==================== block 1
block_1/ff_map.png
Other sequential cells in the stronger grey, the rest of the logic in the fainter grey.
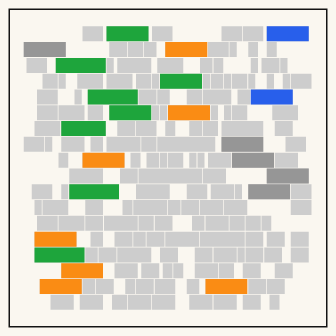

<file path="src/rtl/hazard_pkg.sv">
// Shared definitions for the hazard/forwarding unit: forward-select codes,
// RV32 opcodes and the flag portion of a shadow-pipeline entry.
package hazard_pkg;

  localparam logic [1:0] FWD_RF  = 2'b00;
  localparam logic [1:0] FWD_MEM = 2'b01;
  localparam logic [1:0] FWD_WB  = 2'b10;

  localparam logic [6:0] OP_LUI    = 7'b0110111;
  localparam logic [6:0] OP_AUIPC  = 7'b0010111;
  localparam logic [6:0] OP_JAL    = 7'b1101111;
  localparam logic [6:0] OP_JALR   = 7'b1100111;
  localparam logic [6:0] OP_BRANCH = 7'b1100011;
  localparam logic [6:0] OP_LOAD   = 7'b0000011;
  localparam logic [6:0] OP_STORE  = 7'b0100011;
  localparam logic [6:0] OP_IMM    = 7'b0010011;
  localparam logic [6:0] OP_REG    = 7'b0110011;

  // The rd field width is a module parameter, so the full entry type wraps
  // these flags together with rd inside the module.
  typedef struct packed {
    logic valid;
    logic we;
    logic load;
  } shadowFlags_t;

endpackage

</file>
<file path="src/rtl/src_use_decode.sv">
// Decodes which register source operands an RV32 instruction actually reads,
// so unused rs fields (immediates in disguise) never raise false hazards.
module src_use_decode
  import hazard_pkg::*;
(
  input  logic [6:0] opcode,
  output logic       useRs1,
  output logic       useRs2
);

  always_comb begin
    useRs1 = !(opcode inside {OP_LUI, OP_AUIPC, OP_JAL});
    useRs2 = opcode inside {OP_REG, OP_STORE, OP_BRANCH};
  end

endmodule

</file>
<file path="src/rtl/hazard_scoreboard.sv">
// Hazard and forwarding unit beside ID/EX: tracks in-flight destinations in a
// private shadow pipeline and produces forward selects, load-use stall and flush.
module hazard_scoreboard
  import hazard_pkg::*;
#(
  parameter int REG_AW       = 5,
  parameter int FLUSH_CYCLES = 2,
  parameter bit FWD_EN       = 1'b1
) (
  input  logic        clk,
  input  logic        rst,
  input  logic [31:0] id_instr,
  input  logic        id_valid,
  input  logic        id_rd_we,
  input  logic        id_is_load,
  input  logic        branch_taken,
  output logic [1:0]  fwd_a,
  output logic [1:0]  fwd_b,
  output logic        stall,
  output logic        flush,
  output logic        ex_bubble
);

  localparam int               CNT_W    = $clog2(FLUSH_CYCLES + 1);
  localparam logic [CNT_W-1:0] CNT_LOAD = CNT_W'(FLUSH_CYCLES - 1);

  typedef struct packed {
    shadowFlags_t      f;
    logic [REG_AW-1:0] rd;
  } shadowEntry_t;

  shadowEntry_t      exEnt, memEnt, wbEnt, exNext;
  logic [CNT_W-1:0]  flushCnt;
  logic              useRs1, useRs2;
  logic [REG_AW-1:0] rs1, rs2, rd;
  logic              hitExA, hitExB, hitMemA, hitMemB;
  logic              loadUse, rawStall, bubbleIn;
  logic [1:0]        fwdANext, fwdBNext;
  logic              unusedBits;

  assign rs1 = id_instr[15 +: REG_AW];
  assign rs2 = id_instr[20 +: REG_AW];
  assign rd  = id_instr[7 +: REG_AW];

  // The register file is write-first, so the WB occupant never needs action;
  // it and the non-register instruction fields are intentionally unread.
  assign unusedBits = ^{id_instr, wbEnt};

  src_use_decode uDecode (
    .opcode (id_instr[6:0]),
    .useRs1 (useRs1),
    .useRs2 (useRs2)
  );

  function automatic logic hits(logic used, logic [REG_AW-1:0] rs, shadowEntry_t e);
    return used && (rs != '0) && e.f.valid && e.f.we && (e.rd == rs);
  endfunction

  // NOTE: every always_comb output gets a default first so no latch is inferred.
  always_comb begin
    hitExA   = hits(useRs1, rs1, exEnt);
    hitExB   = hits(useRs2, rs2, exEnt);
    hitMemA  = hits(useRs1, rs1, memEnt);
    hitMemB  = hits(useRs2, rs2, memEnt);
    loadUse  = exEnt.f.load && (hitExA || hitExB);
    rawStall = FWD_EN ? loadUse : (hitExA || hitExB || hitMemA || hitMemB);
  end

  // A taken branch kills the wrong-path consumer, so flush overrides stall.
  assign flush    = branch_taken || (flushCnt != '0);
  assign stall    = id_valid && rawStall && !flush;
  assign bubbleIn = stall || flush || !id_valid;

  always_comb begin
    fwdANext = FWD_RF;
    fwdBNext = FWD_RF;
    exNext   = '0;
    if (!bubbleIn) begin
      exNext.f.valid = 1'b1;
      exNext.f.we    = id_rd_we;
      exNext.f.load  = id_is_load;
      exNext.rd      = rd;
      if (FWD_EN) begin
        // The younger producer (now in EX, next in MEM) wins over the older one.
        if (hitExA)       fwdANext = FWD_MEM;
        else if (hitMemA) fwdANext = FWD_WB;
        if (hitExB)       fwdBNext = FWD_MEM;
        else if (hitMemB) fwdBNext = FWD_WB;
      end
    end
  end

  // NOTE: sequential state uses non-blocking assignments so all registers
  // sample pre-edge values and the shadow pipeline shifts as one.
  always_ff @(posedge clk) begin
    if (rst) begin
      exEnt     <= '0;
      memEnt    <= '0;
      wbEnt     <= '0;
      flushCnt  <= '0;
      fwd_a     <= FWD_RF;
      fwd_b     <= FWD_RF;
      ex_bubble <= 1'b1;
    end else begin
      wbEnt     <= memEnt;
      memEnt    <= exEnt;
      exEnt     <= exNext;
      fwd_a     <= fwdANext;
      fwd_b     <= fwdBNext;
      ex_bubble <= bubbleIn;
      if (branch_taken)         flushCnt <= CNT_LOAD;
      else if (flushCnt != '0)  flushCnt <= flushCnt - CNT_W'(1);
    end
  end

endmodule

</file>
<file path="config.mk">
export PLATFORM = sky130hd
export DESIGN_NAME = hazard_scoreboard
export DESIGN_NICKNAME = d
export VERILOG_FILES = /design/src/rtl/hazard_pkg.sv /design/src/rtl/src_use_decode.sv /design/src/rtl/hazard_scoreboard.sv
export SDC_FILE = /design/constraint.sdc
export NUM_CORES = 1
export LEC_CHECK = 0
export CORE_MARGIN = 2
export CORE_UTILIZATION = 44
export CTS_BUF_LIST = sky130_fd_sc_hd__clkbuf_4 sky130_fd_sc_hd__clkbuf_8
export CTS_CLUSTER_DIAMETER = 100
export DETAILED_ROUTE_END_ITERATION = 8
export GPL_TIMING_DRIVEN = 0
export HOLD_SLACK_MARGIN = 0.02
export PLACE_DENSITY_LB_ADDON = 0.08
export SETUP_SLACK_MARGIN = 0.2
export SYNTH_ARGS = -nofsm -noshare
export SYNTH_HDL_FRONTEND = slang
export SYNTH_SLANG_ARGS = --single-unit
</file>
<file path="constraint.sdc">
create_clock -name clk -period 2.43 [get_ports clk]
set_input_delay 0.486 -clock clk [delete_from_list [all_inputs] [get_ports clk]]
set_output_delay 0.486 -clock clk [all_outputs]
set_load 0.03 [all_outputs]
</file>
==================== block 2
[src/rtl/drop_ctrl.sv]
// Score 4 move controller: owns the 7x6 board, validates column requests,
// animates the falling piece row by row and commits it for the current player.
module drop_ctrl #(
    parameter int unsigned DROP_TICKS = 4
) (
    input  logic                  clk,
    input  logic                  rst,
    input  logic                  new_game,
    input  logic                  play_req,
    input  logic [6:0]            play,
    input  logic [3:0]            free,
    input  logic                  free_valid,
    output logic [6:0]            col_sel,
    output logic [6:0][5:0][1:0]  panel,
    output logic [1:0]            player,
    output logic                  busy,
    output logic                  fall_active,
    output logic [2:0]            fall_row,
    output logic [2:0]            fall_col,
    output logic                  move_done,
    output logic                  invalid,
    output logic                  board_full
);

    typedef enum logic [1:0] {
        ST_IDLE   = 2'd0,
        ST_CHECK  = 2'd1,
        ST_DROP   = 2'd2,
        ST_COMMIT = 2'd3
    } state_e;

    localparam logic [7:0] LAST_TICK = 8'(DROP_TICKS - 1);

    state_e               state_q, state_d;
    logic [6:0]           col_sel_q, col_sel_d;
    logic [6:0][5:0][1:0] panel_q, panel_d;
    logic [1:0]           player_q, player_d;
    logic [2:0]           fall_row_q, fall_row_d;
    logic [2:0]           fall_col_q, fall_col_d;
    logic [2:0]           target_q, target_d;
    logic [7:0]           tick_q, tick_d;
    logic                 move_done_q, move_done_d;
    logic                 invalid_q, invalid_d;

    logic                 play_onehot;
    logic [2:0]           play_idx;
    logic                 free_ok;
    logic                 tick_wrap;
    logic                 at_target;

    always_comb begin
        play_idx = 3'd0;
        for (int i = 0; i < 7; i++) begin
            if (play[i]) play_idx = 3'(i);
        end
    end

    assign play_onehot = (play != 7'd0) && ((play & (play - 7'd1)) == 7'd0);
    // free is only trusted when it names a real row of the 6-row board
    assign free_ok     = free_valid && (free <= 4'd5);
    assign tick_wrap   = (tick_q == LAST_TICK);
    assign at_target   = (fall_row_q == target_q);

    // state register and all datapath flops
    always_ff @(posedge clk) begin
        if (rst) begin
            state_q     <= ST_IDLE;
            col_sel_q   <= '0;
            panel_q     <= '0;
            player_q    <= 2'b01;
            fall_row_q  <= '0;
            fall_col_q  <= '0;
            target_q    <= '0;
            tick_q      <= '0;
            move_done_q <= 1'b0;
            invalid_q   <= 1'b0;
        end else begin
            state_q     <= state_d;
            col_sel_q   <= col_sel_d;
            panel_q     <= panel_d;
            player_q    <= player_d;
            fall_row_q  <= fall_row_d;
            fall_col_q  <= fall_col_d;
            target_q    <= target_d;
            tick_q      <= tick_d;
            move_done_q <= move_done_d;
            invalid_q   <= invalid_d;
        end
    end

    // next-state logic
    always_comb begin
        state_d = state_q;
        if (new_game) begin
            state_d = ST_IDLE;
        end else begin
            case (state_q)
                ST_IDLE:   if (play_req && play_onehot) state_d = ST_CHECK;
                ST_CHECK:  state_d = free_ok ? ST_DROP : ST_IDLE;
                ST_DROP:   if (tick_wrap && at_target) state_d = ST_COMMIT;
                ST_COMMIT: state_d = ST_IDLE;
                default:   state_d = ST_IDLE;
            endcase
        end
    end

    // datapath and registered-output next values
    always_comb begin
        col_sel_d   = col_sel_q;
        panel_d     = panel_q;
        player_d    = player_q;
        fall_row_d  = fall_row_q;
        fall_col_d  = fall_col_q;
        target_d    = target_q;
        tick_d      = tick_q;
        move_done_d = 1'b0;
        invalid_d   = 1'b0;
        if (new_game) begin
            col_sel_d  = '0;
            panel_d    = '0;
            player_d   = 2'b01;
            fall_row_d = '0;
            fall_col_d = '0;
            target_d   = '0;
            tick_d     = '0;
        end else begin
            case (state_q)
                ST_IDLE: begin
                    if (play_req) begin
                        if (play_onehot) begin
                            col_sel_d  = play;
                            fall_col_d = play_idx;
                        end else begin
                            invalid_d = 1'b1;
                        end
                    end
                end
                ST_CHECK: begin
                    if (free_ok) begin
                        target_d   = free[2:0];
                        fall_row_d = '0;
                        tick_d     = '0;
                    end else begin
                        invalid_d = 1'b1;
                        col_sel_d = '0;
                    end
                end
                ST_DROP: begin
                    if (tick_wrap) begin
                        tick_d = '0;
                        if (!at_target) fall_row_d = fall_row_q + 3'd1;
                    end else begin
                        tick_d = tick_q + 8'd1;
                    end
                end
                ST_COMMIT: begin
                    for (int c = 0; c < 7; c++) begin
                        for (int r = 0; r < 6; r++) begin
                            if (3'(c) == fall_col_q && 3'(r) == target_q) panel_d[c][r] = player_q;
                        end
                    end
                    player_d    = (player_q == 2'b01) ? 2'b10 : 2'b01;
                    move_done_d = 1'b1;
                    col_sel_d   = '0;
                end
                default: ;
            endcase
        end
    end

    // outputs decoded from registered state
    always_comb begin
        board_full = 1'b1;
        for (int c = 0; c < 7; c++) begin
            if (panel_q[c][0] == 2'b00) board_full = 1'b0;
        end
    end

    assign busy        = (state_q != ST_IDLE);
    assign fall_active = (state_q == ST_DROP);
    assign col_sel     = col_sel_q;
    assign panel       = panel_q;
    assign player      = player_q;
    assign fall_row    = fall_row_q;
    assign fall_col    = fall_col_q;
    assign move_done   = move_done_q;
    assign invalid     = invalid_q;

endmodule

[config.mk]
export PLATFORM = sky130hd
export DESIGN_NAME = drop_ctrl
export DESIGN_NICKNAME = d
export VERILOG_FILES = /design/src/rtl/drop_ctrl.sv
export SDC_FILE = /design/constraint.sdc
export NUM_CORES = 1
export LEC_CHECK = 0
export CAP_MARGIN = 20
export CELL_PAD_IN_SITES_DETAIL_PLACEMENT = 1
export CELL_PAD_IN_SITES_GLOBAL_PLACEMENT = 1
export CORE_UTILIZATION = 39
export DETAILED_ROUTE_END_ITERATION = 16
export GPL_ROUTABILITY_DRIVEN = 1
export HOLD_SLACK_MARGIN = 0.06
export MAX_ROUTING_LAYER = met4
export PLACE_DENSITY_LB_ADDON = 0.1
export SKIP_CTS_REPAIR_TIMING = 1
export SLEW_MARGIN = 20
export SYNTH_ARGS = -nofsm -noshare
export SYNTH_HDL_FRONTEND = slang
export SYNTH_SLANG_ARGS = --single-unit
[constraint.sdc]
create_clock -name clk -period 5.74 [get_ports clk]
set_input_delay 1.148 -clock clk [delete_from_list [all_inputs] [get_ports clk]]
set_output_delay 1.148 -clock clk [all_outputs]
set_load 0.02 [all_outputs]
==================== block 3
===== config.mk =====
export PLATFORM = sky130hd
export DESIGN_NAME = lfo_delay_gen
export DESIGN_NICKNAME = d
export VERILOG_FILES = /design/src/rtl/dsp_pkg.sv /design/src/rtl/lfo_shift_add_mult.sv /design/src/rtl/lfo_delay_gen.sv
export SDC_FILE = /design/constraint.sdc
export NUM_CORES = 1
export LEC_CHECK = 0
export CAP_MARGIN = 10
export CORE_AREA = 2 2 132 134
export CTS_CLUSTER_SIZE = 8
export DETAILED_ROUTE_END_ITERATION = 12
export DIE_AREA = 0 0 134 136
export GPL_TIMING_DRIVEN = 0
export PLACE_DENSITY = 0.71
export SYNTH_ARGS = -nofsm -noshare
export SYNTH_HDL_FRONTEND = slang
export SYNTH_SLANG_ARGS = --single-unit
export TNS_END_PERCENT = 30

===== constraint.sdc =====
create_clock -name clk -period 2.65 [get_ports clk]
set_input_delay 0.53 -clock clk [delete_from_list [all_inputs] [get_ports clk]]
set_output_delay 0.53 -clock clk [all_outputs]
set_load 0.005 [all_outputs]

===== src/rtl/dsp_pkg.sv =====
`timescale 1ns/1ps
// dsp_pkg
// Shared definitions for the chorus/flanger DSP blocks.
//   lfo_state_t : LFO controller states (IDLE, ADVANCE, MULT, DONE)
//   TRI_OFFSET  : bias removed from the 0..32767 triangle to make it bipolar
//   TRI_SHIFT   : right shift that scales bi*depth back to samples of delay
//   TRI_BITS    : number of phase bits folded into the triangle
package dsp_pkg;

  typedef enum logic [1:0] {
    IDLE    = 2'd0,
    ADVANCE = 2'd1,
    MULT    = 2'd2,
    DONE    = 2'd3
  } lfo_state_t;

  localparam int TRI_OFFSET = 16384;
  localparam int TRI_SHIFT  = 14;
  localparam int TRI_BITS   = 15;

endpackage


===== src/rtl/lfo_shift_add_mult.sv =====
`timescale 1ns/1ps
// lfo_shift_add_mult
// Sequential signed-by-unsigned shift-add multiplier. A start pulse loads the
// operands; one multiplier bit (LSB first) is consumed per clock, so the
// product is final DEPTH_WIDTH clocks after start, when done pulses for one
// cycle. The product then holds until the next start.
// Ports:
//   clk, rst      : clock, synchronous active-high reset
//   start         : load operands and begin
//   multiplicand  : signed 16-bit operand
//   multiplier    : unsigned DEPTH_WIDTH-bit operand
//   done          : one-cycle pulse, product valid
//   product       : signed (16+DEPTH_WIDTH)-bit result
module lfo_shift_add_mult #(
  parameter int DEPTH_WIDTH = 10
) (
  input  logic                            clk,
  input  logic                            rst,
  input  logic                            start,
  input  logic signed [15:0]              multiplicand,
  input  logic        [DEPTH_WIDTH-1:0]   multiplier,
  output logic                            done,
  output logic signed [16+DEPTH_WIDTH-1:0] product
);

  localparam int PROD_W = 16 + DEPTH_WIDTH;
  localparam int CNT_W  = $clog2(DEPTH_WIDTH + 1);

  logic signed [PROD_W-1:0] acc;
  logic signed [PROD_W-1:0] mcandShift;
  logic [DEPTH_WIDTH-1:0]   mplierShift;
  logic [CNT_W-1:0]         stepCnt;
  logic                     running;

  // Each step adds the (progressively left-shifted) multiplicand when the
  // current multiplier LSB is set. The multiplicand is sign-extended to the
  // full product width up front so the accumulation is exact.
  always_ff @(posedge clk) begin
    if (rst) begin
      acc         <= '0;
      mcandShift  <= '0;
      mplierShift <= '0;
      stepCnt     <= '0;
      running     <= 1'b0;
      done        <= 1'b0;
    end else begin
      done <= 1'b0;
      if (start) begin
        acc         <= '0;
        mcandShift  <= PROD_W'(multiplicand);
        mplierShift <= multiplier;
        stepCnt     <= '0;
        running     <= 1'b1;
      end else if (running) begin
        if (mplierShift[0]) begin
          acc <= acc + mcandShift;
        end
        mcandShift  <= mcandShift <<< 1;
        mplierShift <= mplierShift >> 1;
        stepCnt     <= stepCnt + 1'b1;
        if (stepCnt == CNT_W'(DEPTH_WIDTH - 1)) begin
          running <= 1'b0;
          done    <= 1'b1;
        end
      end
    end
  end

  assign product = acc;

endmodule


===== src/rtl/lfo_delay_gen.sv =====
`timescale 1ns/1ps
// lfo_delay_gen
// Triangle LFO producing the signed per-sample delay offset for the
// chorus/flanger delay buffer. Each accepted sample tick advances the phase,
// folds it into a bipolar triangle, scales it by depth with a sequential
// multiplier and presents the result with a one-cycle strobe.
// Ports:
//   clk, rst        : clock, synchronous active-high reset
//   pktChanged_s_i  : sample tick (one cycle per audio sample)
//   rateInc_s_i     : phase increment per tick
//   depth_s_i       : peak deviation in samples (unsigned)
//   enable_s_i      : 1 = modulate, 0 = offset 0 and phase frozen
//   extraDelay_s_o  : signed delay offset (registered, holds between strobes)
//   LFOChanged_s_o  : one-cycle strobe marking a new extraDelay_s_o
//   errorLED_s_o    : sticky, a tick arrived while busy
//   busyLED_c_o     : high whenever the controller is not IDLE
module lfo_delay_gen
  import dsp_pkg::*;
#(
  parameter int PHASE_WIDTH = 24,
  parameter int ADDR_WIDTH  = 14,
  parameter int DEPTH_WIDTH = 10
) (
  input  logic                          clk,
  input  logic                          rst,
  input  logic                          pktChanged_s_i,
  input  logic [PHASE_WIDTH-1:0]        rateInc_s_i,
  input  logic [DEPTH_WIDTH-1:0]        depth_s_i,
  input  logic                          enable_s_i,
  output logic signed [ADDR_WIDTH-1:0]  extraDelay_s_o,
  output logic                          LFOChanged_s_o,
  output logic                          errorLED_s_o,
  output logic                          busyLED_c_o
);

  localparam int PROD_W = 16 + DEPTH_WIDTH;
  localparam int CNT_W  = $clog2(DEPTH_WIDTH + 1);
  localparam logic [PHASE_WIDTH-1:0] PHASE_RESET = PHASE_WIDTH'(1) << (PHASE_WIDTH - 2);
  localparam logic signed [63:0] SAT_MAX = (64'sd1 <<< (ADDR_WIDTH - 1)) - 64'sd1;
  localparam logic signed [63:0] SAT_MIN = -(64'sd1 <<< (ADDR_WIDTH - 1));

  lfo_state_t               state;
  logic [PHASE_WIDTH-1:0]   phase;
  logic [PHASE_WIDTH-1:0]   incLatched;
  logic [DEPTH_WIDTH-1:0]   depthLatched;
  logic                     enableLatched;
  logic [CNT_W-1:0]         multCnt;

  logic [PHASE_WIDTH-1:0]   phaseNext;
  logic [TRI_BITS-1:0]      triVal;
  logic signed [15:0]       biNext;
  logic                     multStart;
  logic                     multDone;
  logic signed [PROD_W-1:0] product;
  logic signed [63:0]       shiftedWide;
  logic signed [ADDR_WIDTH-1:0] satValue;

  // Phase the ADVANCE cycle will commit, and the bipolar triangle derived
  // from it. The multiplier loads this value on the same edge the phase
  // register is updated, so no extra cycle is spent re-reading the phase.
  always_comb begin
    phaseNext = enableLatched ? (phase + incLatched) : phase;
    triVal    = phaseNext[PHASE_WIDTH-2 -: TRI_BITS];
    if (phaseNext[PHASE_WIDTH-1]) begin
      triVal = ~triVal;
    end
    biNext = $signed({1'b0, triVal}) - 16'(TRI_OFFSET);
  end

  assign multStart = (state == ADVANCE);

  lfo_shift_add_mult #(
    .DEPTH_WIDTH (DEPTH_WIDTH)
  ) uMult (
    .clk          (clk),
    .rst          (rst),
    .start        (multStart),
    .multiplicand (biNext),
    .multiplier   (depthLatched),
    .done         (multDone),
    .product      (product)
  );

  // Scale the product back to samples (floor via arithmetic shift) and clamp
  // to the signed offset range. The wide intermediate keeps the comparison
  // valid for any width combination.
  always_comb begin
    shiftedWide = 64'(product) >>> TRI_SHIFT;
    if (shiftedWide > SAT_MAX) begin
      satValue = ADDR_WIDTH'(SAT_MAX);
    end else if (shiftedWide < SAT_MIN) begin
      satValue = ADDR_WIDTH'(SAT_MIN);
    end else begin
      satValue = ADDR_WIDTH'(shiftedWide);
    end
  end

  // Controller: accepts ticks only in IDLE or DONE (back-to-back ticks that
  // land exactly on DONE are not lost), flags ticks that arrive mid-computation,
  // and registers the offset plus strobe while leaving DONE. A disabled tick
  // still runs the sequence so the delay buffer always gets its strobe.
  always_ff @(posedge clk) begin
    if (rst) begin
      state          <= IDLE;
      phase          <= PHASE_RESET;
      incLatched     <= '0;
      depthLatched   <= '0;
      enableLatched  <= 1'b0;
      multCnt        <= '0;
      extraDelay_s_o <= '0;
      LFOChanged_s_o <= 1'b0;
      errorLED_s_o   <= 1'b0;
    end else begin
      LFOChanged_s_o <= 1'b0;
      case (state)
        IDLE: begin
          if (pktChanged_s_i) begin
            incLatched    <= rateInc_s_i;
            depthLatched  <= depth_s_i;
            enableLatched <= enable_s_i;
            state         <= ADVANCE;
          end
        end
        ADVANCE: begin
          if (pktChanged_s_i) begin
            errorLED_s_o <= 1'b1;
          end
          phase   <= phaseNext;
          multCnt <= '0;
          state   <= MULT;
        end
        MULT: begin
          if (pktChanged_s_i) begin
            errorLED_s_o <= 1'b1;
          end
          if (multCnt == CNT_W'(DEPTH_WIDTH - 1)) begin
            state <= DONE;
          end else begin
            multCnt <= multCnt + 1'b1;
          end
        end
        DONE: begin
          if (multDone) begin
            extraDelay_s_o <= enableLatched ? satValue : '0;
            LFOChanged_s_o <= 1'b1;
          end
          if (pktChanged_s_i) begin
            incLatched    <= rateInc_s_i;
            depthLatched  <= depth_s_i;
            enableLatched <= enable_s_i;
            state         <= ADVANCE;
          end else begin
            state <= IDLE;
          end
        end
        default: begin
          state        <= IDLE;
          errorLED_s_o <= 1'b1;
        end
      endcase
    end
  end

  assign busyLED_c_o = (state != IDLE);

endmodule


block_1/floorplan.png
The bar under the picture is 20 um long. Pins as bars on the die edge. Tap cells in grey.
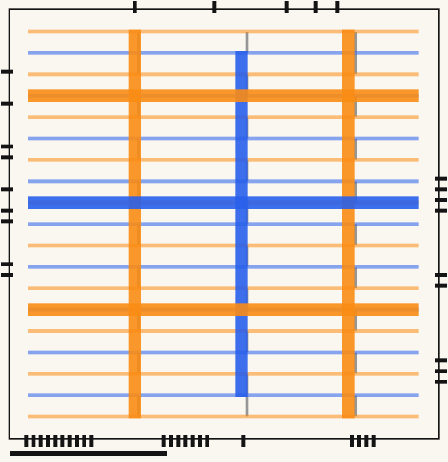
[orange] VSS
[blue] VDD
signal pins: 45
met4 straps: 3
rows: 18
tap cells: 30

block_1/layers.png
Only two layers are drawn.
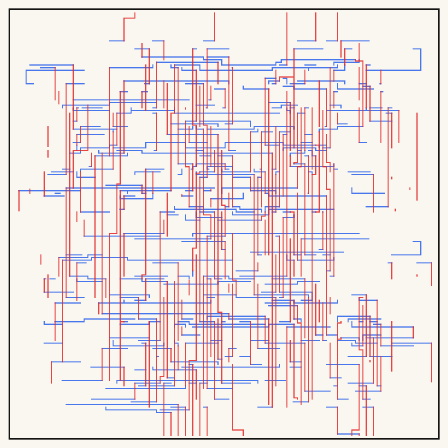
[blue] M1 | wire length: 1260 um
[red] M2 | wire length: 1610 um

Notes on block_1/ff_map.png above:
[blue] flushCnt | sequential cells: 2
[orange] memEnt | sequential cells: 7
[green] exEnt | sequential cells: 8
not coloured: 5

==> notes.md, block 1 <==
Results of the flow run.

Dividing the detail-routed wire length by the instance count gives roughly 15 um. For reference, the critical path is launched at exEnt[0]. The internal power of the cells totals 0.616 mW. The total number of placement rows stands at 18.

The number of buffer and inverter stages on the critical path stands at 1. The worst slack on hold paths stands at around 520 ps. Pin placement for this block handled 45 I/O pins. After layout the clock buffers and inverters come to 2.89% of cell area. The library cell used most frequently in the layout, excluding fill and tap cells, is sky130_fd_sc_hd__dfxtp_1. The met2 track demand over resource in global routing stands at 39.0%.

The sequential power stands at 0.375 mW. Setup repair after global routing could not meet its margin everywhere. In the routed layout, each cell is associated on average with a via count of roughly 5.2. In the synthesized netlist, the number of instances is 119. At the end of the flow, the number of nets in the layout was approximately 210. The number of setup buffers added after CTS stands at 12. On the critical path, the stage with the largest delay is an instance of sky130_fd_sc_hd__or4_4. The biggest slice of the area belongs to multi-input combinational cells. The required time at the worst-slack endpoint stands at 1940 ps.

The final instance area stands at around 1800 um2. A synthesized cell averages roughly 9.4 um2. The overall routed net length stands at ~3000 um. The final reports fail on setup timing.

STA shows the worst reg2reg path with a cell count of 12. The clock insertion delay at the later pin of the skew report stands at 330 ps. The finished layout holds approximately 200 standard cells, fillers aside. Setup slack on the critical path of the routed design comes to -72.8 ps. The run finished, with violations left.

The worst IR drop on VDD stands at about 0.00038 V. The number of setup violations in the final report stands at 1. The standby leakage power stands at between 0.6 and 0.7 nW. Looking at the clock tree report, the root buffer type is sky130_fd_sc_hd__clkbuf_4.
-- block 1: cell families (layout without fill, tap and decap cells) --
group                      after synthesis  in the layout  synth area share, %
AOI/OAI and AO/OA                       17             17                 12.6
buffers and inverters                   11             65                 3.69
DFF                                     22             22                 39.4
and+or+nand+nor                         47             47                 26.7
xor gates and xnor gates                21             21                 16.4
adders and majority gates                1              1                 1.12
-- block 1: registers in the layout, summed over array words and instances (netlist names) --
| signal | flops |
|---|---|
| fwd_a | 2 |
| flushCnt | 2 |
| fwd_b | 2 |
| memEnt | 7 |
| ex_bubble | 1 |
| exEnt | 8 |
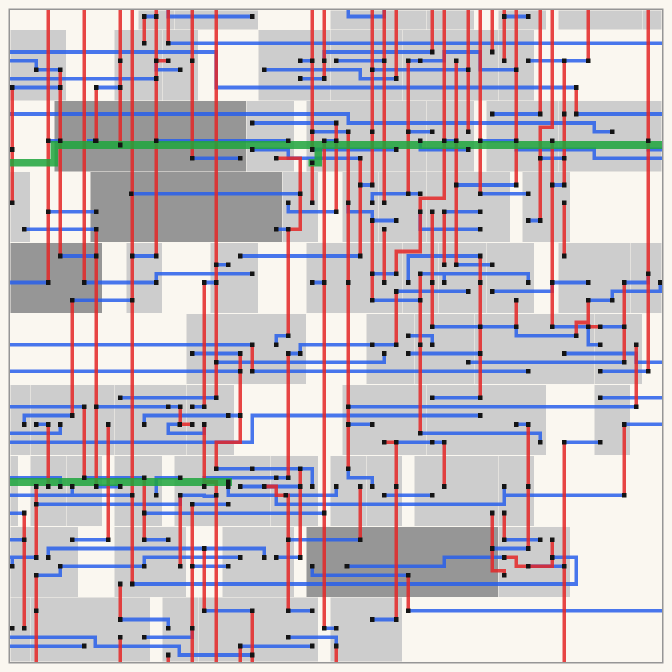
block_3/closeup.png
Region (88, 22) to (113, 47) um. Cells in grey, sequential cells in the stronger grey; small squares are vias.
[red] M2
[green] M3
[blue] M1
cells with their middle in the window: 55
most frequent: nor2_1 (7), a21oi_1 (7), ha_1 (6)
sequential cells in the window: 3
netlist names of flops here include: uMult.product (3)

==> notes.md, block 3 <==
Results of the flow run.

The proportion of power drawn by flip-flops and latches stands at between 30% and 40%. The worst setup timing slack at the placement stage stands at -488 ps. According to the timing report, the critical path is captured at uMult.mcandShift[21].

The final antenna diode tally reported by the flow is 0. The overall power of the completed layout stands at between 8 and 9 mW. The worst slack on hold paths stands at ~460 ps. For reference, simple AND, OR, NAND and NOR cells occupy a little under 20% of the area reported after synthesis. The depth of the CTS H-tree stands at 4. The fraction of met1 tracks used by global routing stands at between 20 and 30%. For this run, the final setup violation count is recorded as 24.

The layout buffering overhead excluding clock cells stands at roughly 8.7%. The detailed route wirelength on metal3 stands at between 600 and 700 um. The checks that failed: setup timing. The final estimated routing congestion in global placement stands at ~0.9.

The flow ran to the end, but the final reports show violations. The number of cells on the worst reg-to-reg path stands at 11. The routed length per instance stands at 15.5 um. The data arrival time at the worst-slack endpoint stands at between 3000 and 4000 ps. Tap insertion was completed with ~230 tapcells. The worst setup slack after layout stands at -189 ps. The net count after synthesis stands at 1114.
## block 3: cell usage in the layout (no fill, tap or decap), types with 26 or more instances in the layout
cell	netlist	layout
sky130_fd_sc_hd__nor2_1	73	73
sky130_fd_sc_hd__ha_1	57	40
sky130_fd_sc_hd__mux2i_1	28	26
sky130_fd_sc_hd__xnor2_1	41	41
sky130_fd_sc_hd__a211oi_1	47	42
sky130_fd_sc_hd__nand2_1	181	179
sky130_fd_sc_hd__clkbuf_1	39	36
sky130_fd_sc_hd__clkdlybuf4s50_1	0	53
sky130_fd_sc_hd__dfxtp_1	147	130
sky130_fd_sc_hd__a21oi_1	131	119
block_2/m4.png
Cells faint in the background.
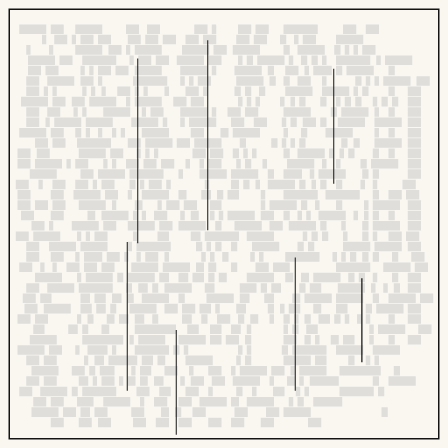
main direction: vertical
wire length on this layer: 250 um
longest straight run: 49.6 um
share of all routed wire: 1.7%
nets with wire on the layer: 4

==> notes.md, block 2 <==
Results of the flow run.

Yosys attributes the largest share of cell area to sky130_fd_sc_hd__dfxtp_1 (48%), sky130_fd_sc_hd__mux2i_1 (10%), sky130_fd_sc_hd__nor2_1 (7.6%). TritonCTS built the clock tree. The maximum clock frequency stands at ~300 MHz. Per the layout report, the design carries 26 clock buffers. 0 antenna diodes ended up in the layout.

The sequential share of cell area stands at a little over a third. Per the detailed-route log, wirelength across all metal layers totals roughly 15000 um. The core outline area stands at between 10000 and 15000 um2.

Counting every instance in the synthesized netlist gives 560. The run finished with clean final reports. STA reports a reg2reg setup slack of ~3300 ps. The proportion of synthesized area in mux cells stands at about a tenth. The signed area change from the synthesized netlist to the final layout stands at 38.0%. Cells with a size suffix above 1 make up between 5 and 6% of the layout. Setup repair after global routing left no endpoint under its margin.

For this run, the number of standard cells in the final layout without fillers is 811. In this run, CTS created clock tree buffers numbering 17. After synthesis, the largest area contributor takes up 47.9% of total cell area. The commonest cells after synthesis are sky130_fd_sc_hd__dfxtp_1 (114), sky130_fd_sc_hd__nor2_1 (97), sky130_fd_sc_hd__nand2_1 (59). The cell area that synthesis handed to floorplanning was between 4000 and 5000 um2. The internal power component stands at between 1.5 and 2 mW.

Global routing put the most usage on met2. The detail route stage leaves a number of antenna-violating nets equal to 0. The async set-reset flop share out of synthesis stands at 0%. The number of different library cells used by synthesis comes to ~48. The met1 wire length stands at 6590 um.

In the final layout, excluding clock buffers the buffer count is 120. For this run the top cell type by instance count after synthesis was sky130_fd_sc_hd__dfxtp_1. The worst slack on hold paths stands at roughly 480 ps. The synthesized design spends more area on one cell type than any other, namely sky130_fd_sc_hd__dfxtp_1. Power spread over the standard cell area amounts to roughly 290 nW/um2. On met2, the global router reports a usage of roughly two fifths. Looking at the clock tree report, the root buffer type is sky130_fd_sc_hd__clkbuf_16.

The overall power of the completed layout stands at between 1.5 and 2 mW. The launch point of the worst register-to-register path is recorded as state_q[0]. The die width stands at between 100 and 150 um. Dividing the synthesized area by the synthesized cell count gives around 8.5 um2. Multi-input logic gates represent a cell area share of roughly a third. The sequential power stands at 0.794 mW. The detailed route wirelength on metal3 stands at approximately 640 um.

Per the synthesis report, the adder-cell share of the synthesized area is 0.526%.
block 2: sequential cells by signal (all words and copies together) (netlist names), named ones only:
signal,count
move_done,1
target_q,3
tick_q,8
state_q,1
fall_row,3
invalid,1
col_sel,7
panel,84
player,2
fall_col,3
block 2: worst max-delay path, cell delays in order (launching register included):
cell and delay (ps):
sky130_fd_sc_hd__dfxtp_1 600, sky130_fd_sc_hd__nand2b_1 240, sky130_fd_sc_hd__inv_1 250, sky130_fd_sc_hd__clkdlybuf4s50_1 690

==> screenshots <==
Routing congestion map.
panel A
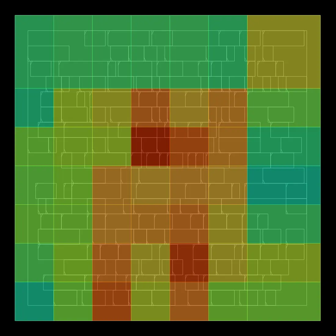
panel B
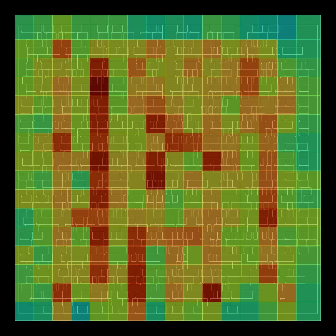
panel C
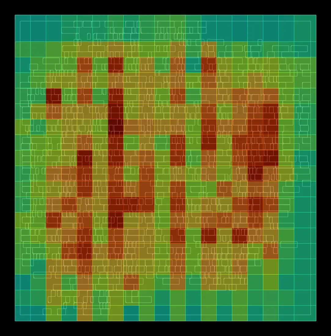
panel B -> block 2
panel A -> block 1
panel C -> block 3


==================== block 4
block_4/floorplan.png
The bar under the picture is 10 um long. Pins as bars on the die edge. Tap cells in grey.
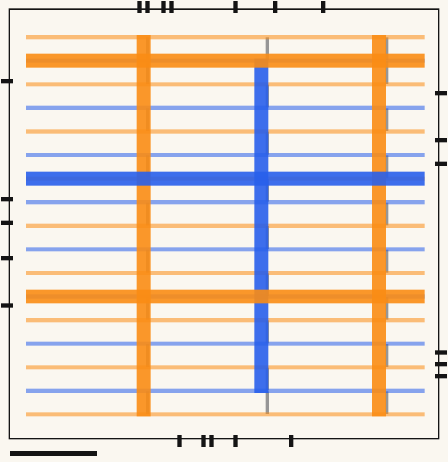

[config.mk]
export PLATFORM = sky130hd
export DESIGN_NAME = stream_accumulator
export DESIGN_NICKNAME = d
export VERILOG_FILES = /design/src/rtl/stream_acc_pkg.sv /design/src/rtl/acc_adder.sv /design/src/rtl/stream_accumulator.sv
export SDC_FILE = /design/constraint.sdc
export NUM_CORES = 1
export LEC_CHECK = 0
export ABC_AREA = 1
export CAP_MARGIN = 20
export CORE_MARGIN = 1.5
export CORE_UTILIZATION = 50
export DETAILED_ROUTE_END_ITERATION = 8
export GPL_TIMING_DRIVEN = 0
export PLACE_DENSITY_LB_ADDON = 0.15
export SYNTH_ARGS = -nofsm -noshare
export SYNTH_HDL_FRONTEND = slang
export SYNTH_SLANG_ARGS = --single-unit
[constraint.sdc]
create_clock -name clk -period 4.3 [get_ports clk]
set_input_delay 0.86 -clock clk [delete_from_list [all_inputs] [get_ports clk]]
set_output_delay 0.86 -clock clk [all_outputs]
set_load 0.01 [all_outputs]
[src/rtl/stream_acc_pkg.sv]
// Shared types and defaults for the stream accumulator and its adder.
package stream_acc_pkg;

    typedef enum logic {
        ACCUM = 1'b0,
        HOLD  = 1'b1
    } acc_state_e;

    localparam int DEFAULT_WIDTH   = 5;
    localparam int DEFAULT_MAX_LEN = 8;

    // Bits needed to hold a beat count of 0..max_len inclusive.
    function automatic int count_width(input int max_len);
        return $clog2(max_len + 1);
    endfunction

endpackage

[src/rtl/acc_adder.sv]
// Combinational ripple-carry adder; drop-in equivalent of the 5-bit team adder at WIDTH=5.
module acc_adder #(
    parameter int WIDTH = 5
) (
    input  logic [WIDTH-1:0] a,
    input  logic [WIDTH-1:0] b,
    output logic [WIDTH-1:0] sum,
    output logic             carry_out
);

    logic [WIDTH:0] carry;

    assign carry[0] = 1'b0;

    generate
        for (genvar gi = 0; gi < WIDTH; gi++) begin : g_bit
            assign sum[gi]      = a[gi] ^ b[gi] ^ carry[gi];
            assign carry[gi+1]  = (a[gi] & b[gi]) | (carry[gi] & (a[gi] ^ b[gi]));
        end
    endgenerate

    assign carry_out = carry[WIDTH];

endmodule

[src/rtl/stream_accumulator.sv]
// Packet accumulator: sums a valid/ready operand stream per packet and presents
// sum, sticky overflow and beat count until the consumer takes the result.
module stream_accumulator
    import stream_acc_pkg::*;
#(
    parameter int WIDTH   = DEFAULT_WIDTH,
    parameter int MAX_LEN = DEFAULT_MAX_LEN,
    localparam int CW     = count_width(MAX_LEN)
) (
    input  logic             clk,
    input  logic             rst_n,
    input  logic             in_valid,
    output logic             in_ready,
    input  logic [WIDTH-1:0] in_data,
    input  logic             in_last,
    output logic             out_valid,
    input  logic             out_ready,
    output logic [WIDTH-1:0] out_sum,
    output logic             out_overflow,
    output logic [CW-1:0]    out_count,
    output logic             out_forced
);

    localparam logic [CW-1:0] MAX_COUNT = CW'(MAX_LEN);

    acc_state_e       state_reg,    state_next;
    logic [WIDTH-1:0] acc_reg,      acc_next;
    logic             sticky_reg,   sticky_next;
    logic [CW-1:0]    count_reg,    count_next;
    logic [WIDTH-1:0] sum_reg,      sum_next;
    logic             overflow_reg, overflow_next;
    logic [CW-1:0]    out_count_reg, out_count_next;
    logic             forced_reg,   forced_next;

    logic [WIDTH-1:0] add_sum;
    logic             add_carry;
    logic [CW-1:0]    count_inc;
    logic             accept;

    acc_adder #(.WIDTH(WIDTH)) u_adder (
        .a         (acc_reg),
        .b         (in_data),
        .sum       (add_sum),
        .carry_out (add_carry)
    );

    // Gating with rst_n keeps in_ready low while reset is held.
    assign in_ready  = rst_n && (state_reg == ACCUM);
    assign out_valid = (state_reg == HOLD);
    assign accept    = in_valid && in_ready;
    assign count_inc = count_reg + CW'(1);

    always_comb begin
        state_next     = state_reg;
        acc_next       = acc_reg;
        sticky_next    = sticky_reg;
        count_next     = count_reg;
        sum_next       = sum_reg;
        overflow_next  = overflow_reg;
        out_count_next = out_count_reg;
        forced_next    = forced_reg;

        case (state_reg)
            ACCUM: begin
                if (accept) begin
                    acc_next    = add_sum;
                    sticky_next = sticky_reg | add_carry;
                    count_next  = count_inc;
                    if (in_last || (count_inc == MAX_COUNT)) begin
                        state_next     = HOLD;
                        sum_next       = add_sum;
                        overflow_next  = sticky_reg | add_carry;
                        out_count_next = count_inc;
                        forced_next    = !in_last;
                    end
                end
            end
            HOLD: begin
                if (out_ready) begin
                    state_next  = ACCUM;
                    acc_next    = '0;
                    sticky_next = 1'b0;
                    count_next  = '0;
                end
            end
            default: state_next = ACCUM;
        endcase
    end

    always_ff @(posedge clk or negedge rst_n) begin
        if (!rst_n) begin
            state_reg     <= ACCUM;
            acc_reg       <= '0;
            sticky_reg    <= 1'b0;
            count_reg     <= '0;
            sum_reg       <= '0;
            overflow_reg  <= 1'b0;
            out_count_reg <= '0;
            forced_reg    <= 1'b0;
        end else begin
            state_reg     <= state_next;
            acc_reg       <= acc_next;
            sticky_reg    <= sticky_next;
            count_reg     <= count_next;
            sum_reg       <= sum_next;
            overflow_reg  <= overflow_next;
            out_count_reg <= out_count_next;
            forced_reg    <= forced_next;
        end
    end

    assign out_sum      = sum_reg;
    assign out_overflow = overflow_reg;
    assign out_count    = out_count_reg;
    assign out_forced   = forced_reg;

endmodule
==================== block 5
$ cat config.mk
export PLATFORM = sky130hd
export DESIGN_NAME = sevenseg_word_decoder
export DESIGN_NICKNAME = d
export VERILOG_FILES = /design/src/rtl/sevenseg_word_decoder.sv
export SDC_FILE = /design/constraint.sdc
export NUM_CORES = 1
export LEC_CHECK = 0
export CAP_MARGIN = 30
export CELL_PAD_IN_SITES_DETAIL_PLACEMENT = 1
export CELL_PAD_IN_SITES_GLOBAL_PLACEMENT = 1
export CORE_ASPECT_RATIO = 0.6
export CORE_MARGIN = 1
export CORE_UTILIZATION = 35
export CTS_BUF_LIST = sky130_fd_sc_hd__clkbuf_16
export CTS_CLUSTER_SIZE = 20
export DETAILED_ROUTE_END_ITERATION = 8
export GPL_TIMING_DRIVEN = 0
export PLACE_DENSITY_LB_ADDON = 0.1
export SETUP_SLACK_MARGIN = 0.15
export SLEW_MARGIN = 20
export SYNTH_ARGS = -nofsm -noshare
export SYNTH_HDL_FRONTEND = slang
export SYNTH_SLANG_ARGS = --single-unit
$ cat constraint.sdc
create_clock -name clk -period 2.7 [get_ports clk]
set_input_delay 0.405 -clock clk [delete_from_list [all_inputs] [get_ports clk]]
set_output_delay 0.405 -clock clk [all_outputs]
set_load 0.05 [all_outputs]
$ cat src/rtl/sevenseg_word_decoder.sv
// Recovers the hex word shown on an active-low multi-digit 7-segment bus.
// Waits for a stable bus, then decodes one digit per clock and strobes the result.
module sevenseg_word_decoder #(
  parameter int HEX_DIGITS     = 8,
  parameter int SEGS_PER_DIGIT = 7,
  parameter int STABLE_CYCLES  = 4
) (
  input  logic                               clk,
  input  logic                               reset,
  input  logic [HEX_DIGITS*SEGS_PER_DIGIT-1:0] seg_in,
  output logic [4*HEX_DIGITS-1:0]            word_out,
  output logic                               word_valid,
  output logic [HEX_DIGITS-1:0]              digit_err,
  output logic                               err_sticky,
  output logic                               busy
);

  localparam int SW  = HEX_DIGITS * SEGS_PER_DIGIT;
  localparam int WW  = 4 * HEX_DIGITS;
  localparam int NIB = 4;
  localparam int IW  = (HEX_DIGITS > 1) ? $clog2(HEX_DIGITS) : 1;
  localparam int CW  = (STABLE_CYCLES > 1) ? $clog2(STABLE_CYCLES) : 1;
  localparam logic [CW-1:0] CNT_MAX  = CW'(STABLE_CYCLES - 1);
  localparam logic [IW-1:0] IDX_LAST = IW'(HEX_DIGITS - 1);

  typedef enum logic [0:0] {IDLE = 1'b0, DECODE = 1'b1} state_t;

  // Returns {error, nibble}; blank and any non-hex shape decode to 0 with error set.
  function automatic logic [4:0] decode_digit(input logic [6:0] seg_n);
    logic [4:0] r;
    r = {1'b1, 4'h0};
    case (~seg_n)
      7'b1111110: r = {1'b0, 4'h0};
      7'b0110000: r = {1'b0, 4'h1};
      7'b1101101: r = {1'b0, 4'h2};
      7'b1111001: r = {1'b0, 4'h3};
      7'b0110011: r = {1'b0, 4'h4};
      7'b1011011: r = {1'b0, 4'h5};
      7'b1011111: r = {1'b0, 4'h6};
      7'b1110000: r = {1'b0, 4'h7};
      7'b1111111: r = {1'b0, 4'h8};
      7'b1111011: r = {1'b0, 4'h9};
      7'b1110111: r = {1'b0, 4'hA};
      7'b0011111: r = {1'b0, 4'hB};
      7'b1001110: r = {1'b0, 4'hC};
      7'b0111101: r = {1'b0, 4'hD};
      7'b1001111: r = {1'b0, 4'hE};
      7'b1000111: r = {1'b0, 4'hF};
      default:    r = {1'b1, 4'h0};
    endcase
    return r;
  endfunction

  state_t                state_r, next_state_s;
  logic [SW-1:0]         samp_r, shadow_r, last_snap_r;
  logic [CW-1:0]         cnt_r;
  logic                  first_flag_r;
  logic [IW-1:0]         idx_r;
  logic [WW-1:0]         acc_r, acc_next_s, word_r;
  logic [HEX_DIGITS-1:0] err_acc_r, err_next_s, digit_err_r;
  logic                  valid_r, sticky_r, busy_r;
  logic                  capture_s, last_s;
  logic [4:0]            digit_dec_s;

  // Next-state, capture decision and per-digit accumulation.
  always_comb begin
    next_state_s = state_r;
    capture_s    = 1'b0;
    last_s       = 1'b0;
    digit_dec_s  = decode_digit(shadow_r[idx_r*SEGS_PER_DIGIT +: 7]);
    acc_next_s   = acc_r;
    err_next_s   = err_acc_r;
    acc_next_s[idx_r*NIB +: NIB] = digit_dec_s[3:0];
    err_next_s[idx_r]            = digit_dec_s[4];
    case (state_r)
      IDLE: begin
        if ((cnt_r == CNT_MAX) && (seg_in == samp_r) &&
            ((samp_r != last_snap_r) || first_flag_r)) begin
          capture_s    = 1'b1;
          next_state_s = DECODE;
        end else begin
          next_state_s = IDLE;
        end
      end
      DECODE: begin
        if (idx_r == IDX_LAST) begin
          last_s       = 1'b1;
          next_state_s = IDLE;
        end else begin
          next_state_s = DECODE;
        end
      end
      default: next_state_s = IDLE;
    endcase
  end

  // State register.
  always_ff @(posedge clk) begin
    if (reset) state_r <= IDLE;
    else       state_r <= next_state_s;
  end

  // Input stabiliser, snapshot capture and published results.
  always_ff @(posedge clk) begin
    if (reset) begin
      samp_r       <= '0;
      cnt_r        <= '0;
      shadow_r     <= '0;
      last_snap_r  <= '0;
      first_flag_r <= 1'b1;
      idx_r        <= '0;
      acc_r        <= '0;
      err_acc_r    <= '0;
      word_r       <= '0;
      digit_err_r  <= '0;
      valid_r      <= 1'b0;
      sticky_r     <= 1'b0;
      busy_r       <= 1'b0;
    end else begin
      samp_r  <= seg_in;
      valid_r <= 1'b0;
      busy_r  <= (next_state_s == DECODE);
      if (seg_in != samp_r)    cnt_r <= '0;
      else if (cnt_r != CNT_MAX) cnt_r <= cnt_r + 1'b1;
      if (capture_s) begin
        shadow_r     <= samp_r;
        last_snap_r  <= samp_r;
        first_flag_r <= 1'b0;
        idx_r        <= '0;
        acc_r        <= '0;
        err_acc_r    <= '0;
      end else if (state_r == DECODE) begin
        acc_r     <= acc_next_s;
        err_acc_r <= err_next_s;
        idx_r     <= idx_r + 1'b1;
        if (last_s) begin
          word_r      <= acc_next_s;
          digit_err_r <= err_next_s;
          sticky_r    <= sticky_r | (|err_next_s);
          valid_r     <= 1'b1;
        end
      end
    end
  end

  assign word_out   = word_r;
  assign word_valid = valid_r;
  assign digit_err  = digit_err_r;
  assign err_sticky = sticky_r;
  assign busy       = busy_r;

endmodule

==================== block 6
==> src/rtl/crossbar_route_ctrl.sv <==
// crossbar_route_ctrl: searches the 5-switch network for the smallest control word realising a requested permutation
module crossbar_route_ctrl #(
  parameter bit HOLD_ON_ERR = 1'b1
) (
  input  logic       clk,
  input  logic       rst,
  input  logic       req_valid,
  output logic       req_ready,
  input  logic [7:0] req_dest,
  output logic [4:0] ctrl,
  output logic       rsp_valid,
  input  logic       rsp_ready,
  output logic [1:0] rsp_err
);
  typedef enum logic [1:0] {IDLE, CHECK, SEARCH, DONE} state_t;
  state_t state, state_n;
  logic [7:0] dest, dest_n;
  logic [4:0] cand, cand_n, ctrl_n;
  logic [1:0] err_n;
  logic [1:0] f [4];
  logic [1:0] a, b, c, d, bp, cp, o1, o2, o3, o4;
  logic distinct, match;
  assign f[0] = dest[1:0];
  assign f[1] = dest[3:2];
  assign f[2] = dest[5:4];
  assign f[3] = dest[7:6];
  assign distinct = f[0] != f[1] && f[0] != f[2] && f[0] != f[3] &&
                    f[1] != f[2] && f[1] != f[3] && f[2] != f[3];
  // o1..o4 hold the index of the input that reaches each output under cand
  always_comb begin
    a  = cand[0] ? 2'd1 : 2'd0;
    b  = cand[0] ? 2'd0 : 2'd1;
    c  = cand[3] ? 2'd3 : 2'd2;
    d  = cand[3] ? 2'd2 : 2'd3;
    bp = cand[2] ? c : b;
    cp = cand[2] ? b : c;
    o1 = cand[1] ? bp : a;
    o2 = cand[1] ? a : bp;
    o3 = cand[4] ? d : cp;
    o4 = cand[4] ? cp : d;
  end
  assign match = f[o1] == 2'd0 && f[o2] == 2'd1 && f[o3] == 2'd2 && f[o4] == 2'd3;
  assign req_ready = state == IDLE;
  assign rsp_valid = state == DONE;
  always_comb begin
    state_n = state;
    dest_n  = dest;
    cand_n  = cand;
    ctrl_n  = ctrl;
    err_n   = rsp_err;
    case (state)
      IDLE: if (req_valid) begin
        dest_n  = req_dest;
        state_n = CHECK;
      end
      CHECK: if (!distinct) begin
        state_n = DONE;
        err_n   = 2'b01;
        ctrl_n  = HOLD_ON_ERR ? ctrl : 5'b00000;
      end else begin
        state_n = SEARCH;
        cand_n  = 5'd0;
      end
      SEARCH: if (match) begin
        state_n = DONE;
        err_n   = 2'b00;
        ctrl_n  = cand;
      end else if (cand != 5'd31) begin
        cand_n = cand + 5'd1;
      end else begin
        state_n = DONE;
        err_n   = 2'b10;
        ctrl_n  = HOLD_ON_ERR ? ctrl : 5'b00000;
      end
      DONE: if (rsp_ready) state_n = IDLE;
      default: state_n = IDLE;
    endcase
  end
  always_ff @(posedge clk or posedge rst) begin
    if (rst) begin
      state   <= IDLE;
      dest    <= '0;
      cand    <= '0;
      ctrl    <= '0;
      rsp_err <= '0;
    end else begin
      state   <= state_n;
      dest    <= dest_n;
      cand    <= cand_n;
      ctrl    <= ctrl_n;
      rsp_err <= err_n;
    end
  end
endmodule

==> config.mk <==
export PLATFORM = sky130hd
export DESIGN_NAME = crossbar_route_ctrl
export DESIGN_NICKNAME = d
export VERILOG_FILES = /design/src/rtl/crossbar_route_ctrl.sv
export SDC_FILE = /design/constraint.sdc
export NUM_CORES = 1
export LEC_CHECK = 0
export ABC_AREA = 1
export CORE_AREA = 4 4 48 93
export CTS_BUF_LIST = sky130_fd_sc_hd__clkbuf_8
export DETAILED_ROUTE_END_ITERATION = 8
export DIE_AREA = 0 0 52 97
export PLACE_DENSITY = 0.72
export SLEW_MARGIN = 20
export SYNTH_ARGS = -nofsm -noshare
export SYNTH_HDL_FRONTEND = slang
export SYNTH_SLANG_ARGS = --single-unit
==> constraint.sdc <==
create_clock -name clk -period 2.8 [get_ports clk]
set_clock_uncertainty 0.05 [all_clocks]
set_input_delay 0.42 -clock clk [delete_from_list [all_inputs] [get_ports clk]]
set_output_delay 0.42 -clock clk [all_outputs]
set_load 0.03 [all_outputs]
block_4/ff_map.png
Other sequential cells in the stronger grey, the rest of the logic in the fainter grey.
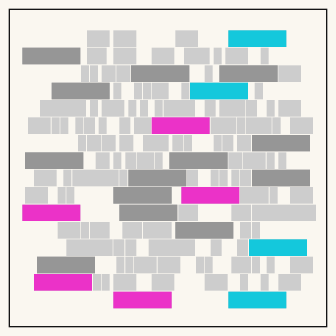
[cyan] out_count | sequential cells: 4
[magenta] out_sum | sequential cells: 5
not coloured: 13

## Picture notes: block_4/floorplan.png
[orange] VSS
[blue] VDD
signal pins: 23
met1 rails: 17
met5 straps: 3
met4 straps: 3

==> notes.md, block 4 <==
Results of the flow run.

The layout has 4 clock buffers. The internal power of the cells totals approximately 0.50 mW. The floorplan step records an initial core utilization of between 50% and 60%. Non-clock buffers in the final layout number 26. The sequential cell area fraction in the yosys report stands at 51.2%. The number of warnings reported in the stage logs is 26.

The clock network consumes a total of around 0.11 mW. The routed design shows a wire length per standard cell of ~12 um. The initial detailed-routing violation count stands at 15. The maximum number of pins on one net before global-route repair stands at 24. The warning tally printed by Yosys for this design is 0. Once detail routing completed, the nets flagged for antenna violations numbered 0. The number of nets in the final layout stands at approximately 150.

The switching power total stands at 0.249 mW. For the worst min-delay path, the startpoint reported by OpenROAD is out_sum[0]. Subtracting the final worst setup slack from the clock period gives 3330 ps. The sequential cells in the finished layout cover a total of about 550 um2.

Looking at the reg2reg group, the worst path ends at out_sum[4]. The wire length of the first global-routing pass stands at ~3400 um. No sink is reached through more buffers than the 2 on the longest clock path.

The headroom to the max-slew limit stands at 75.2%. The relative contribution of combinational cells to total power stands at 40.4%. Power comes to 0.744 mW. The count of port buffers added during placement stands at 22. The met3 track demand over resource in global routing stands at between 2 and 3%.

The run finished with clean final reports. The number of antenna violations at the first check in global routing is 0. Yosys reports that the most numerous cell types are sky130_fd_sc_hd__nand2_1 (29), sky130_fd_sc_hd__dfrtp_1 (22), sky130_fd_sc_hd__inv_1 (15).
-- block 4: worst max path at each step --
| stage | end | slack (ps) | cells after the start |
|---|---|---|---|
| 2_1_floorplan | out_sum[4] | 1610 | 9 |
| 3_3_place_gp | in_ready | 570 | 4 |
| 3_5_place_dp | in_ready | 540 | 4 |
| 4_1_cts | in_ready | 520 | 4 |
| 5_1_grt | in_ready | 890 | 5 |
| 6_report | in_ready | 970 | 5 |
-- block 4: critical path: cells and delay by family --
kind	cells	cell delay (ps)
and+or+nand+nor	1	110
buffers and inverters	4	1500
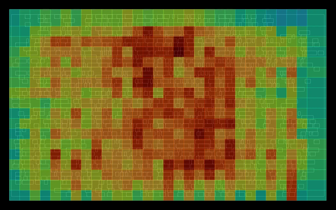
block_5/congestion_map.png
met3 Usage GRT: 9.40%
Avg WL per Cell: 27.2 um
final core utilization: 56.1%

==> notes.md, block 5 <==
Results of the flow run.

The initial detailed-routing violation count stands at between 700 and 800. The die width stands at 213 um. The sum of met2 wire segment lengths after detailed routing stands at ~17000 um. Synthesis produced 982 cells. The slowest stage of the critical path belongs to the cell sky130_fd_sc_hd__or3b_4. In the final layout, excluding clock buffers the buffer count is 271. The last timing report of the flow puts the setup violation total at roughly 130. Counting every sink on the clock net gives 201.

The worst setup slack after layout stands at -444 ps. The smallest clock period supported by the final layout is computed as approximately 3100 ps. Dividing total power by cell area gives a power density of 438 nW/um2. The timing report notes that buffer and inverter cells on the critical path total 6. The non-clock inverters instantiated in the layout total 7.

The final reports fail on setup timing. The switching power total stands at around 1.6 mW. The flow ran to the end, but the final reports show violations.

The net count after synthesis stands at 1048. The worst IR drop on VDD stands at 0.000314 V. The layout has 21 clock buffers.
block 5: sequential cells by signal (all words and copies together), names as in the netlist:
| register | count |
|---|---|
| busy | 1 |
| err_sticky | 1 |
| cnt_r | 2 |
| last_snap_r | 56 |
| word_valid | 1 |
| first_flag_r | 1 |
| err_acc_r | 8 |
| digit_err | 8 |
| word_out | 32 |
| idx_r | 3 |
| samp_r | 56 |
| acc_r | 32 |
block_6/layers.png
Only two layers are drawn.
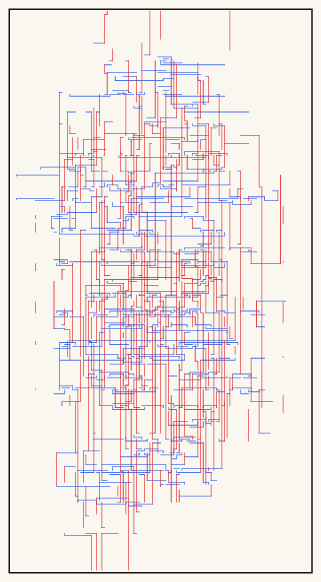
[blue] M1 | wire length: 1450 um
[red] M2 | wire length: 2050 um

==> notes.md, block 6 <==
Results of the flow run.

Gates resized during post-CTS repair numbered 0. The tree is rooted in a sky130_fd_sc_hd__clkbuf_8. The flow ran to the end, and the final reports show no timing, DRC or antenna violations. The final instance count without filler cells stands at between 300 and 400.

STA shows the worst min-delay path finishing at rsp_err[0]. The repair_antennas step left the layout with diodes totalling 0. STA lists the endpoint of the worst register-to-register path as cand[0]. The number of buffer and inverter stages on the critical path stands at 2.

For the worst min-delay path, the startpoint reported by OpenROAD is rsp_err[0]. From the final report, the count of setup violators was given as 0. The power drawn by the combinational cells stands at approximately 1 mW.

The proportion of synthesized area in mux cells stands at 0%. The cell count in the Yosys report stands at between 200 and 300. The registers reported with the highest flop counts are dest: 8 flops, cand: 5 flops, ctrl: 5 flops.

Non-clock buffering takes up a little over a tenth of total cell area after layout. The proportion of power drawn by flip-flops and latches stands at ~32%. STA classifies the critical path endpoint as an output port. The launch point of the critical path was reported as state[0]. The layout has 26 inverters outside the clock class. For this run, the post-layout net count is between 200 and 300. Summed over all layers, the routed wires come to between 3000 and 4000 um. The synthesized netlist devotes under 10% of its cell area to adder and majority cells.

In the power breakdown, the biggest contributor is combinational cells. The flop and latch count out of synthesis stands at 22. The clock-pin slew on the worst setup and hold paths stands at around 70 ps. The cell-mix breakdown from Yosys lists the compound-gate area share as 8.43%. Counting flops per register, the top entry is dest.

The maximum clock frequency stands at approximately 460 MHz. TritonRoute output was used to compute an average wire per cell of 12.2 um. The count of nets left with antenna violations once routing finished came out at 0. The flop count stands at 22. According to the floorplan report, the die width is 52 um.

The initial detailed-routing violation count stands at around 59. The layout cell share with drive strength beyond 1 stands at between 10% and 20%. The worst register-to-register path depth is 10. The number of setup buffers added after CTS stands at 0. Summed over all nets, the switching power comes to roughly 0.91 mW. Broken down by cell family, the worst path's largest delay share belongs to buffers and inverters. The half-perimeter wire length after detailed placement stands at 3000 um.

A synthesized cell averages 6.59 um2. The mapped netlist covers between 1500 and 2000 um2. STA on the placed design reports a worst setup slack of approximately 700 ps. The slack of the worst reg-to-reg path stands at just over 700 ps.

The largest fanout on the critical path stands at 5.
block 6: placed cells by master (no fill, tap or decap), drive strengths merged:
cell and instances:
inv 26, dfrtp 22, nand4 4, nand3 23, clkdlybuf4s50 20, o21ai 12
or2 1, xnor2 2, o22ai 1, ha 6, nand2 110, nor2 22
clkbuf 3, nand3b 3, a21oi 10
block 6: metal layers:
metal | up-vias | wire (um) | GRT usage [%]
met4 | 0 | 210 | 10.9
met1 | 724 | 1450 | 18.7
li1 | 819 | - | -
met5 | - | 0 | 0
met2 | 45 | 2050 | 30.0
met3 | 18 | 123 | 1.54

==================== block 7
block_7/congestion_map.png
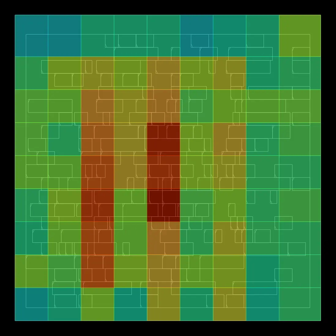

`src/rtl/multicycle_pkg.sv`:
```
// Shared encodings for the multicycle MIPS control path: FSM states,
// opcode/funct constants, datapath mux encodings and the per-state
// control word.
package multicycle_pkg;

    typedef enum logic [3:0] {
        ST_RESET     = 4'd0,
        ST_FETCH     = 4'd1,
        ST_DECODE    = 4'd2,
        ST_MEM_ADDR  = 4'd3,
        ST_MEM_READ  = 4'd4,
        ST_MEM_WB    = 4'd5,
        ST_MEM_WRITE = 4'd6,
        ST_R_EXEC    = 4'd7,
        ST_R_WB      = 4'd8,
        ST_I_EXEC    = 4'd9,
        ST_I_WB      = 4'd10,
        ST_BRANCH    = 4'd11,
        ST_JUMP      = 4'd12,
        ST_JR        = 4'd13
    } state_t;

    localparam logic [5:0] OP_RTYPE = 6'b000000;
    localparam logic [5:0] OP_LW    = 6'b100011;
    localparam logic [5:0] OP_SW    = 6'b101011;
    localparam logic [5:0] OP_BEQ   = 6'b000100;
    localparam logic [5:0] OP_BNE   = 6'b000101;
    localparam logic [5:0] OP_J     = 6'b000010;
    localparam logic [5:0] OP_ADDI  = 6'b001000;
    localparam logic [5:0] FUNCT_JR = 6'b001000;

    // aluOP encodings, shared with alu_ctrl
    localparam logic [1:0] FORCE_ADD      = 2'b00;
    localparam logic [1:0] FORCE_SUBTRACT = 2'b01;
    localparam logic [1:0] FORCE_PASS     = 2'b10;

    localparam logic [1:0] SRC_B_REG     = 2'b00;
    localparam logic [1:0] SRC_B_FOUR    = 2'b01;
    localparam logic [1:0] SRC_B_IMM     = 2'b10;
    localparam logic [1:0] SRC_B_IMM_SH2 = 2'b11;

    localparam logic [1:0] PC_SRC_ALU    = 2'b00;
    localparam logic [1:0] PC_SRC_ALUOUT = 2'b01;
    localparam logic [1:0] PC_SRC_JUMP   = 2'b10;
    localparam logic [1:0] PC_SRC_REG    = 2'b11;

    typedef enum logic [2:0] {
        CLS_MEM,
        CLS_R,
        CLS_JR,
        CLS_BR,
        CLS_J,
        CLS_IMM,
        CLS_ILLEGAL
    } inst_class_t;

    typedef struct packed {
        logic       pc_write;
        logic       pc_write_cond;
        logic       branch_ne;
        logic       iord;
        logic       mem_read;
        logic       mem_write;
        logic       ir_write;
        logic       mem_to_reg;
        logic       reg_dst;
        logic       reg_write;
        logic       alu_src_a;
        logic [1:0] alu_src_b;
        logic [1:0] alu_op;
        logic [1:0] pc_source;
    } ctrl_t;

    // Moore control word for a state; everything not listed stays 0.
    function automatic ctrl_t ctrl_for_state(state_t s, logic is_bne);
        ctrl_t c;
        c = '0;
        case (s)
            ST_FETCH: begin
                c.mem_read  = 1'b1;
                c.ir_write  = 1'b1;
                c.pc_write  = 1'b1;
                c.alu_src_b = SRC_B_FOUR;
            end
            ST_DECODE: c.alu_src_b = SRC_B_IMM_SH2;
            ST_MEM_ADDR, ST_I_EXEC: begin
                c.alu_src_a = 1'b1;
                c.alu_src_b = SRC_B_IMM;
                c.alu_op    = FORCE_ADD;
            end
            ST_MEM_READ: begin
                c.mem_read = 1'b1;
                c.iord     = 1'b1;
            end
            ST_MEM_WB: begin
                c.reg_write  = 1'b1;
                c.mem_to_reg = 1'b1;
            end
            ST_MEM_WRITE: begin
                c.mem_write = 1'b1;
                c.iord      = 1'b1;
            end
            ST_R_EXEC: begin
                c.alu_src_a = 1'b1;
                c.alu_op    = FORCE_PASS;
            end
            ST_R_WB: begin
                c.reg_dst   = 1'b1;
                c.reg_write = 1'b1;
            end
            ST_I_WB: c.reg_write = 1'b1;
            ST_BRANCH: begin
                c.alu_src_a     = 1'b1;
                c.alu_op        = FORCE_SUBTRACT;
                c.pc_write_cond = 1'b1;
                c.pc_source     = PC_SRC_ALUOUT;
                c.branch_ne     = is_bne;
            end
            ST_JUMP: begin
                c.pc_write  = 1'b1;
                c.pc_source = PC_SRC_JUMP;
            end
            ST_JR: begin
                c.pc_write  = 1'b1;
                c.pc_source = PC_SRC_REG;
            end
            default: c = '0;
        endcase
        return c;
    endfunction

endpackage

```
`src/rtl/multicycle_ctrl_decode.sv`:
```
// Opcode classifier for the DECODE dispatch of multicycle_ctrl.
import multicycle_pkg::*;

module mc_op_decode (
    input  logic [5:0]  op_i,
    input  logic [5:0]  func_i,
    output inst_class_t class_o
);

    // Map opcode (and funct for R-type) to an instruction class
    always_comb begin
        // NOTE: default assignment first so no path leaves class_o unassigned (no latch).
        class_o = CLS_ILLEGAL;
        case (op_i)
            OP_LW, OP_SW:   class_o = CLS_MEM;
            OP_RTYPE:       class_o = (func_i == FUNCT_JR) ? CLS_JR : CLS_R;
            OP_BEQ, OP_BNE: class_o = CLS_BR;
            OP_J:           class_o = CLS_J;
            OP_ADDI:        class_o = CLS_IMM;
            default:        class_o = CLS_ILLEGAL;
        endcase
    end

endmodule

```
`src/rtl/multicycle_ctrl.sv`:
```
// Main control FSM for the multicycle MIPS datapath. Outputs are registered
// Moore decodes of the next state. Optional memory wait states are enabled
// by defining MC_MEM_WAIT_EN, which adds the mem_ready port.
import multicycle_pkg::*;

module multicycle_ctrl (
    input  logic       clk,
    input  logic       rst,
    input  logic [5:0] op,
    input  logic [5:0] func,
`ifdef MC_MEM_WAIT_EN
    input  logic       mem_ready,
`endif
    output logic       pc_write,
    output logic       pc_write_cond,
    output logic       branch_ne,
    output logic       iord,
    output logic       mem_read,
    output logic       mem_write,
    output logic       ir_write,
    output logic       mem_to_reg,
    output logic       reg_dst,
    output logic       reg_write,
    output logic       alu_src_a,
    output logic [1:0] alu_src_b,
    output logic [1:0] aluOP,
    output logic [1:0] pc_source,
    output logic       illegal_op,
    output logic [3:0] state
);

    state_t      state_q, state_d;
    ctrl_t       ctrl_q;
    logic        illegal_op_q;
    inst_class_t inst_class;
    logic        mem_done;
    logic        fetch_gate;

`ifdef MC_MEM_WAIT_EN
    assign mem_done = mem_ready;
`else
    assign mem_done = 1'b1;
`endif

    mc_op_decode u_decode (
        .op_i    (op),
        .func_i  (func),
        .class_o (inst_class)
    );

    // Next-state selection; unknown encodings fall back to FETCH
    always_comb begin
        state_d = ST_FETCH;
        case (state_q)
            ST_RESET:     state_d = ST_FETCH;
            ST_FETCH:     state_d = mem_done ? ST_DECODE : ST_FETCH;
            ST_DECODE: begin
                case (inst_class)
                    CLS_MEM: state_d = ST_MEM_ADDR;
                    CLS_R:   state_d = ST_R_EXEC;
                    CLS_JR:  state_d = ST_JR;
                    CLS_BR:  state_d = ST_BRANCH;
                    CLS_J:   state_d = ST_JUMP;
                    CLS_IMM: state_d = ST_I_EXEC;
                    default: state_d = ST_FETCH;
                endcase
            end
            ST_MEM_ADDR:  state_d = (op == OP_SW) ? ST_MEM_WRITE : ST_MEM_READ;
            ST_MEM_READ:  state_d = mem_done ? ST_MEM_WB : ST_MEM_READ;
            ST_MEM_WB:    state_d = ST_FETCH;
            ST_MEM_WRITE: state_d = mem_done ? ST_FETCH : ST_MEM_WRITE;
            ST_R_EXEC:    state_d = ST_R_WB;
            ST_R_WB:      state_d = ST_FETCH;
            ST_I_EXEC:    state_d = ST_I_WB;
            ST_I_WB:      state_d = ST_FETCH;
            ST_BRANCH:    state_d = ST_FETCH;
            ST_JUMP:      state_d = ST_FETCH;
            ST_JR:        state_d = ST_FETCH;
            default:      state_d = ST_FETCH;
        endcase
    end

    // State register, registered control word and sticky illegal flag
    always_ff @(posedge clk or posedge rst) begin
        if (rst) begin
            // NOTE: async reset clears the control word too, so no strobe outlives rst.
            state_q      <= ST_RESET;
            ctrl_q       <= '0;
            illegal_op_q <= 1'b0;
        end else begin
            // NOTE: non-blocking updates so every register sees pre-edge values.
            state_q <= state_d;
            ctrl_q  <= ctrl_for_state(state_d, op == OP_BNE);
            if (state_q == ST_DECODE && inst_class == CLS_ILLEGAL) begin
                illegal_op_q <= 1'b1;
            end
        end
    end

    // IR and PC only load in the FETCH cycle where memory delivers the word.
    assign fetch_gate = (state_q != ST_FETCH) || mem_done;

    assign pc_write      = ctrl_q.pc_write & fetch_gate;
    assign ir_write      = ctrl_q.ir_write & fetch_gate;
    assign pc_write_cond = ctrl_q.pc_write_cond;
    assign branch_ne     = ctrl_q.branch_ne;
    assign iord          = ctrl_q.iord;
    assign mem_read      = ctrl_q.mem_read;
    assign mem_write     = ctrl_q.mem_write;
    assign mem_to_reg    = ctrl_q.mem_to_reg;
    assign reg_dst       = ctrl_q.reg_dst;
    assign reg_write     = ctrl_q.reg_write;
    assign alu_src_a     = ctrl_q.alu_src_a;
    assign alu_src_b     = ctrl_q.alu_src_b;
    assign aluOP         = ctrl_q.alu_op;
    assign pc_source     = ctrl_q.pc_source;
    assign illegal_op    = illegal_op_q;
    assign state         = state_q;

endmodule

```
`config.mk`:
```
export PLATFORM = sky130hd
export DESIGN_NAME = multicycle_ctrl
export DESIGN_NICKNAME = d
export VERILOG_FILES = /design/src/rtl/multicycle_pkg.sv /design/src/rtl/multicycle_ctrl_decode.sv /design/src/rtl/multicycle_ctrl.sv
export SDC_FILE = /design/constraint.sdc
export NUM_CORES = 1
export LEC_CHECK = 0
export CAP_MARGIN = 10
export CELL_PAD_IN_SITES_DETAIL_PLACEMENT = 0
export CELL_PAD_IN_SITES_GLOBAL_PLACEMENT = 1
export CORE_MARGIN = 2
export CORE_UTILIZATION = 30
export CTS_CLUSTER_SIZE = 40
export DETAILED_ROUTE_END_ITERATION = 8
export HOLD_SLACK_MARGIN = 0.06
export MAX_ROUTING_LAYER = met4
export PLACE_DENSITY_LB_ADDON = 0.05
export REMOVE_ABC_BUFFERS = 1
export SYNTH_ARGS = -nofsm -noshare
export SYNTH_HDL_FRONTEND = slang
export SYNTH_SLANG_ARGS = --single-unit
export TNS_END_PERCENT = 100
```
`constraint.sdc`:
```
create_clock -name clk -period 1.6 [get_ports clk]
set_input_delay 0.24 -clock clk [delete_from_list [all_inputs] [get_ports clk]]
set_output_delay 0.24 -clock clk [all_outputs]
set_load 0.005 [all_outputs]
```
==================== block 8
File: config.mk
export PLATFORM = sky130hd
export DESIGN_NAME = alu_7seg_scan_flat
export DESIGN_NICKNAME = d
export VERILOG_FILES = /design/src/rtl/alu_7seg_scan_if.sv /design/src/rtl/alu_7seg_scan.sv /design/src/flat_wrapper.sv
export SDC_FILE = /design/constraint.sdc
export NUM_CORES = 1
export LEC_CHECK = 0
export ABC_AREA = 1
export ABC_CLOCK_PERIOD_IN_PS = 6700
export CAP_MARGIN = 20
export CORE_ASPECT_RATIO = 1.75
export CORE_MARGIN = 10
export CORE_UTILIZATION = 30
export DETAILED_ROUTE_END_ITERATION = 12
export GPL_TIMING_DRIVEN = 0
export SLEW_MARGIN = 5
export SYNTH_ARGS = -nofsm -noshare
export SYNTH_HDL_FRONTEND = slang
export SYNTH_SLANG_ARGS = --single-unit
File: constraint.sdc
create_clock -name clk -period 6.7 [get_ports clk]
set_input_delay 1.675 -clock clk [delete_from_list [all_inputs] [get_ports clk]]
set_output_delay 1.675 -clock clk [all_outputs]
set_load 0.01 [all_outputs]
File: src/rtl/alu_7seg_scan_if.sv
// alu_7seg_scan_if: operand/opcode inputs and display/flag outputs of the ALU display
interface alu_7seg_scan_if #(
    parameter int WIDTH  = 8,
    parameter int DIGITS = 4
);
    logic [WIDTH-1:0]  in_1;
    logic [WIDTH-1:0]  in_2;
    logic [2:0]        sel;
    logic              En;
    logic [7:0]        out;
    logic [DIGITS-1:0] an;
    logic              valid;
    logic              carry;
    logic              zero;
    modport master (output in_1, in_2, sel, En, input out, an, valid, carry, zero);
    modport slave  (input in_1, in_2, sel, En, output out, an, valid, carry, zero);
endinterface

File: src/rtl/alu_7seg_scan.sv
// alu_7seg_scan: registered ALU result shown in hex on a scanned 7-segment bank
module alu_7seg_scan #(
    parameter int WIDTH    = 8,
    parameter int DIGITS   = 4,
    parameter int SCAN_DIV = 4
) (
    input logic clk,
    input logic rst,
    alu_7seg_scan_if.slave bus
);
    localparam int DW = DIGITS > 1 ? $clog2(DIGITS) : 1;
    localparam int PW = SCAN_DIV > 1 ? $clog2(SCAN_DIV) : 1;
    // glyphs gfedcba, entry 0 in the low bits
    localparam logic [16*7-1:0] FONT = {
        7'h71, 7'h79, 7'h5E, 7'h39, 7'h7C, 7'h77, 7'h6F, 7'h7F,
        7'h07, 7'h7D, 7'h6D, 7'h66, 7'h4F, 7'h5B, 7'h06, 7'h3F
    };
    if (DIGITS * 4 < WIDTH + 1 || SCAN_DIV < 1) begin : g_bad_params
        $error("alu_7seg_scan: need DIGITS*4 >= WIDTH+1 and SCAN_DIV >= 1");
    end
    logic [PW-1:0]         p;
    logic [DW-1:0]         d;
    logic [WIDTH:0]        r;
    logic [WIDTH:0]        res;
    logic                  vld;
    logic [DIGITS*4-1:0]   dv;
    logic [DIGITS*4-1:0]   up;
    logic [3:0]            nib;
    logic                  blank;
    always_comb begin
        r = bus.sel == 3'd0 ? {1'b0, bus.in_1} + {1'b0, bus.in_2} :
            bus.sel == 3'd1 ? {1'b0, bus.in_1} - {1'b0, bus.in_2} :
            bus.sel == 3'd2 ? {1'b0, bus.in_1 & bus.in_2} :
            bus.sel == 3'd3 ? {1'b0, bus.in_1 | bus.in_2} :
            bus.sel == 3'd4 ? {1'b0, bus.in_1 ^ bus.in_2} :
            bus.sel == 3'd5 ? {1'b0, ~bus.in_1} :
            bus.sel == 3'd6 ? {bus.in_1, 1'b0} :
                              {bus.in_1[0], 1'b0, bus.in_1[WIDTH-1:1]};
    end
    always_ff @(posedge clk) begin
        if (rst) begin
            p   <= '0;
            d   <= '0;
            res <= '0;
            vld <= 1'b0;
        end else begin
            p <= p == PW'(SCAN_DIV - 1) ? '0 : p + 1'b1;
            if (p == PW'(SCAN_DIV - 1))
                d <= d == DW'(DIGITS - 1) ? '0 : d + 1'b1;
            if (bus.En) begin
                res <= r;
                vld <= 1'b1;
            end
        end
    end
    // a digit blanks when it and every more significant nibble are zero
    always_comb begin
        dv    = (DIGITS*4)'(res);
        up    = dv >> {d, 2'b00};
        nib   = up[3:0];
        blank = d != '0 && up == '0;
    end
    assign bus.valid = vld;
    assign bus.carry = res[WIDTH];
    assign bus.zero  = res[WIDTH-1:0] == '0;
    assign bus.an    = ~(DIGITS'(1) << d);
    assign bus.out   = !vld ? 8'h00 :
                       {d == '0 && bus.zero, blank ? 7'h00 : FONT[int'(nib)*7 +: 7]};
endmodule

File: src/flat_wrapper.sv
// flat-port wrapper written by rule: the top's interface ports become plain ports
module alu_7seg_scan_flat 
#(
    parameter int WIDTH    = 8,
    parameter int DIGITS   = 4,
    parameter int SCAN_DIV = 4
)
  (clk, rst, bus_in_1, bus_in_2, bus_sel, bus_En, bus_out, bus_an, bus_valid, bus_carry, bus_zero);
  alu_7seg_scan_if #(.WIDTH(WIDTH), .DIGITS(DIGITS)) bus_i ();
  input logic clk;
  input logic rst;
  input wire logic [$bits(bus_i.in_1)-1:0] bus_in_1;
  input wire logic [$bits(bus_i.in_2)-1:0] bus_in_2;
  input wire logic [$bits(bus_i.sel)-1:0] bus_sel;
  input wire logic [$bits(bus_i.En)-1:0] bus_En;
  output wire logic [$bits(bus_i.out)-1:0] bus_out;
  output wire logic [$bits(bus_i.an)-1:0] bus_an;
  output wire logic [$bits(bus_i.valid)-1:0] bus_valid;
  output wire logic [$bits(bus_i.carry)-1:0] bus_carry;
  output wire logic [$bits(bus_i.zero)-1:0] bus_zero;
  assign bus_i.in_1 = bus_in_1;
  assign bus_i.in_2 = bus_in_2;
  assign bus_i.sel = bus_sel;
  assign bus_i.En = bus_En;
  assign bus_out = bus_i.out;
  assign bus_an = bus_i.an;
  assign bus_valid = bus_i.valid;
  assign bus_carry = bus_i.carry;
  assign bus_zero = bus_i.zero;
  alu_7seg_scan #(.WIDTH(WIDTH), .DIGITS(DIGITS), .SCAN_DIV(SCAN_DIV)) u_core (.clk(clk), .rst(rst), .bus(bus_i));
endmodule
==================== block 9
===== src/rtl/uat_tx_sched_pkg.sv =====
// uat_tx_sched_pkg: shared types for the uat transmit scheduler.
// Holds the scheduler state encoding and the byte width.
package uat_tx_sched_pkg;

    localparam int BYTE_W = 8;

    typedef enum logic [2:0] {
        IDLE      = 3'd0,
        FETCH     = 3'd1,
        ISSUE     = 3'd2,
        WAIT_BUSY = 3'd3,
        WAIT_DONE = 3'd4,
        GAP       = 3'd5,
        DRAIN     = 3'd6
    } sched_state_t;

endpackage


===== src/rtl/uat_rr_arb2.sv =====
// uat_rr_arb2: combinational 2-way round-robin pick.
// Ports: req0/req1 requests, last_grant previous owner,
//        gnt_valid any request, gnt_id chosen requester.
module uat_rr_arb2 (
    input  logic req0,
    input  logic req1,
    input  logic last_grant,
    output logic gnt_valid,
    output logic gnt_id
);

    assign gnt_valid = req0 | req1;
    // A lone requester wins outright; a tie goes to the one not served last.
    assign gnt_id = (req0 & req1) ? ~last_grant : req1;

endmodule


===== src/rtl/uat_tx_sched.sv =====
// uat_tx_sched: packet-atomic two-requester scheduler for the uat transmitter.
// Ports: clk, srst (sync, active high); s0_*/s1_* valid/ready byte streams
//   with last; tx_din/tx_cmd (toggle) to the transmitter, tx_ready from it;
//   busy, grant (current/last owner), wdog_err (sticky).
// Optional: define UAT_TX_SCHED_WDOG_EN to add the tx_ready watchdog.
import uat_tx_sched_pkg::*;

module uat_tx_sched #(
    parameter int GAP_CYCLES  = 0,
    parameter int WDOG_CYCLES = 32
) (
    input  logic              clk,
    input  logic              srst,
    input  logic              s0_valid,
    input  logic [BYTE_W-1:0] s0_data,
    input  logic              s0_last,
    output logic              s0_ready,
    input  logic              s1_valid,
    input  logic [BYTE_W-1:0] s1_data,
    input  logic              s1_last,
    output logic              s1_ready,
    output logic [BYTE_W-1:0] tx_din,
    output logic              tx_cmd,
    input  logic              tx_ready,
    output logic              busy,
    output logic              grant,
    output logic              wdog_err
);

    localparam logic [7:0] GAP_LAST = 8'(GAP_CYCLES - 1);

    sched_state_t      state;
    logic              last_r;
    logic [7:0]        gap_cnt;
    logic              gnt_valid;
    logic              gnt_id;
    logic              sel_valid;
    logic [BYTE_W-1:0] sel_data;
    logic              sel_last;
    logic              take;

`ifdef UAT_TX_SCHED_WDOG_EN
    localparam int WDW = $clog2(WDOG_CYCLES + 1);
    localparam logic [WDW-1:0] WD_LAST = WDW'(WDOG_CYCLES - 1);
    logic [WDW-1:0] wd_cnt;
`else
    assign wdog_err = 1'b0;
`endif

    uat_rr_arb2 u_arb (
        .req0       (s0_valid),
        .req1       (s1_valid),
        .last_grant (grant),
        .gnt_valid  (gnt_valid),
        .gnt_id     (gnt_id)
    );

    assign sel_valid = grant ? s1_valid : s0_valid;
    assign sel_data  = grant ? s1_data  : s0_data;
    assign sel_last  = grant ? s1_last  : s0_last;

    // Only the owner is ever offered ready; DRAIN swallows a dead packet.
    assign take     = (state == FETCH) || (state == DRAIN);
    assign s0_ready = take && !grant;
    assign s1_ready = take && grant;

    always_ff @(posedge clk) begin
        if (srst) begin
            state   <= IDLE;
            tx_cmd  <= 1'b0;
            tx_din  <= '0;
            busy    <= 1'b0;
            grant   <= 1'b1;
            last_r  <= 1'b0;
            gap_cnt <= '0;
`ifdef UAT_TX_SCHED_WDOG_EN
            wd_cnt   <= '0;
            wdog_err <= 1'b0;
`endif
        end else begin
            unique case (state)
                IDLE: begin
                    if (gnt_valid) begin
                        grant <= gnt_id;
                        busy  <= 1'b1;
                        state <= FETCH;
                    end
                end
                FETCH: begin
                    if (sel_valid) begin
                        tx_din <= sel_data;
                        last_r <= sel_last;
                        state  <= ISSUE;
                    end
                end
                ISSUE: begin
                    tx_cmd <= ~tx_cmd;
`ifdef UAT_TX_SCHED_WDOG_EN
                    wd_cnt <= '0;
`endif
                    state  <= WAIT_BUSY;
                end
                WAIT_BUSY: begin
                    if (!tx_ready) begin
                        state <= WAIT_DONE;
                    end
`ifdef UAT_TX_SCHED_WDOG_EN
                    else if (wd_cnt == WD_LAST) begin
                        wdog_err <= 1'b1;
                        if (last_r) begin
                            busy  <= 1'b0;
                            state <= IDLE;
                        end else begin
                            state <= DRAIN;
                        end
                    end else if (wd_cnt != '1) begin
                        wd_cnt <= wd_cnt + WDW'(1);
                    end
`endif
                end
                WAIT_DONE: begin
                    if (tx_ready) begin
                        if (GAP_CYCLES > 0) begin
                            gap_cnt <= '0;
                            state   <= GAP;
                        end else begin
                            busy  <= !last_r;
                            state <= last_r ? IDLE : FETCH;
                        end
                    end
                end
                GAP: begin
                    if (gap_cnt == GAP_LAST) begin
                        busy  <= !last_r;
                        state <= last_r ? IDLE : FETCH;
                    end else if (gap_cnt != 8'hFF) begin
                        gap_cnt <= gap_cnt + 8'd1;
                    end
                end
                DRAIN: begin
                    if (sel_valid && sel_last) begin
                        busy  <= 1'b0;
                        state <= IDLE;
                    end
                end
                default: state <= IDLE;
            endcase
        end
    end

endmodule


===== config.mk =====
export PLATFORM = sky130hd
export DESIGN_NAME = uat_tx_sched
export DESIGN_NICKNAME = d
export VERILOG_FILES = /design/src/rtl/uat_tx_sched_pkg.sv /design/src/rtl/uat_rr_arb2.sv /design/src/rtl/uat_tx_sched.sv
export SDC_FILE = /design/constraint.sdc
export NUM_CORES = 1
export LEC_CHECK = 0
export ABC_AREA = 1
export CORE_MARGIN = 3
export CORE_UTILIZATION = 45
export CTS_BUF_LIST = sky130_fd_sc_hd__clkbuf_16
export CTS_CLUSTER_DIAMETER = 40
export DETAILED_ROUTE_END_ITERATION = 16
export MAX_ROUTING_LAYER = met4
export PLACE_DENSITY = 0.8
export SYNTH_ARGS = -nofsm -noshare
export SYNTH_HDL_FRONTEND = slang
export SYNTH_SLANG_ARGS = --single-unit

===== constraint.sdc =====
create_clock -name clk -period 2.48 [get_ports clk]
set_input_delay 0.372 -clock clk [delete_from_list [all_inputs] [get_ports clk]]
set_output_delay 0.372 -clock clk [all_outputs]
set_load 0.02 [all_outputs]

==================== block 10
$ cat src/rtl/ccff_chain_loader.sv
// Configuration chain loader: serializes stream words MSB-first onto the ccff chain head
// with a registered shift enable, and returns the bits falling out of the tail as readback words.
module ccff_chain_loader #(
  parameter  int CHAIN_LEN = 1024,
  parameter  int WORD_W    = 32,
  localparam int CNT_W     = $clog2(CHAIN_LEN + 1)
) (
  input  logic              prog_clk,
  input  logic              prog_rst_n,
  input  logic              start,
  input  logic              abort,
  input  logic              s_valid,
  output logic              s_ready,
  input  logic [WORD_W-1:0] s_data,
  output logic              ccff_head,
  output logic              ccff_clk_en,
  input  logic              ccff_tail,
  output logic              rb_valid,
  output logic [WORD_W-1:0] rb_data,
  output logic              busy,
  output logic              done
);

  localparam int WC_W = $clog2(WORD_W + 1);

  typedef enum logic [1:0] {IDLE, FETCH, SHIFT, DONE} state_t;

  state_t            r_state, w_state_nxt;
  logic [WORD_W-1:0] r_sr;
  logic [WC_W-1:0]   r_wcnt;
  logic [CNT_W-1:0]  r_tot;
  logic [WORD_W-1:0] r_rb_sr;
  logic [WC_W-1:0]   r_rb_cnt;
  logic              r_head, r_clk_en, r_rb_valid;
  logic [WORD_W-1:0] r_rb_data;

  logic [CNT_W-1:0]  w_tot_nxt;
  logic              w_last, w_word_end, w_more, w_flush;
  logic [WORD_W-1:0] w_rb_next, w_rb_just, w_rb_part;
  logic [WC_W-1:0]   w_rb_n;

  assign w_tot_nxt  = r_tot + CNT_W'(1);
  assign w_last     = (w_tot_nxt == CNT_W'(CHAIN_LEN));
  assign w_word_end = (r_wcnt == WC_W'(1));
  assign w_more     = ~abort & ~w_last & ~w_word_end;

  // Tail bits enter at the LSB; emitted words are left-justified so the first-out bit is the MSB.
  assign w_rb_next  = (r_rb_sr << 1) | WORD_W'(ccff_tail);
  assign w_rb_n     = r_rb_cnt + WC_W'(1);
  assign w_flush    = (w_rb_n == WC_W'(WORD_W)) | w_last | abort;
  assign w_rb_just  = w_rb_next << (WC_W'(WORD_W) - w_rb_n);
  assign w_rb_part  = r_rb_sr << (WC_W'(WORD_W) - r_rb_cnt);

  always_ff @(posedge prog_clk or negedge prog_rst_n) begin
    if (!prog_rst_n) r_state <= IDLE;
    else             r_state <= w_state_nxt;
  end

  always_comb begin
    w_state_nxt = r_state;
    case (r_state)
      IDLE:  if (start && !abort)     w_state_nxt = FETCH;
      FETCH: if (abort)               w_state_nxt = DONE;
             else if (s_valid)        w_state_nxt = SHIFT;
      SHIFT: if (abort || w_last)     w_state_nxt = DONE;
             else if (w_word_end)     w_state_nxt = FETCH;
      DONE:                           w_state_nxt = IDLE;
      default:                        w_state_nxt = IDLE;
    endcase
  end

  always_comb begin
    s_ready = (r_state == FETCH);
    busy    = (r_state != IDLE);
    done    = (r_state == DONE);
  end

  always_ff @(posedge prog_clk or negedge prog_rst_n) begin
    if (!prog_rst_n) begin
      r_sr       <= '0;
      r_wcnt     <= '0;
      r_tot      <= '0;
      r_rb_sr    <= '0;
      r_rb_cnt   <= '0;
      r_head     <= 1'b0;
      r_clk_en   <= 1'b0;
      r_rb_valid <= 1'b0;
      r_rb_data  <= '0;
    end else begin
      r_rb_valid <= 1'b0;
      case (r_state)
        IDLE: if (start && !abort) begin
          r_tot    <= '0;
          r_rb_sr  <= '0;
          r_rb_cnt <= '0;
        end
        FETCH: if (abort) begin
          if (r_rb_cnt != '0) begin
            r_rb_data  <= w_rb_part;
            r_rb_valid <= 1'b1;
          end
          r_rb_sr  <= '0;
          r_rb_cnt <= '0;
        end else if (s_valid) begin
          // First bit goes out on the accept edge so the chain sees it next cycle.
          r_head   <= s_data[WORD_W-1];
          r_sr     <= s_data << 1;
          r_wcnt   <= WC_W'(WORD_W);
          r_clk_en <= 1'b1;
        end
        SHIFT: begin
          r_tot  <= w_tot_nxt;
          r_wcnt <= r_wcnt - WC_W'(1);
          if (w_flush) begin
            r_rb_data  <= w_rb_just;
            r_rb_valid <= 1'b1;
            r_rb_sr    <= '0;
            r_rb_cnt   <= '0;
          end else begin
            r_rb_sr  <= w_rb_next;
            r_rb_cnt <= w_rb_n;
          end
          if (w_more) begin
            r_head <= r_sr[WORD_W-1];
            r_sr   <= r_sr << 1;
          end else begin
            r_clk_en <= 1'b0;
          end
        end
        default: ;
      endcase
    end
  end

  assign ccff_head   = r_head;
  assign ccff_clk_en = r_clk_en;
  assign rb_valid    = r_rb_valid;
  assign rb_data     = r_rb_data;

endmodule

$ cat config.mk
export PLATFORM = sky130hd
export DESIGN_NAME = ccff_chain_loader
export DESIGN_NICKNAME = d
export VERILOG_FILES = /design/src/rtl/ccff_chain_loader.sv
export SDC_FILE = /design/constraint.sdc
export NUM_CORES = 1
export LEC_CHECK = 0
export CELL_PAD_IN_SITES_DETAIL_PLACEMENT = 1
export CELL_PAD_IN_SITES_GLOBAL_PLACEMENT = 2
export CORE_MARGIN = 2
export CORE_UTILIZATION = 36
export DETAILED_ROUTE_END_ITERATION = 8
export PLACE_DENSITY_LB_ADDON = 0.1
export SLEW_MARGIN = 10
export SYNTH_ARGS = -nofsm -noshare
export SYNTH_HDL_FRONTEND = slang
export SYNTH_SLANG_ARGS = --single-unit
$ cat constraint.sdc
create_clock -name prog_clk -period 4.5 [get_ports prog_clk]
set_input_delay 0.9 -clock prog_clk [delete_from_list [all_inputs] [get_ports prog_clk]]
set_output_delay 0.9 -clock prog_clk [all_outputs]
set_load 0.01 [all_outputs]

==> notes/layouts.md <==
Pictures saved along the way, in no particular order.

Routing congestion map.
image #1
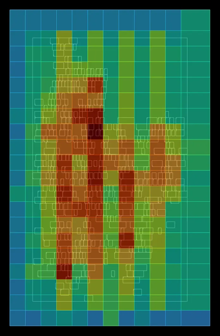
image #2
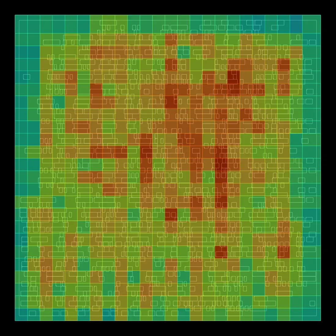
image #3
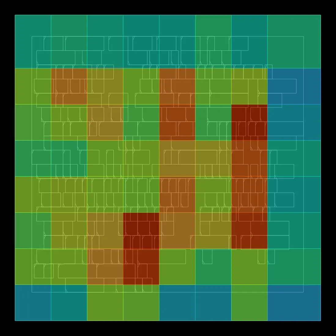
The one with the lowest track usage is image #1.
Image #1 is block 8.
Image #3 is block 9.
Image #2 is block 10.

block_8/floorplan.png
The bar under the picture is 20 um long. Pins as bars on the die edge. Tap cells in grey.
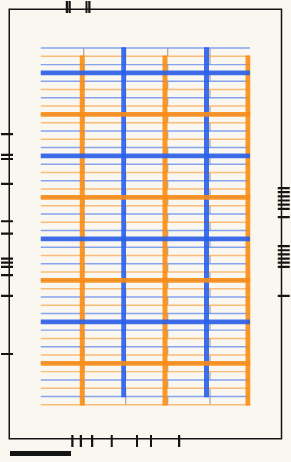
[orange] VSS
[blue] VDD
rows: 43
met4 straps: 5
tap cells: 90

==> notes.md, block 8 <==
Results of the flow run.

The synthesized netlist devotes about 16% of its cell area to compound gates. The simple-gate share of the synthesized area stands at 37.6%. The clock period minus final worst setup slack stands at ~4600 ps. The number of nets in the final layout stands at 514. Summed over all failing endpoints, the final setup total negative slack is 0 ps.

The required time at the worst-slack endpoint stands at 5030 ps. Setup slack closes at approximately 2100 ps. The layout summary lists the proportion of cells stronger than drive strength 1 as between 6 and 7%.

The met3 track demand over resource in global routing stands at less than 1%. The worst setup path is captured at an output port. The largest share of the power goes to combinational cells. Before any placement, the netlist area is recorded as roughly 2500 um2.

From left edge to right edge, the die measures roughly 90 um. The mean instance size in the synthesized netlist stands at around 6 um2. Hold analysis lists the worst path endpoint as u_core.p[0]. In the finished design, the share of the clock period the worst path needs comes to around two thirds. The worst IR drop on VDD stands at 0.0000883 V. The number of pins exceeding their max-slew limit in the final report stands at 0. Of the total power, registers draw 21.9%.

The first global-routing pass estimated approximately 13000 um of wire. In this run the most used layer during global routing was met2. At the floorplan stage, the core utilization is reported as about 31%. The switching power total stands at about 0.17 mW. In this run the count of I/O pins placed on the die edge is 37. The flow ran to the end, and the final reports show no timing, DRC or antenna violations.

The cell sitting at the root of the clock tree is a sky130_fd_sc_hd__clkbuf_16.
## block 8: final cells by class
| class | instances | area [um2] |
|---|---|---|
| buffer | 13 | 80.1 |
| clock buffer | 4 | 88.8 |
| fill | 896 | 5000 |
| inverter | 72 | 275 |
| multi-input combinational | 318 | 1850 |
| sequential | 14 | 280 |
| tap | 90 | 113 |
| timing repair buffer | 33 | 330 |
## block 8: state kept, by name, summed over array words and instances, names as in the netlist
register / count
u_core.bus.valid: 1
u_core.p: 2
u_core.d: 2
u_core.res: 9
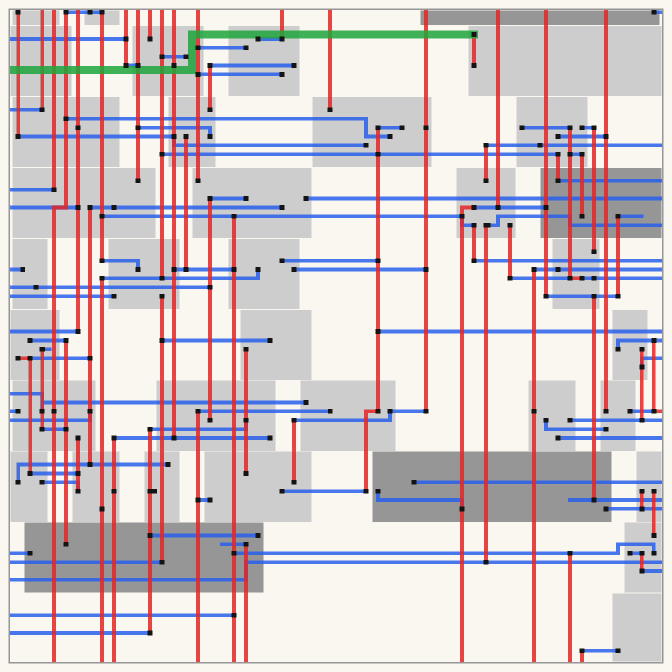
block_10/closeup.png
Region (114, 30) to (139, 55) um. Cells in grey, sequential cells in the stronger grey; small squares are vias.
[green] M3
[blue] M1
[red] M2
netlist names of flops here include: r_tot (2), r_state (1)
most frequent: o21ai_0 (4), dfrtp_1 (3)
sequential cells in the window: 3
cells with their middle in the window: 30

block_10/m4.png
Cells faint in the background.
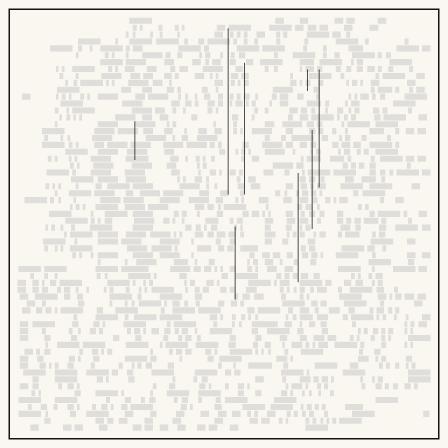
main direction: vertical
share of all routed wire: 0.92%
longest straight run: 65.3 um
nets with wire on the layer: 8

==> notes.md, block 10 <==
Results of the flow run.

The number of cells on the worst reg-to-reg path stands at 8. The number of pins exceeding their max-slew limit in the final report stands at 0. The critical path ends at rb_data[31]. The half-perimeter wire length after detailed placement stands at between 20000 and 25000 um. The run finished with clean final reports. The synthesis report names the predominant flop master as sky130_fd_sc_hd__dfrtp_1. The via count of the first global-routing pass came to between 8000 and 9000. Among cell families on the critical path, the largest total delay comes from AND-OR/OR-AND gates. For the worst setup path, the data required time is about 4800 ps. Before antenna repair, the detailed router went through 4 iterations. Data arrives at the worst endpoint at 3930 ps. Clock tree synthesis inserted a total of 17 buffers. As reported, the later end of the worst-skew pair has a clock insertion delay of 430 ps. TritonCTS reports the number of clock sinks as approximately 120. The clock network is responsible for between 10% and 20% of the overall power. The share of total power dissipated in sequential elements is about a quarter. The number of antenna violations at the first check in global routing stands at 0. For this run, the script counts the antenna cells in the layout as 0. The depth of the CTS H-tree stands at 4. The met3 track demand over resource in global routing stands at 4.21%. Yosys reports a chip area of 9780 um2.

The cell area after synthesis stands at between 9000 and 10000 um2. The top-level port count stands at 76. The detailed route wirelength on metal3 stands at 1600 um. The largest stage delay on the critical path stands at around 940 ps. For this design, the slowest cell found on the critical path is sky130_fd_sc_hd__o21ai_1. Note that the worst hold path type here is in2async. Power attributed to combinational cells is 4.00 mW. The tool flagged a number of max-cap violations equal to 0. The core outline area stands at around 27000 um2.

Looking at the power breakdown, combinational cells take around 56% of the total. On the worst setup and hold paths after CTS, the clock-pin slew comes to approximately 70 ps. Dividing the detail-routed via count by the number of cells gives 6.09. Looking at the reg2reg group, the worst path starts from r_rb_cnt[0].
[block 10: through the flow]
step / cell area (um2) / hold WS, ps / power (mW) / std cells / util, %
after global placement: 10700 / 466 / 5.74 / 1412 / 40.1
after detailed placement: 10700 / 486 / 5.78 / 1412 / 40.1
after global routing: 11300 / 518 / 7.72 / 1444 / 42.3
after floorplan: 9780 / 445 / 4.64 / 1075 / -
after CTS: 11300 / 502 / 7.22 / 1444 / 42.3
final: 11300 / 487 / 7.13 / 1444 / 42.3
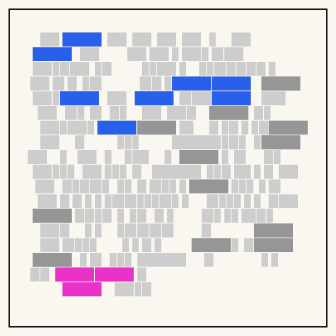
block_9/ff_map.png
Other sequential cells in the stronger grey, the rest of the logic in the fainter grey.
[blue] tx_din | sequential cells: 8
[magenta] state | sequential cells: 3
not coloured: 12

==> notes.md, block 9 <==
Results of the flow run.

The height of the die stands at slightly below 60 um. The worst IR drop on VDD stands at about 0.00073 V. Summing all multiplexer cells gives an area fraction of 0%. The final hold violation count stands at 0.

TritonCTS built the clock tree. The global routing stage identified its most utilized layer as met2. Entering global routing, the biggest net connects 22 pins.

The cell count after synthesis came out at between 150 and 200. The post-route clock period utilization stands at between 90% and 100%. The final estimated routing congestion in global placement stands at ~0.86. The cell-mix breakdown from Yosys lists the compound-gate area share as between 15 and 20%.

The met1 wire length stands at 1250 um. In the synthesized netlist, the dominant kind of combinational cell is simple AND/OR/NAND/NOR gates. The flow ran to the end, and the final reports show no timing, DRC or antenna violations. The sequential cell area fraction in the yosys report stands at a little under two fifths. The design draws about 1.6 mW. The share of the synthesized area in the top cell type stands at between 30% and 40%. The number of buffer and inverter stages on the critical path stands at 3.
==> block 9: cell type report <==
cell class / instances / area share (%)
Clock inverter: 1 / 0.301
Inverter: 21 / 4.82
Timing Repair Buffer: 36 / 21.5
Tap cell: 30 / 2.26
Multi-Input combinational cell: 138 / 38.9
Sequential cell: 23 / 27.7
Clock buffer: 3 / 4.51
==> block 9: power by group <==
group	internal (mW)	total, mW	switching [mW]
registers	0.457	0.523	0.0661
clock network	0.217	0.349	0.132
logic	0.295	0.743	0.448
block_7/closeup.png
Region (35, 3) to (60, 28) um. Cells in grey, sequential cells in the stronger grey; small squares are vias.
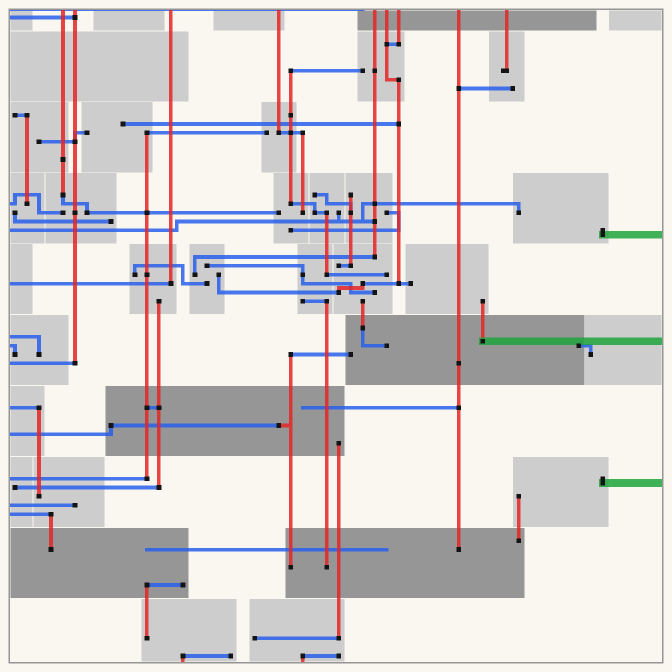
[blue] M1
[green] M3
[red] M2
most frequent: clkdlybuf4s50_1 (5), dfrtp_1 (4), nor2_1 (3)
sequential cells in the window: 4
cells with their middle in the window: 25

block_7/ff_map.png
Other sequential cells in the stronger grey, the rest of the logic in the fainter grey.
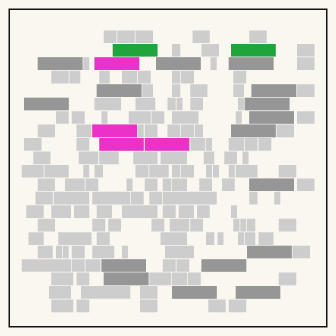
[green] pc_source | sequential cells: 2
[magenta] state | sequential cells: 4

Notes on block_7/congestion_map.png above:
Global Route Usage Sum: 16.5%
final core utilization: 56.3%

==> notes.md, block 7 <==
Results of the flow run.

The run finished, with violations left. Entering global routing, the biggest net connects 14 pins. The buffer_ports step reported a buffer count of 35. The final timing report lists a hold violation count of 0.

Of the total standard cell area in the layout, the multi-input combinational portion is around a third. The final reports fail on setup timing. Summed over all nets, wire length on met2 after detailed routing comes to around 1500 um. In the post-synthesis netlist, the cell with the most instances is sky130_fd_sc_hd__dfrtp_1. The tree is rooted in a sky130_fd_sc_hd__clkbuf_4. Walking the worst path, the cells encountered are or4b_4 -> nor4_4 -> buf_4 -> a211oi_2 -> buf_4 -> a21oi_2. For reference, the top logic cell family by area is simple AND/OR/NAND/NOR gates. The area share of and-or/or-and cells after synthesis stands at between 10% and 20%.

The mean instance size in the synthesized netlist stands at around 10 um2. The main area contributors are sky130_fd_sc_hd__dfrtp_1 (51%), sky130_fd_sc_hd__inv_1 (3.1%), sky130_fd_sc_hd__nor2_1 (2.8%). Total power for the finished layout comes to around 2.6 mW.

The tally of clock buffers in the finished layout stands at 3. The number of well taps stands at roughly 46. Sorting the synthesized cells by how often they occur yields sky130_fd_sc_hd__dfrtp_1 (22), sky130_fd_sc_hd__inv_1 (9), sky130_fd_sc_hd__nor2_1 (8).

After layout the signal buffers, clock cells excluded, come to between 30 and 40% of cell area. The floorplan step defined a core boundary enclosing around 3400 um2. The critical path's slowest stage uses the library cell sky130_fd_sc_hd__or4b_4. Global routing consumed, on the met3 layer, ~2.6% of the routing resources.

The number of setup violations in the final report stands at 15. For this run, global-route usage on met1 was measured as about a fifth. The worst setup slack after layout stands at -283 ps.
block 7: report_power, final:
| group | total [mW] | leakage [nW] | switching, mW | internal [mW] |
|---|---|---|---|---|
| Sequential | 0.749 | 0.285 | 0.0475 | 0.702 |
| Combinational | 1.37 | 0.544 | 0.665 | 0.707 |
| Clock | 0.437 | 0.0279 | 0.183 | 0.253 |
| Total | 2.56 | 0.856 | 0.896 | 1.66 |
block 7: cells by family after synthesis:
| family | after synthesis |
|---|---|
| simple gates | 41 |
| compound gates | 26 |
| flops | 22 |
| buf+inv | 13 |
| xor+xnor | 1 |


==> layout pictures side by side <==
Zoomed window.
Plate I
Region (147, 20) to (172, 45) um. Cells in grey, sequential cells in the stronger grey; small squares are vias.
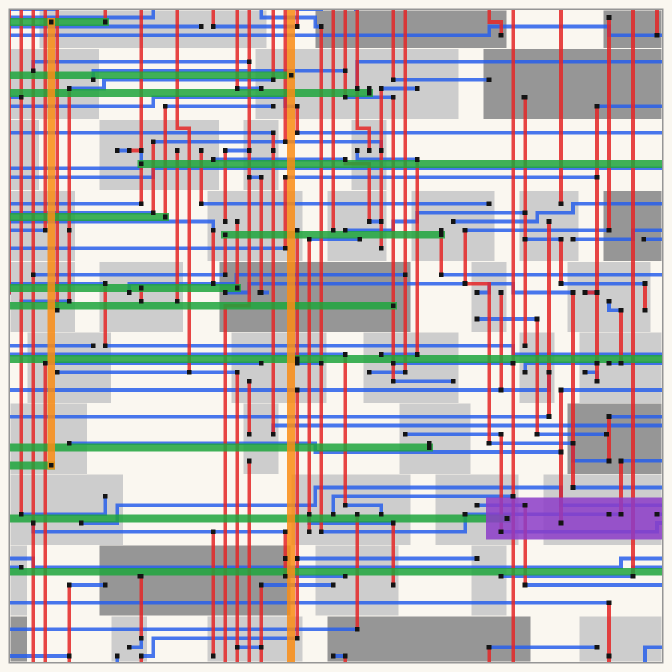
Plate II
Region (26, 12) to (51, 37) um. Cells in grey, sequential cells in the stronger grey; small squares are vias.
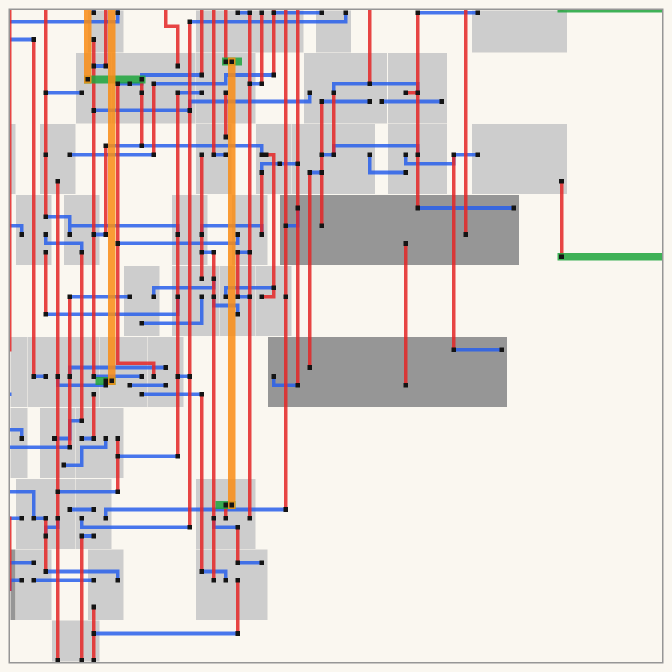
Plate III
Region (31, 2) to (56, 27) um. Cells in grey, sequential cells in the stronger grey; small squares are vias.
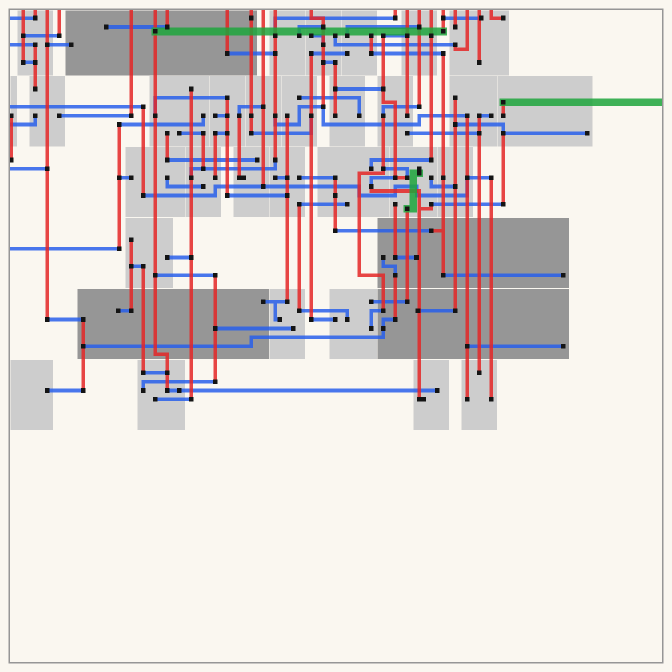
Plate IV
Region (72, 16) to (97, 41) um. Cells in grey, sequential cells in the stronger grey; small squares are vias.
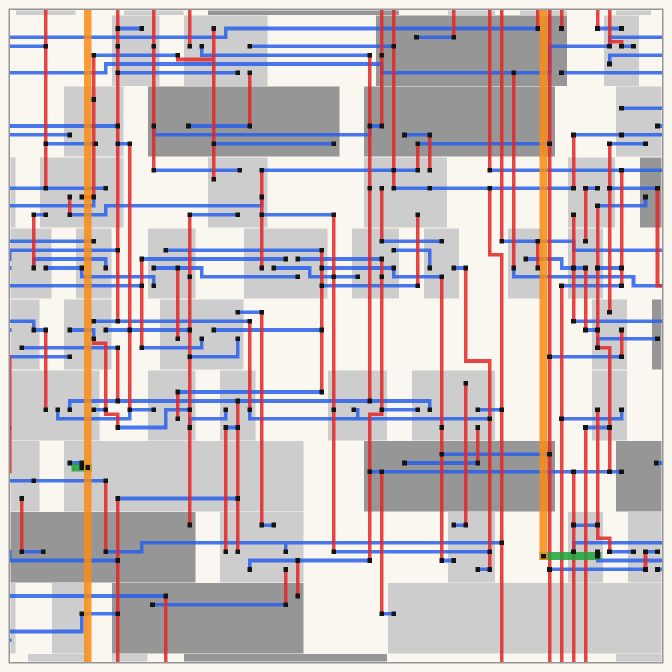
Plate V
Region (28, 1) to (53, 26) um. Cells in grey, sequential cells in the stronger grey; small squares are vias.
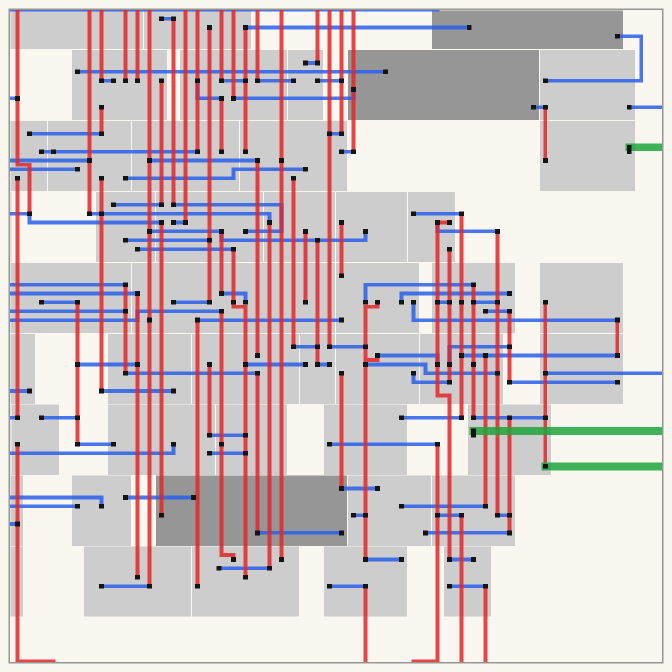
Plate VI
Region (54, 23) to (79, 48) um. Cells in grey, sequential cells in the stronger grey; small squares are vias.
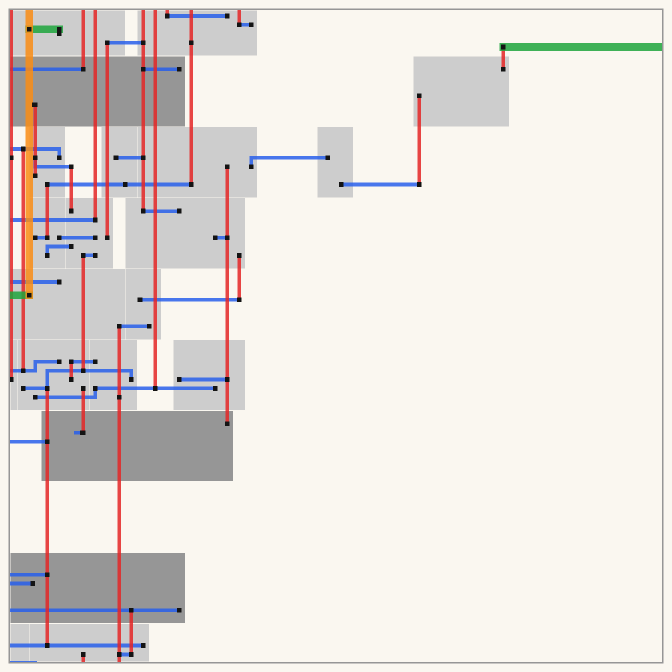
- Plate VI = block 8
- Plate I = block 5
- Plate V = block 1
- Plate II = block 6
- Plate IV = block 2
- Plate III = block 9

Key to Plate I:
[orange] M4
[red] M2
[blue] M1
[purple] M5
[green] M3
netlist names of flops here include: last_snap_r (4), samp_r (1)
sequential cells in the window: 5
most frequent: mux2i_1 (7), nor2_1 (6), xor2_1 (5)
cells with their middle in the window: 35


==> layout pictures side by side <==
Metal 4.
Cells faint in the background.
shot_01.png
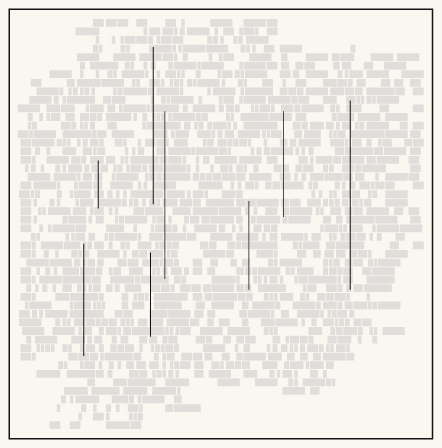
shot_02.png
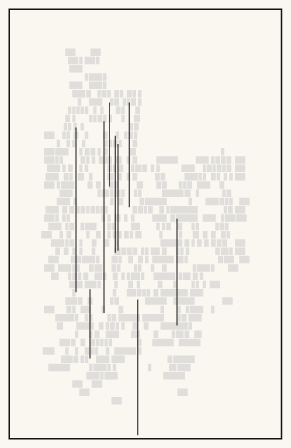
shot_03.png
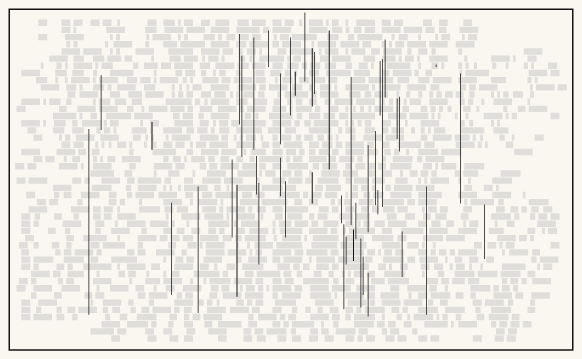
shot_04.png
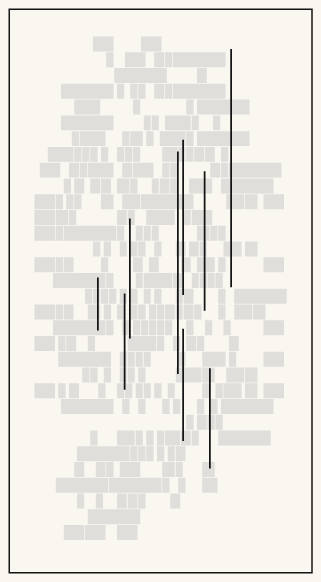
- shot_02.png = block 8
- shot_03.png = block 5
- shot_01.png = block 3
- shot_04.png = block 6

Key to shot_04.png:
share of all routed wire: 5.5%
longest straight run: 40.8 um
wire length on this layer: 211 um
nets with wire on the layer: 9

Power and IR drop assume default switching activity.
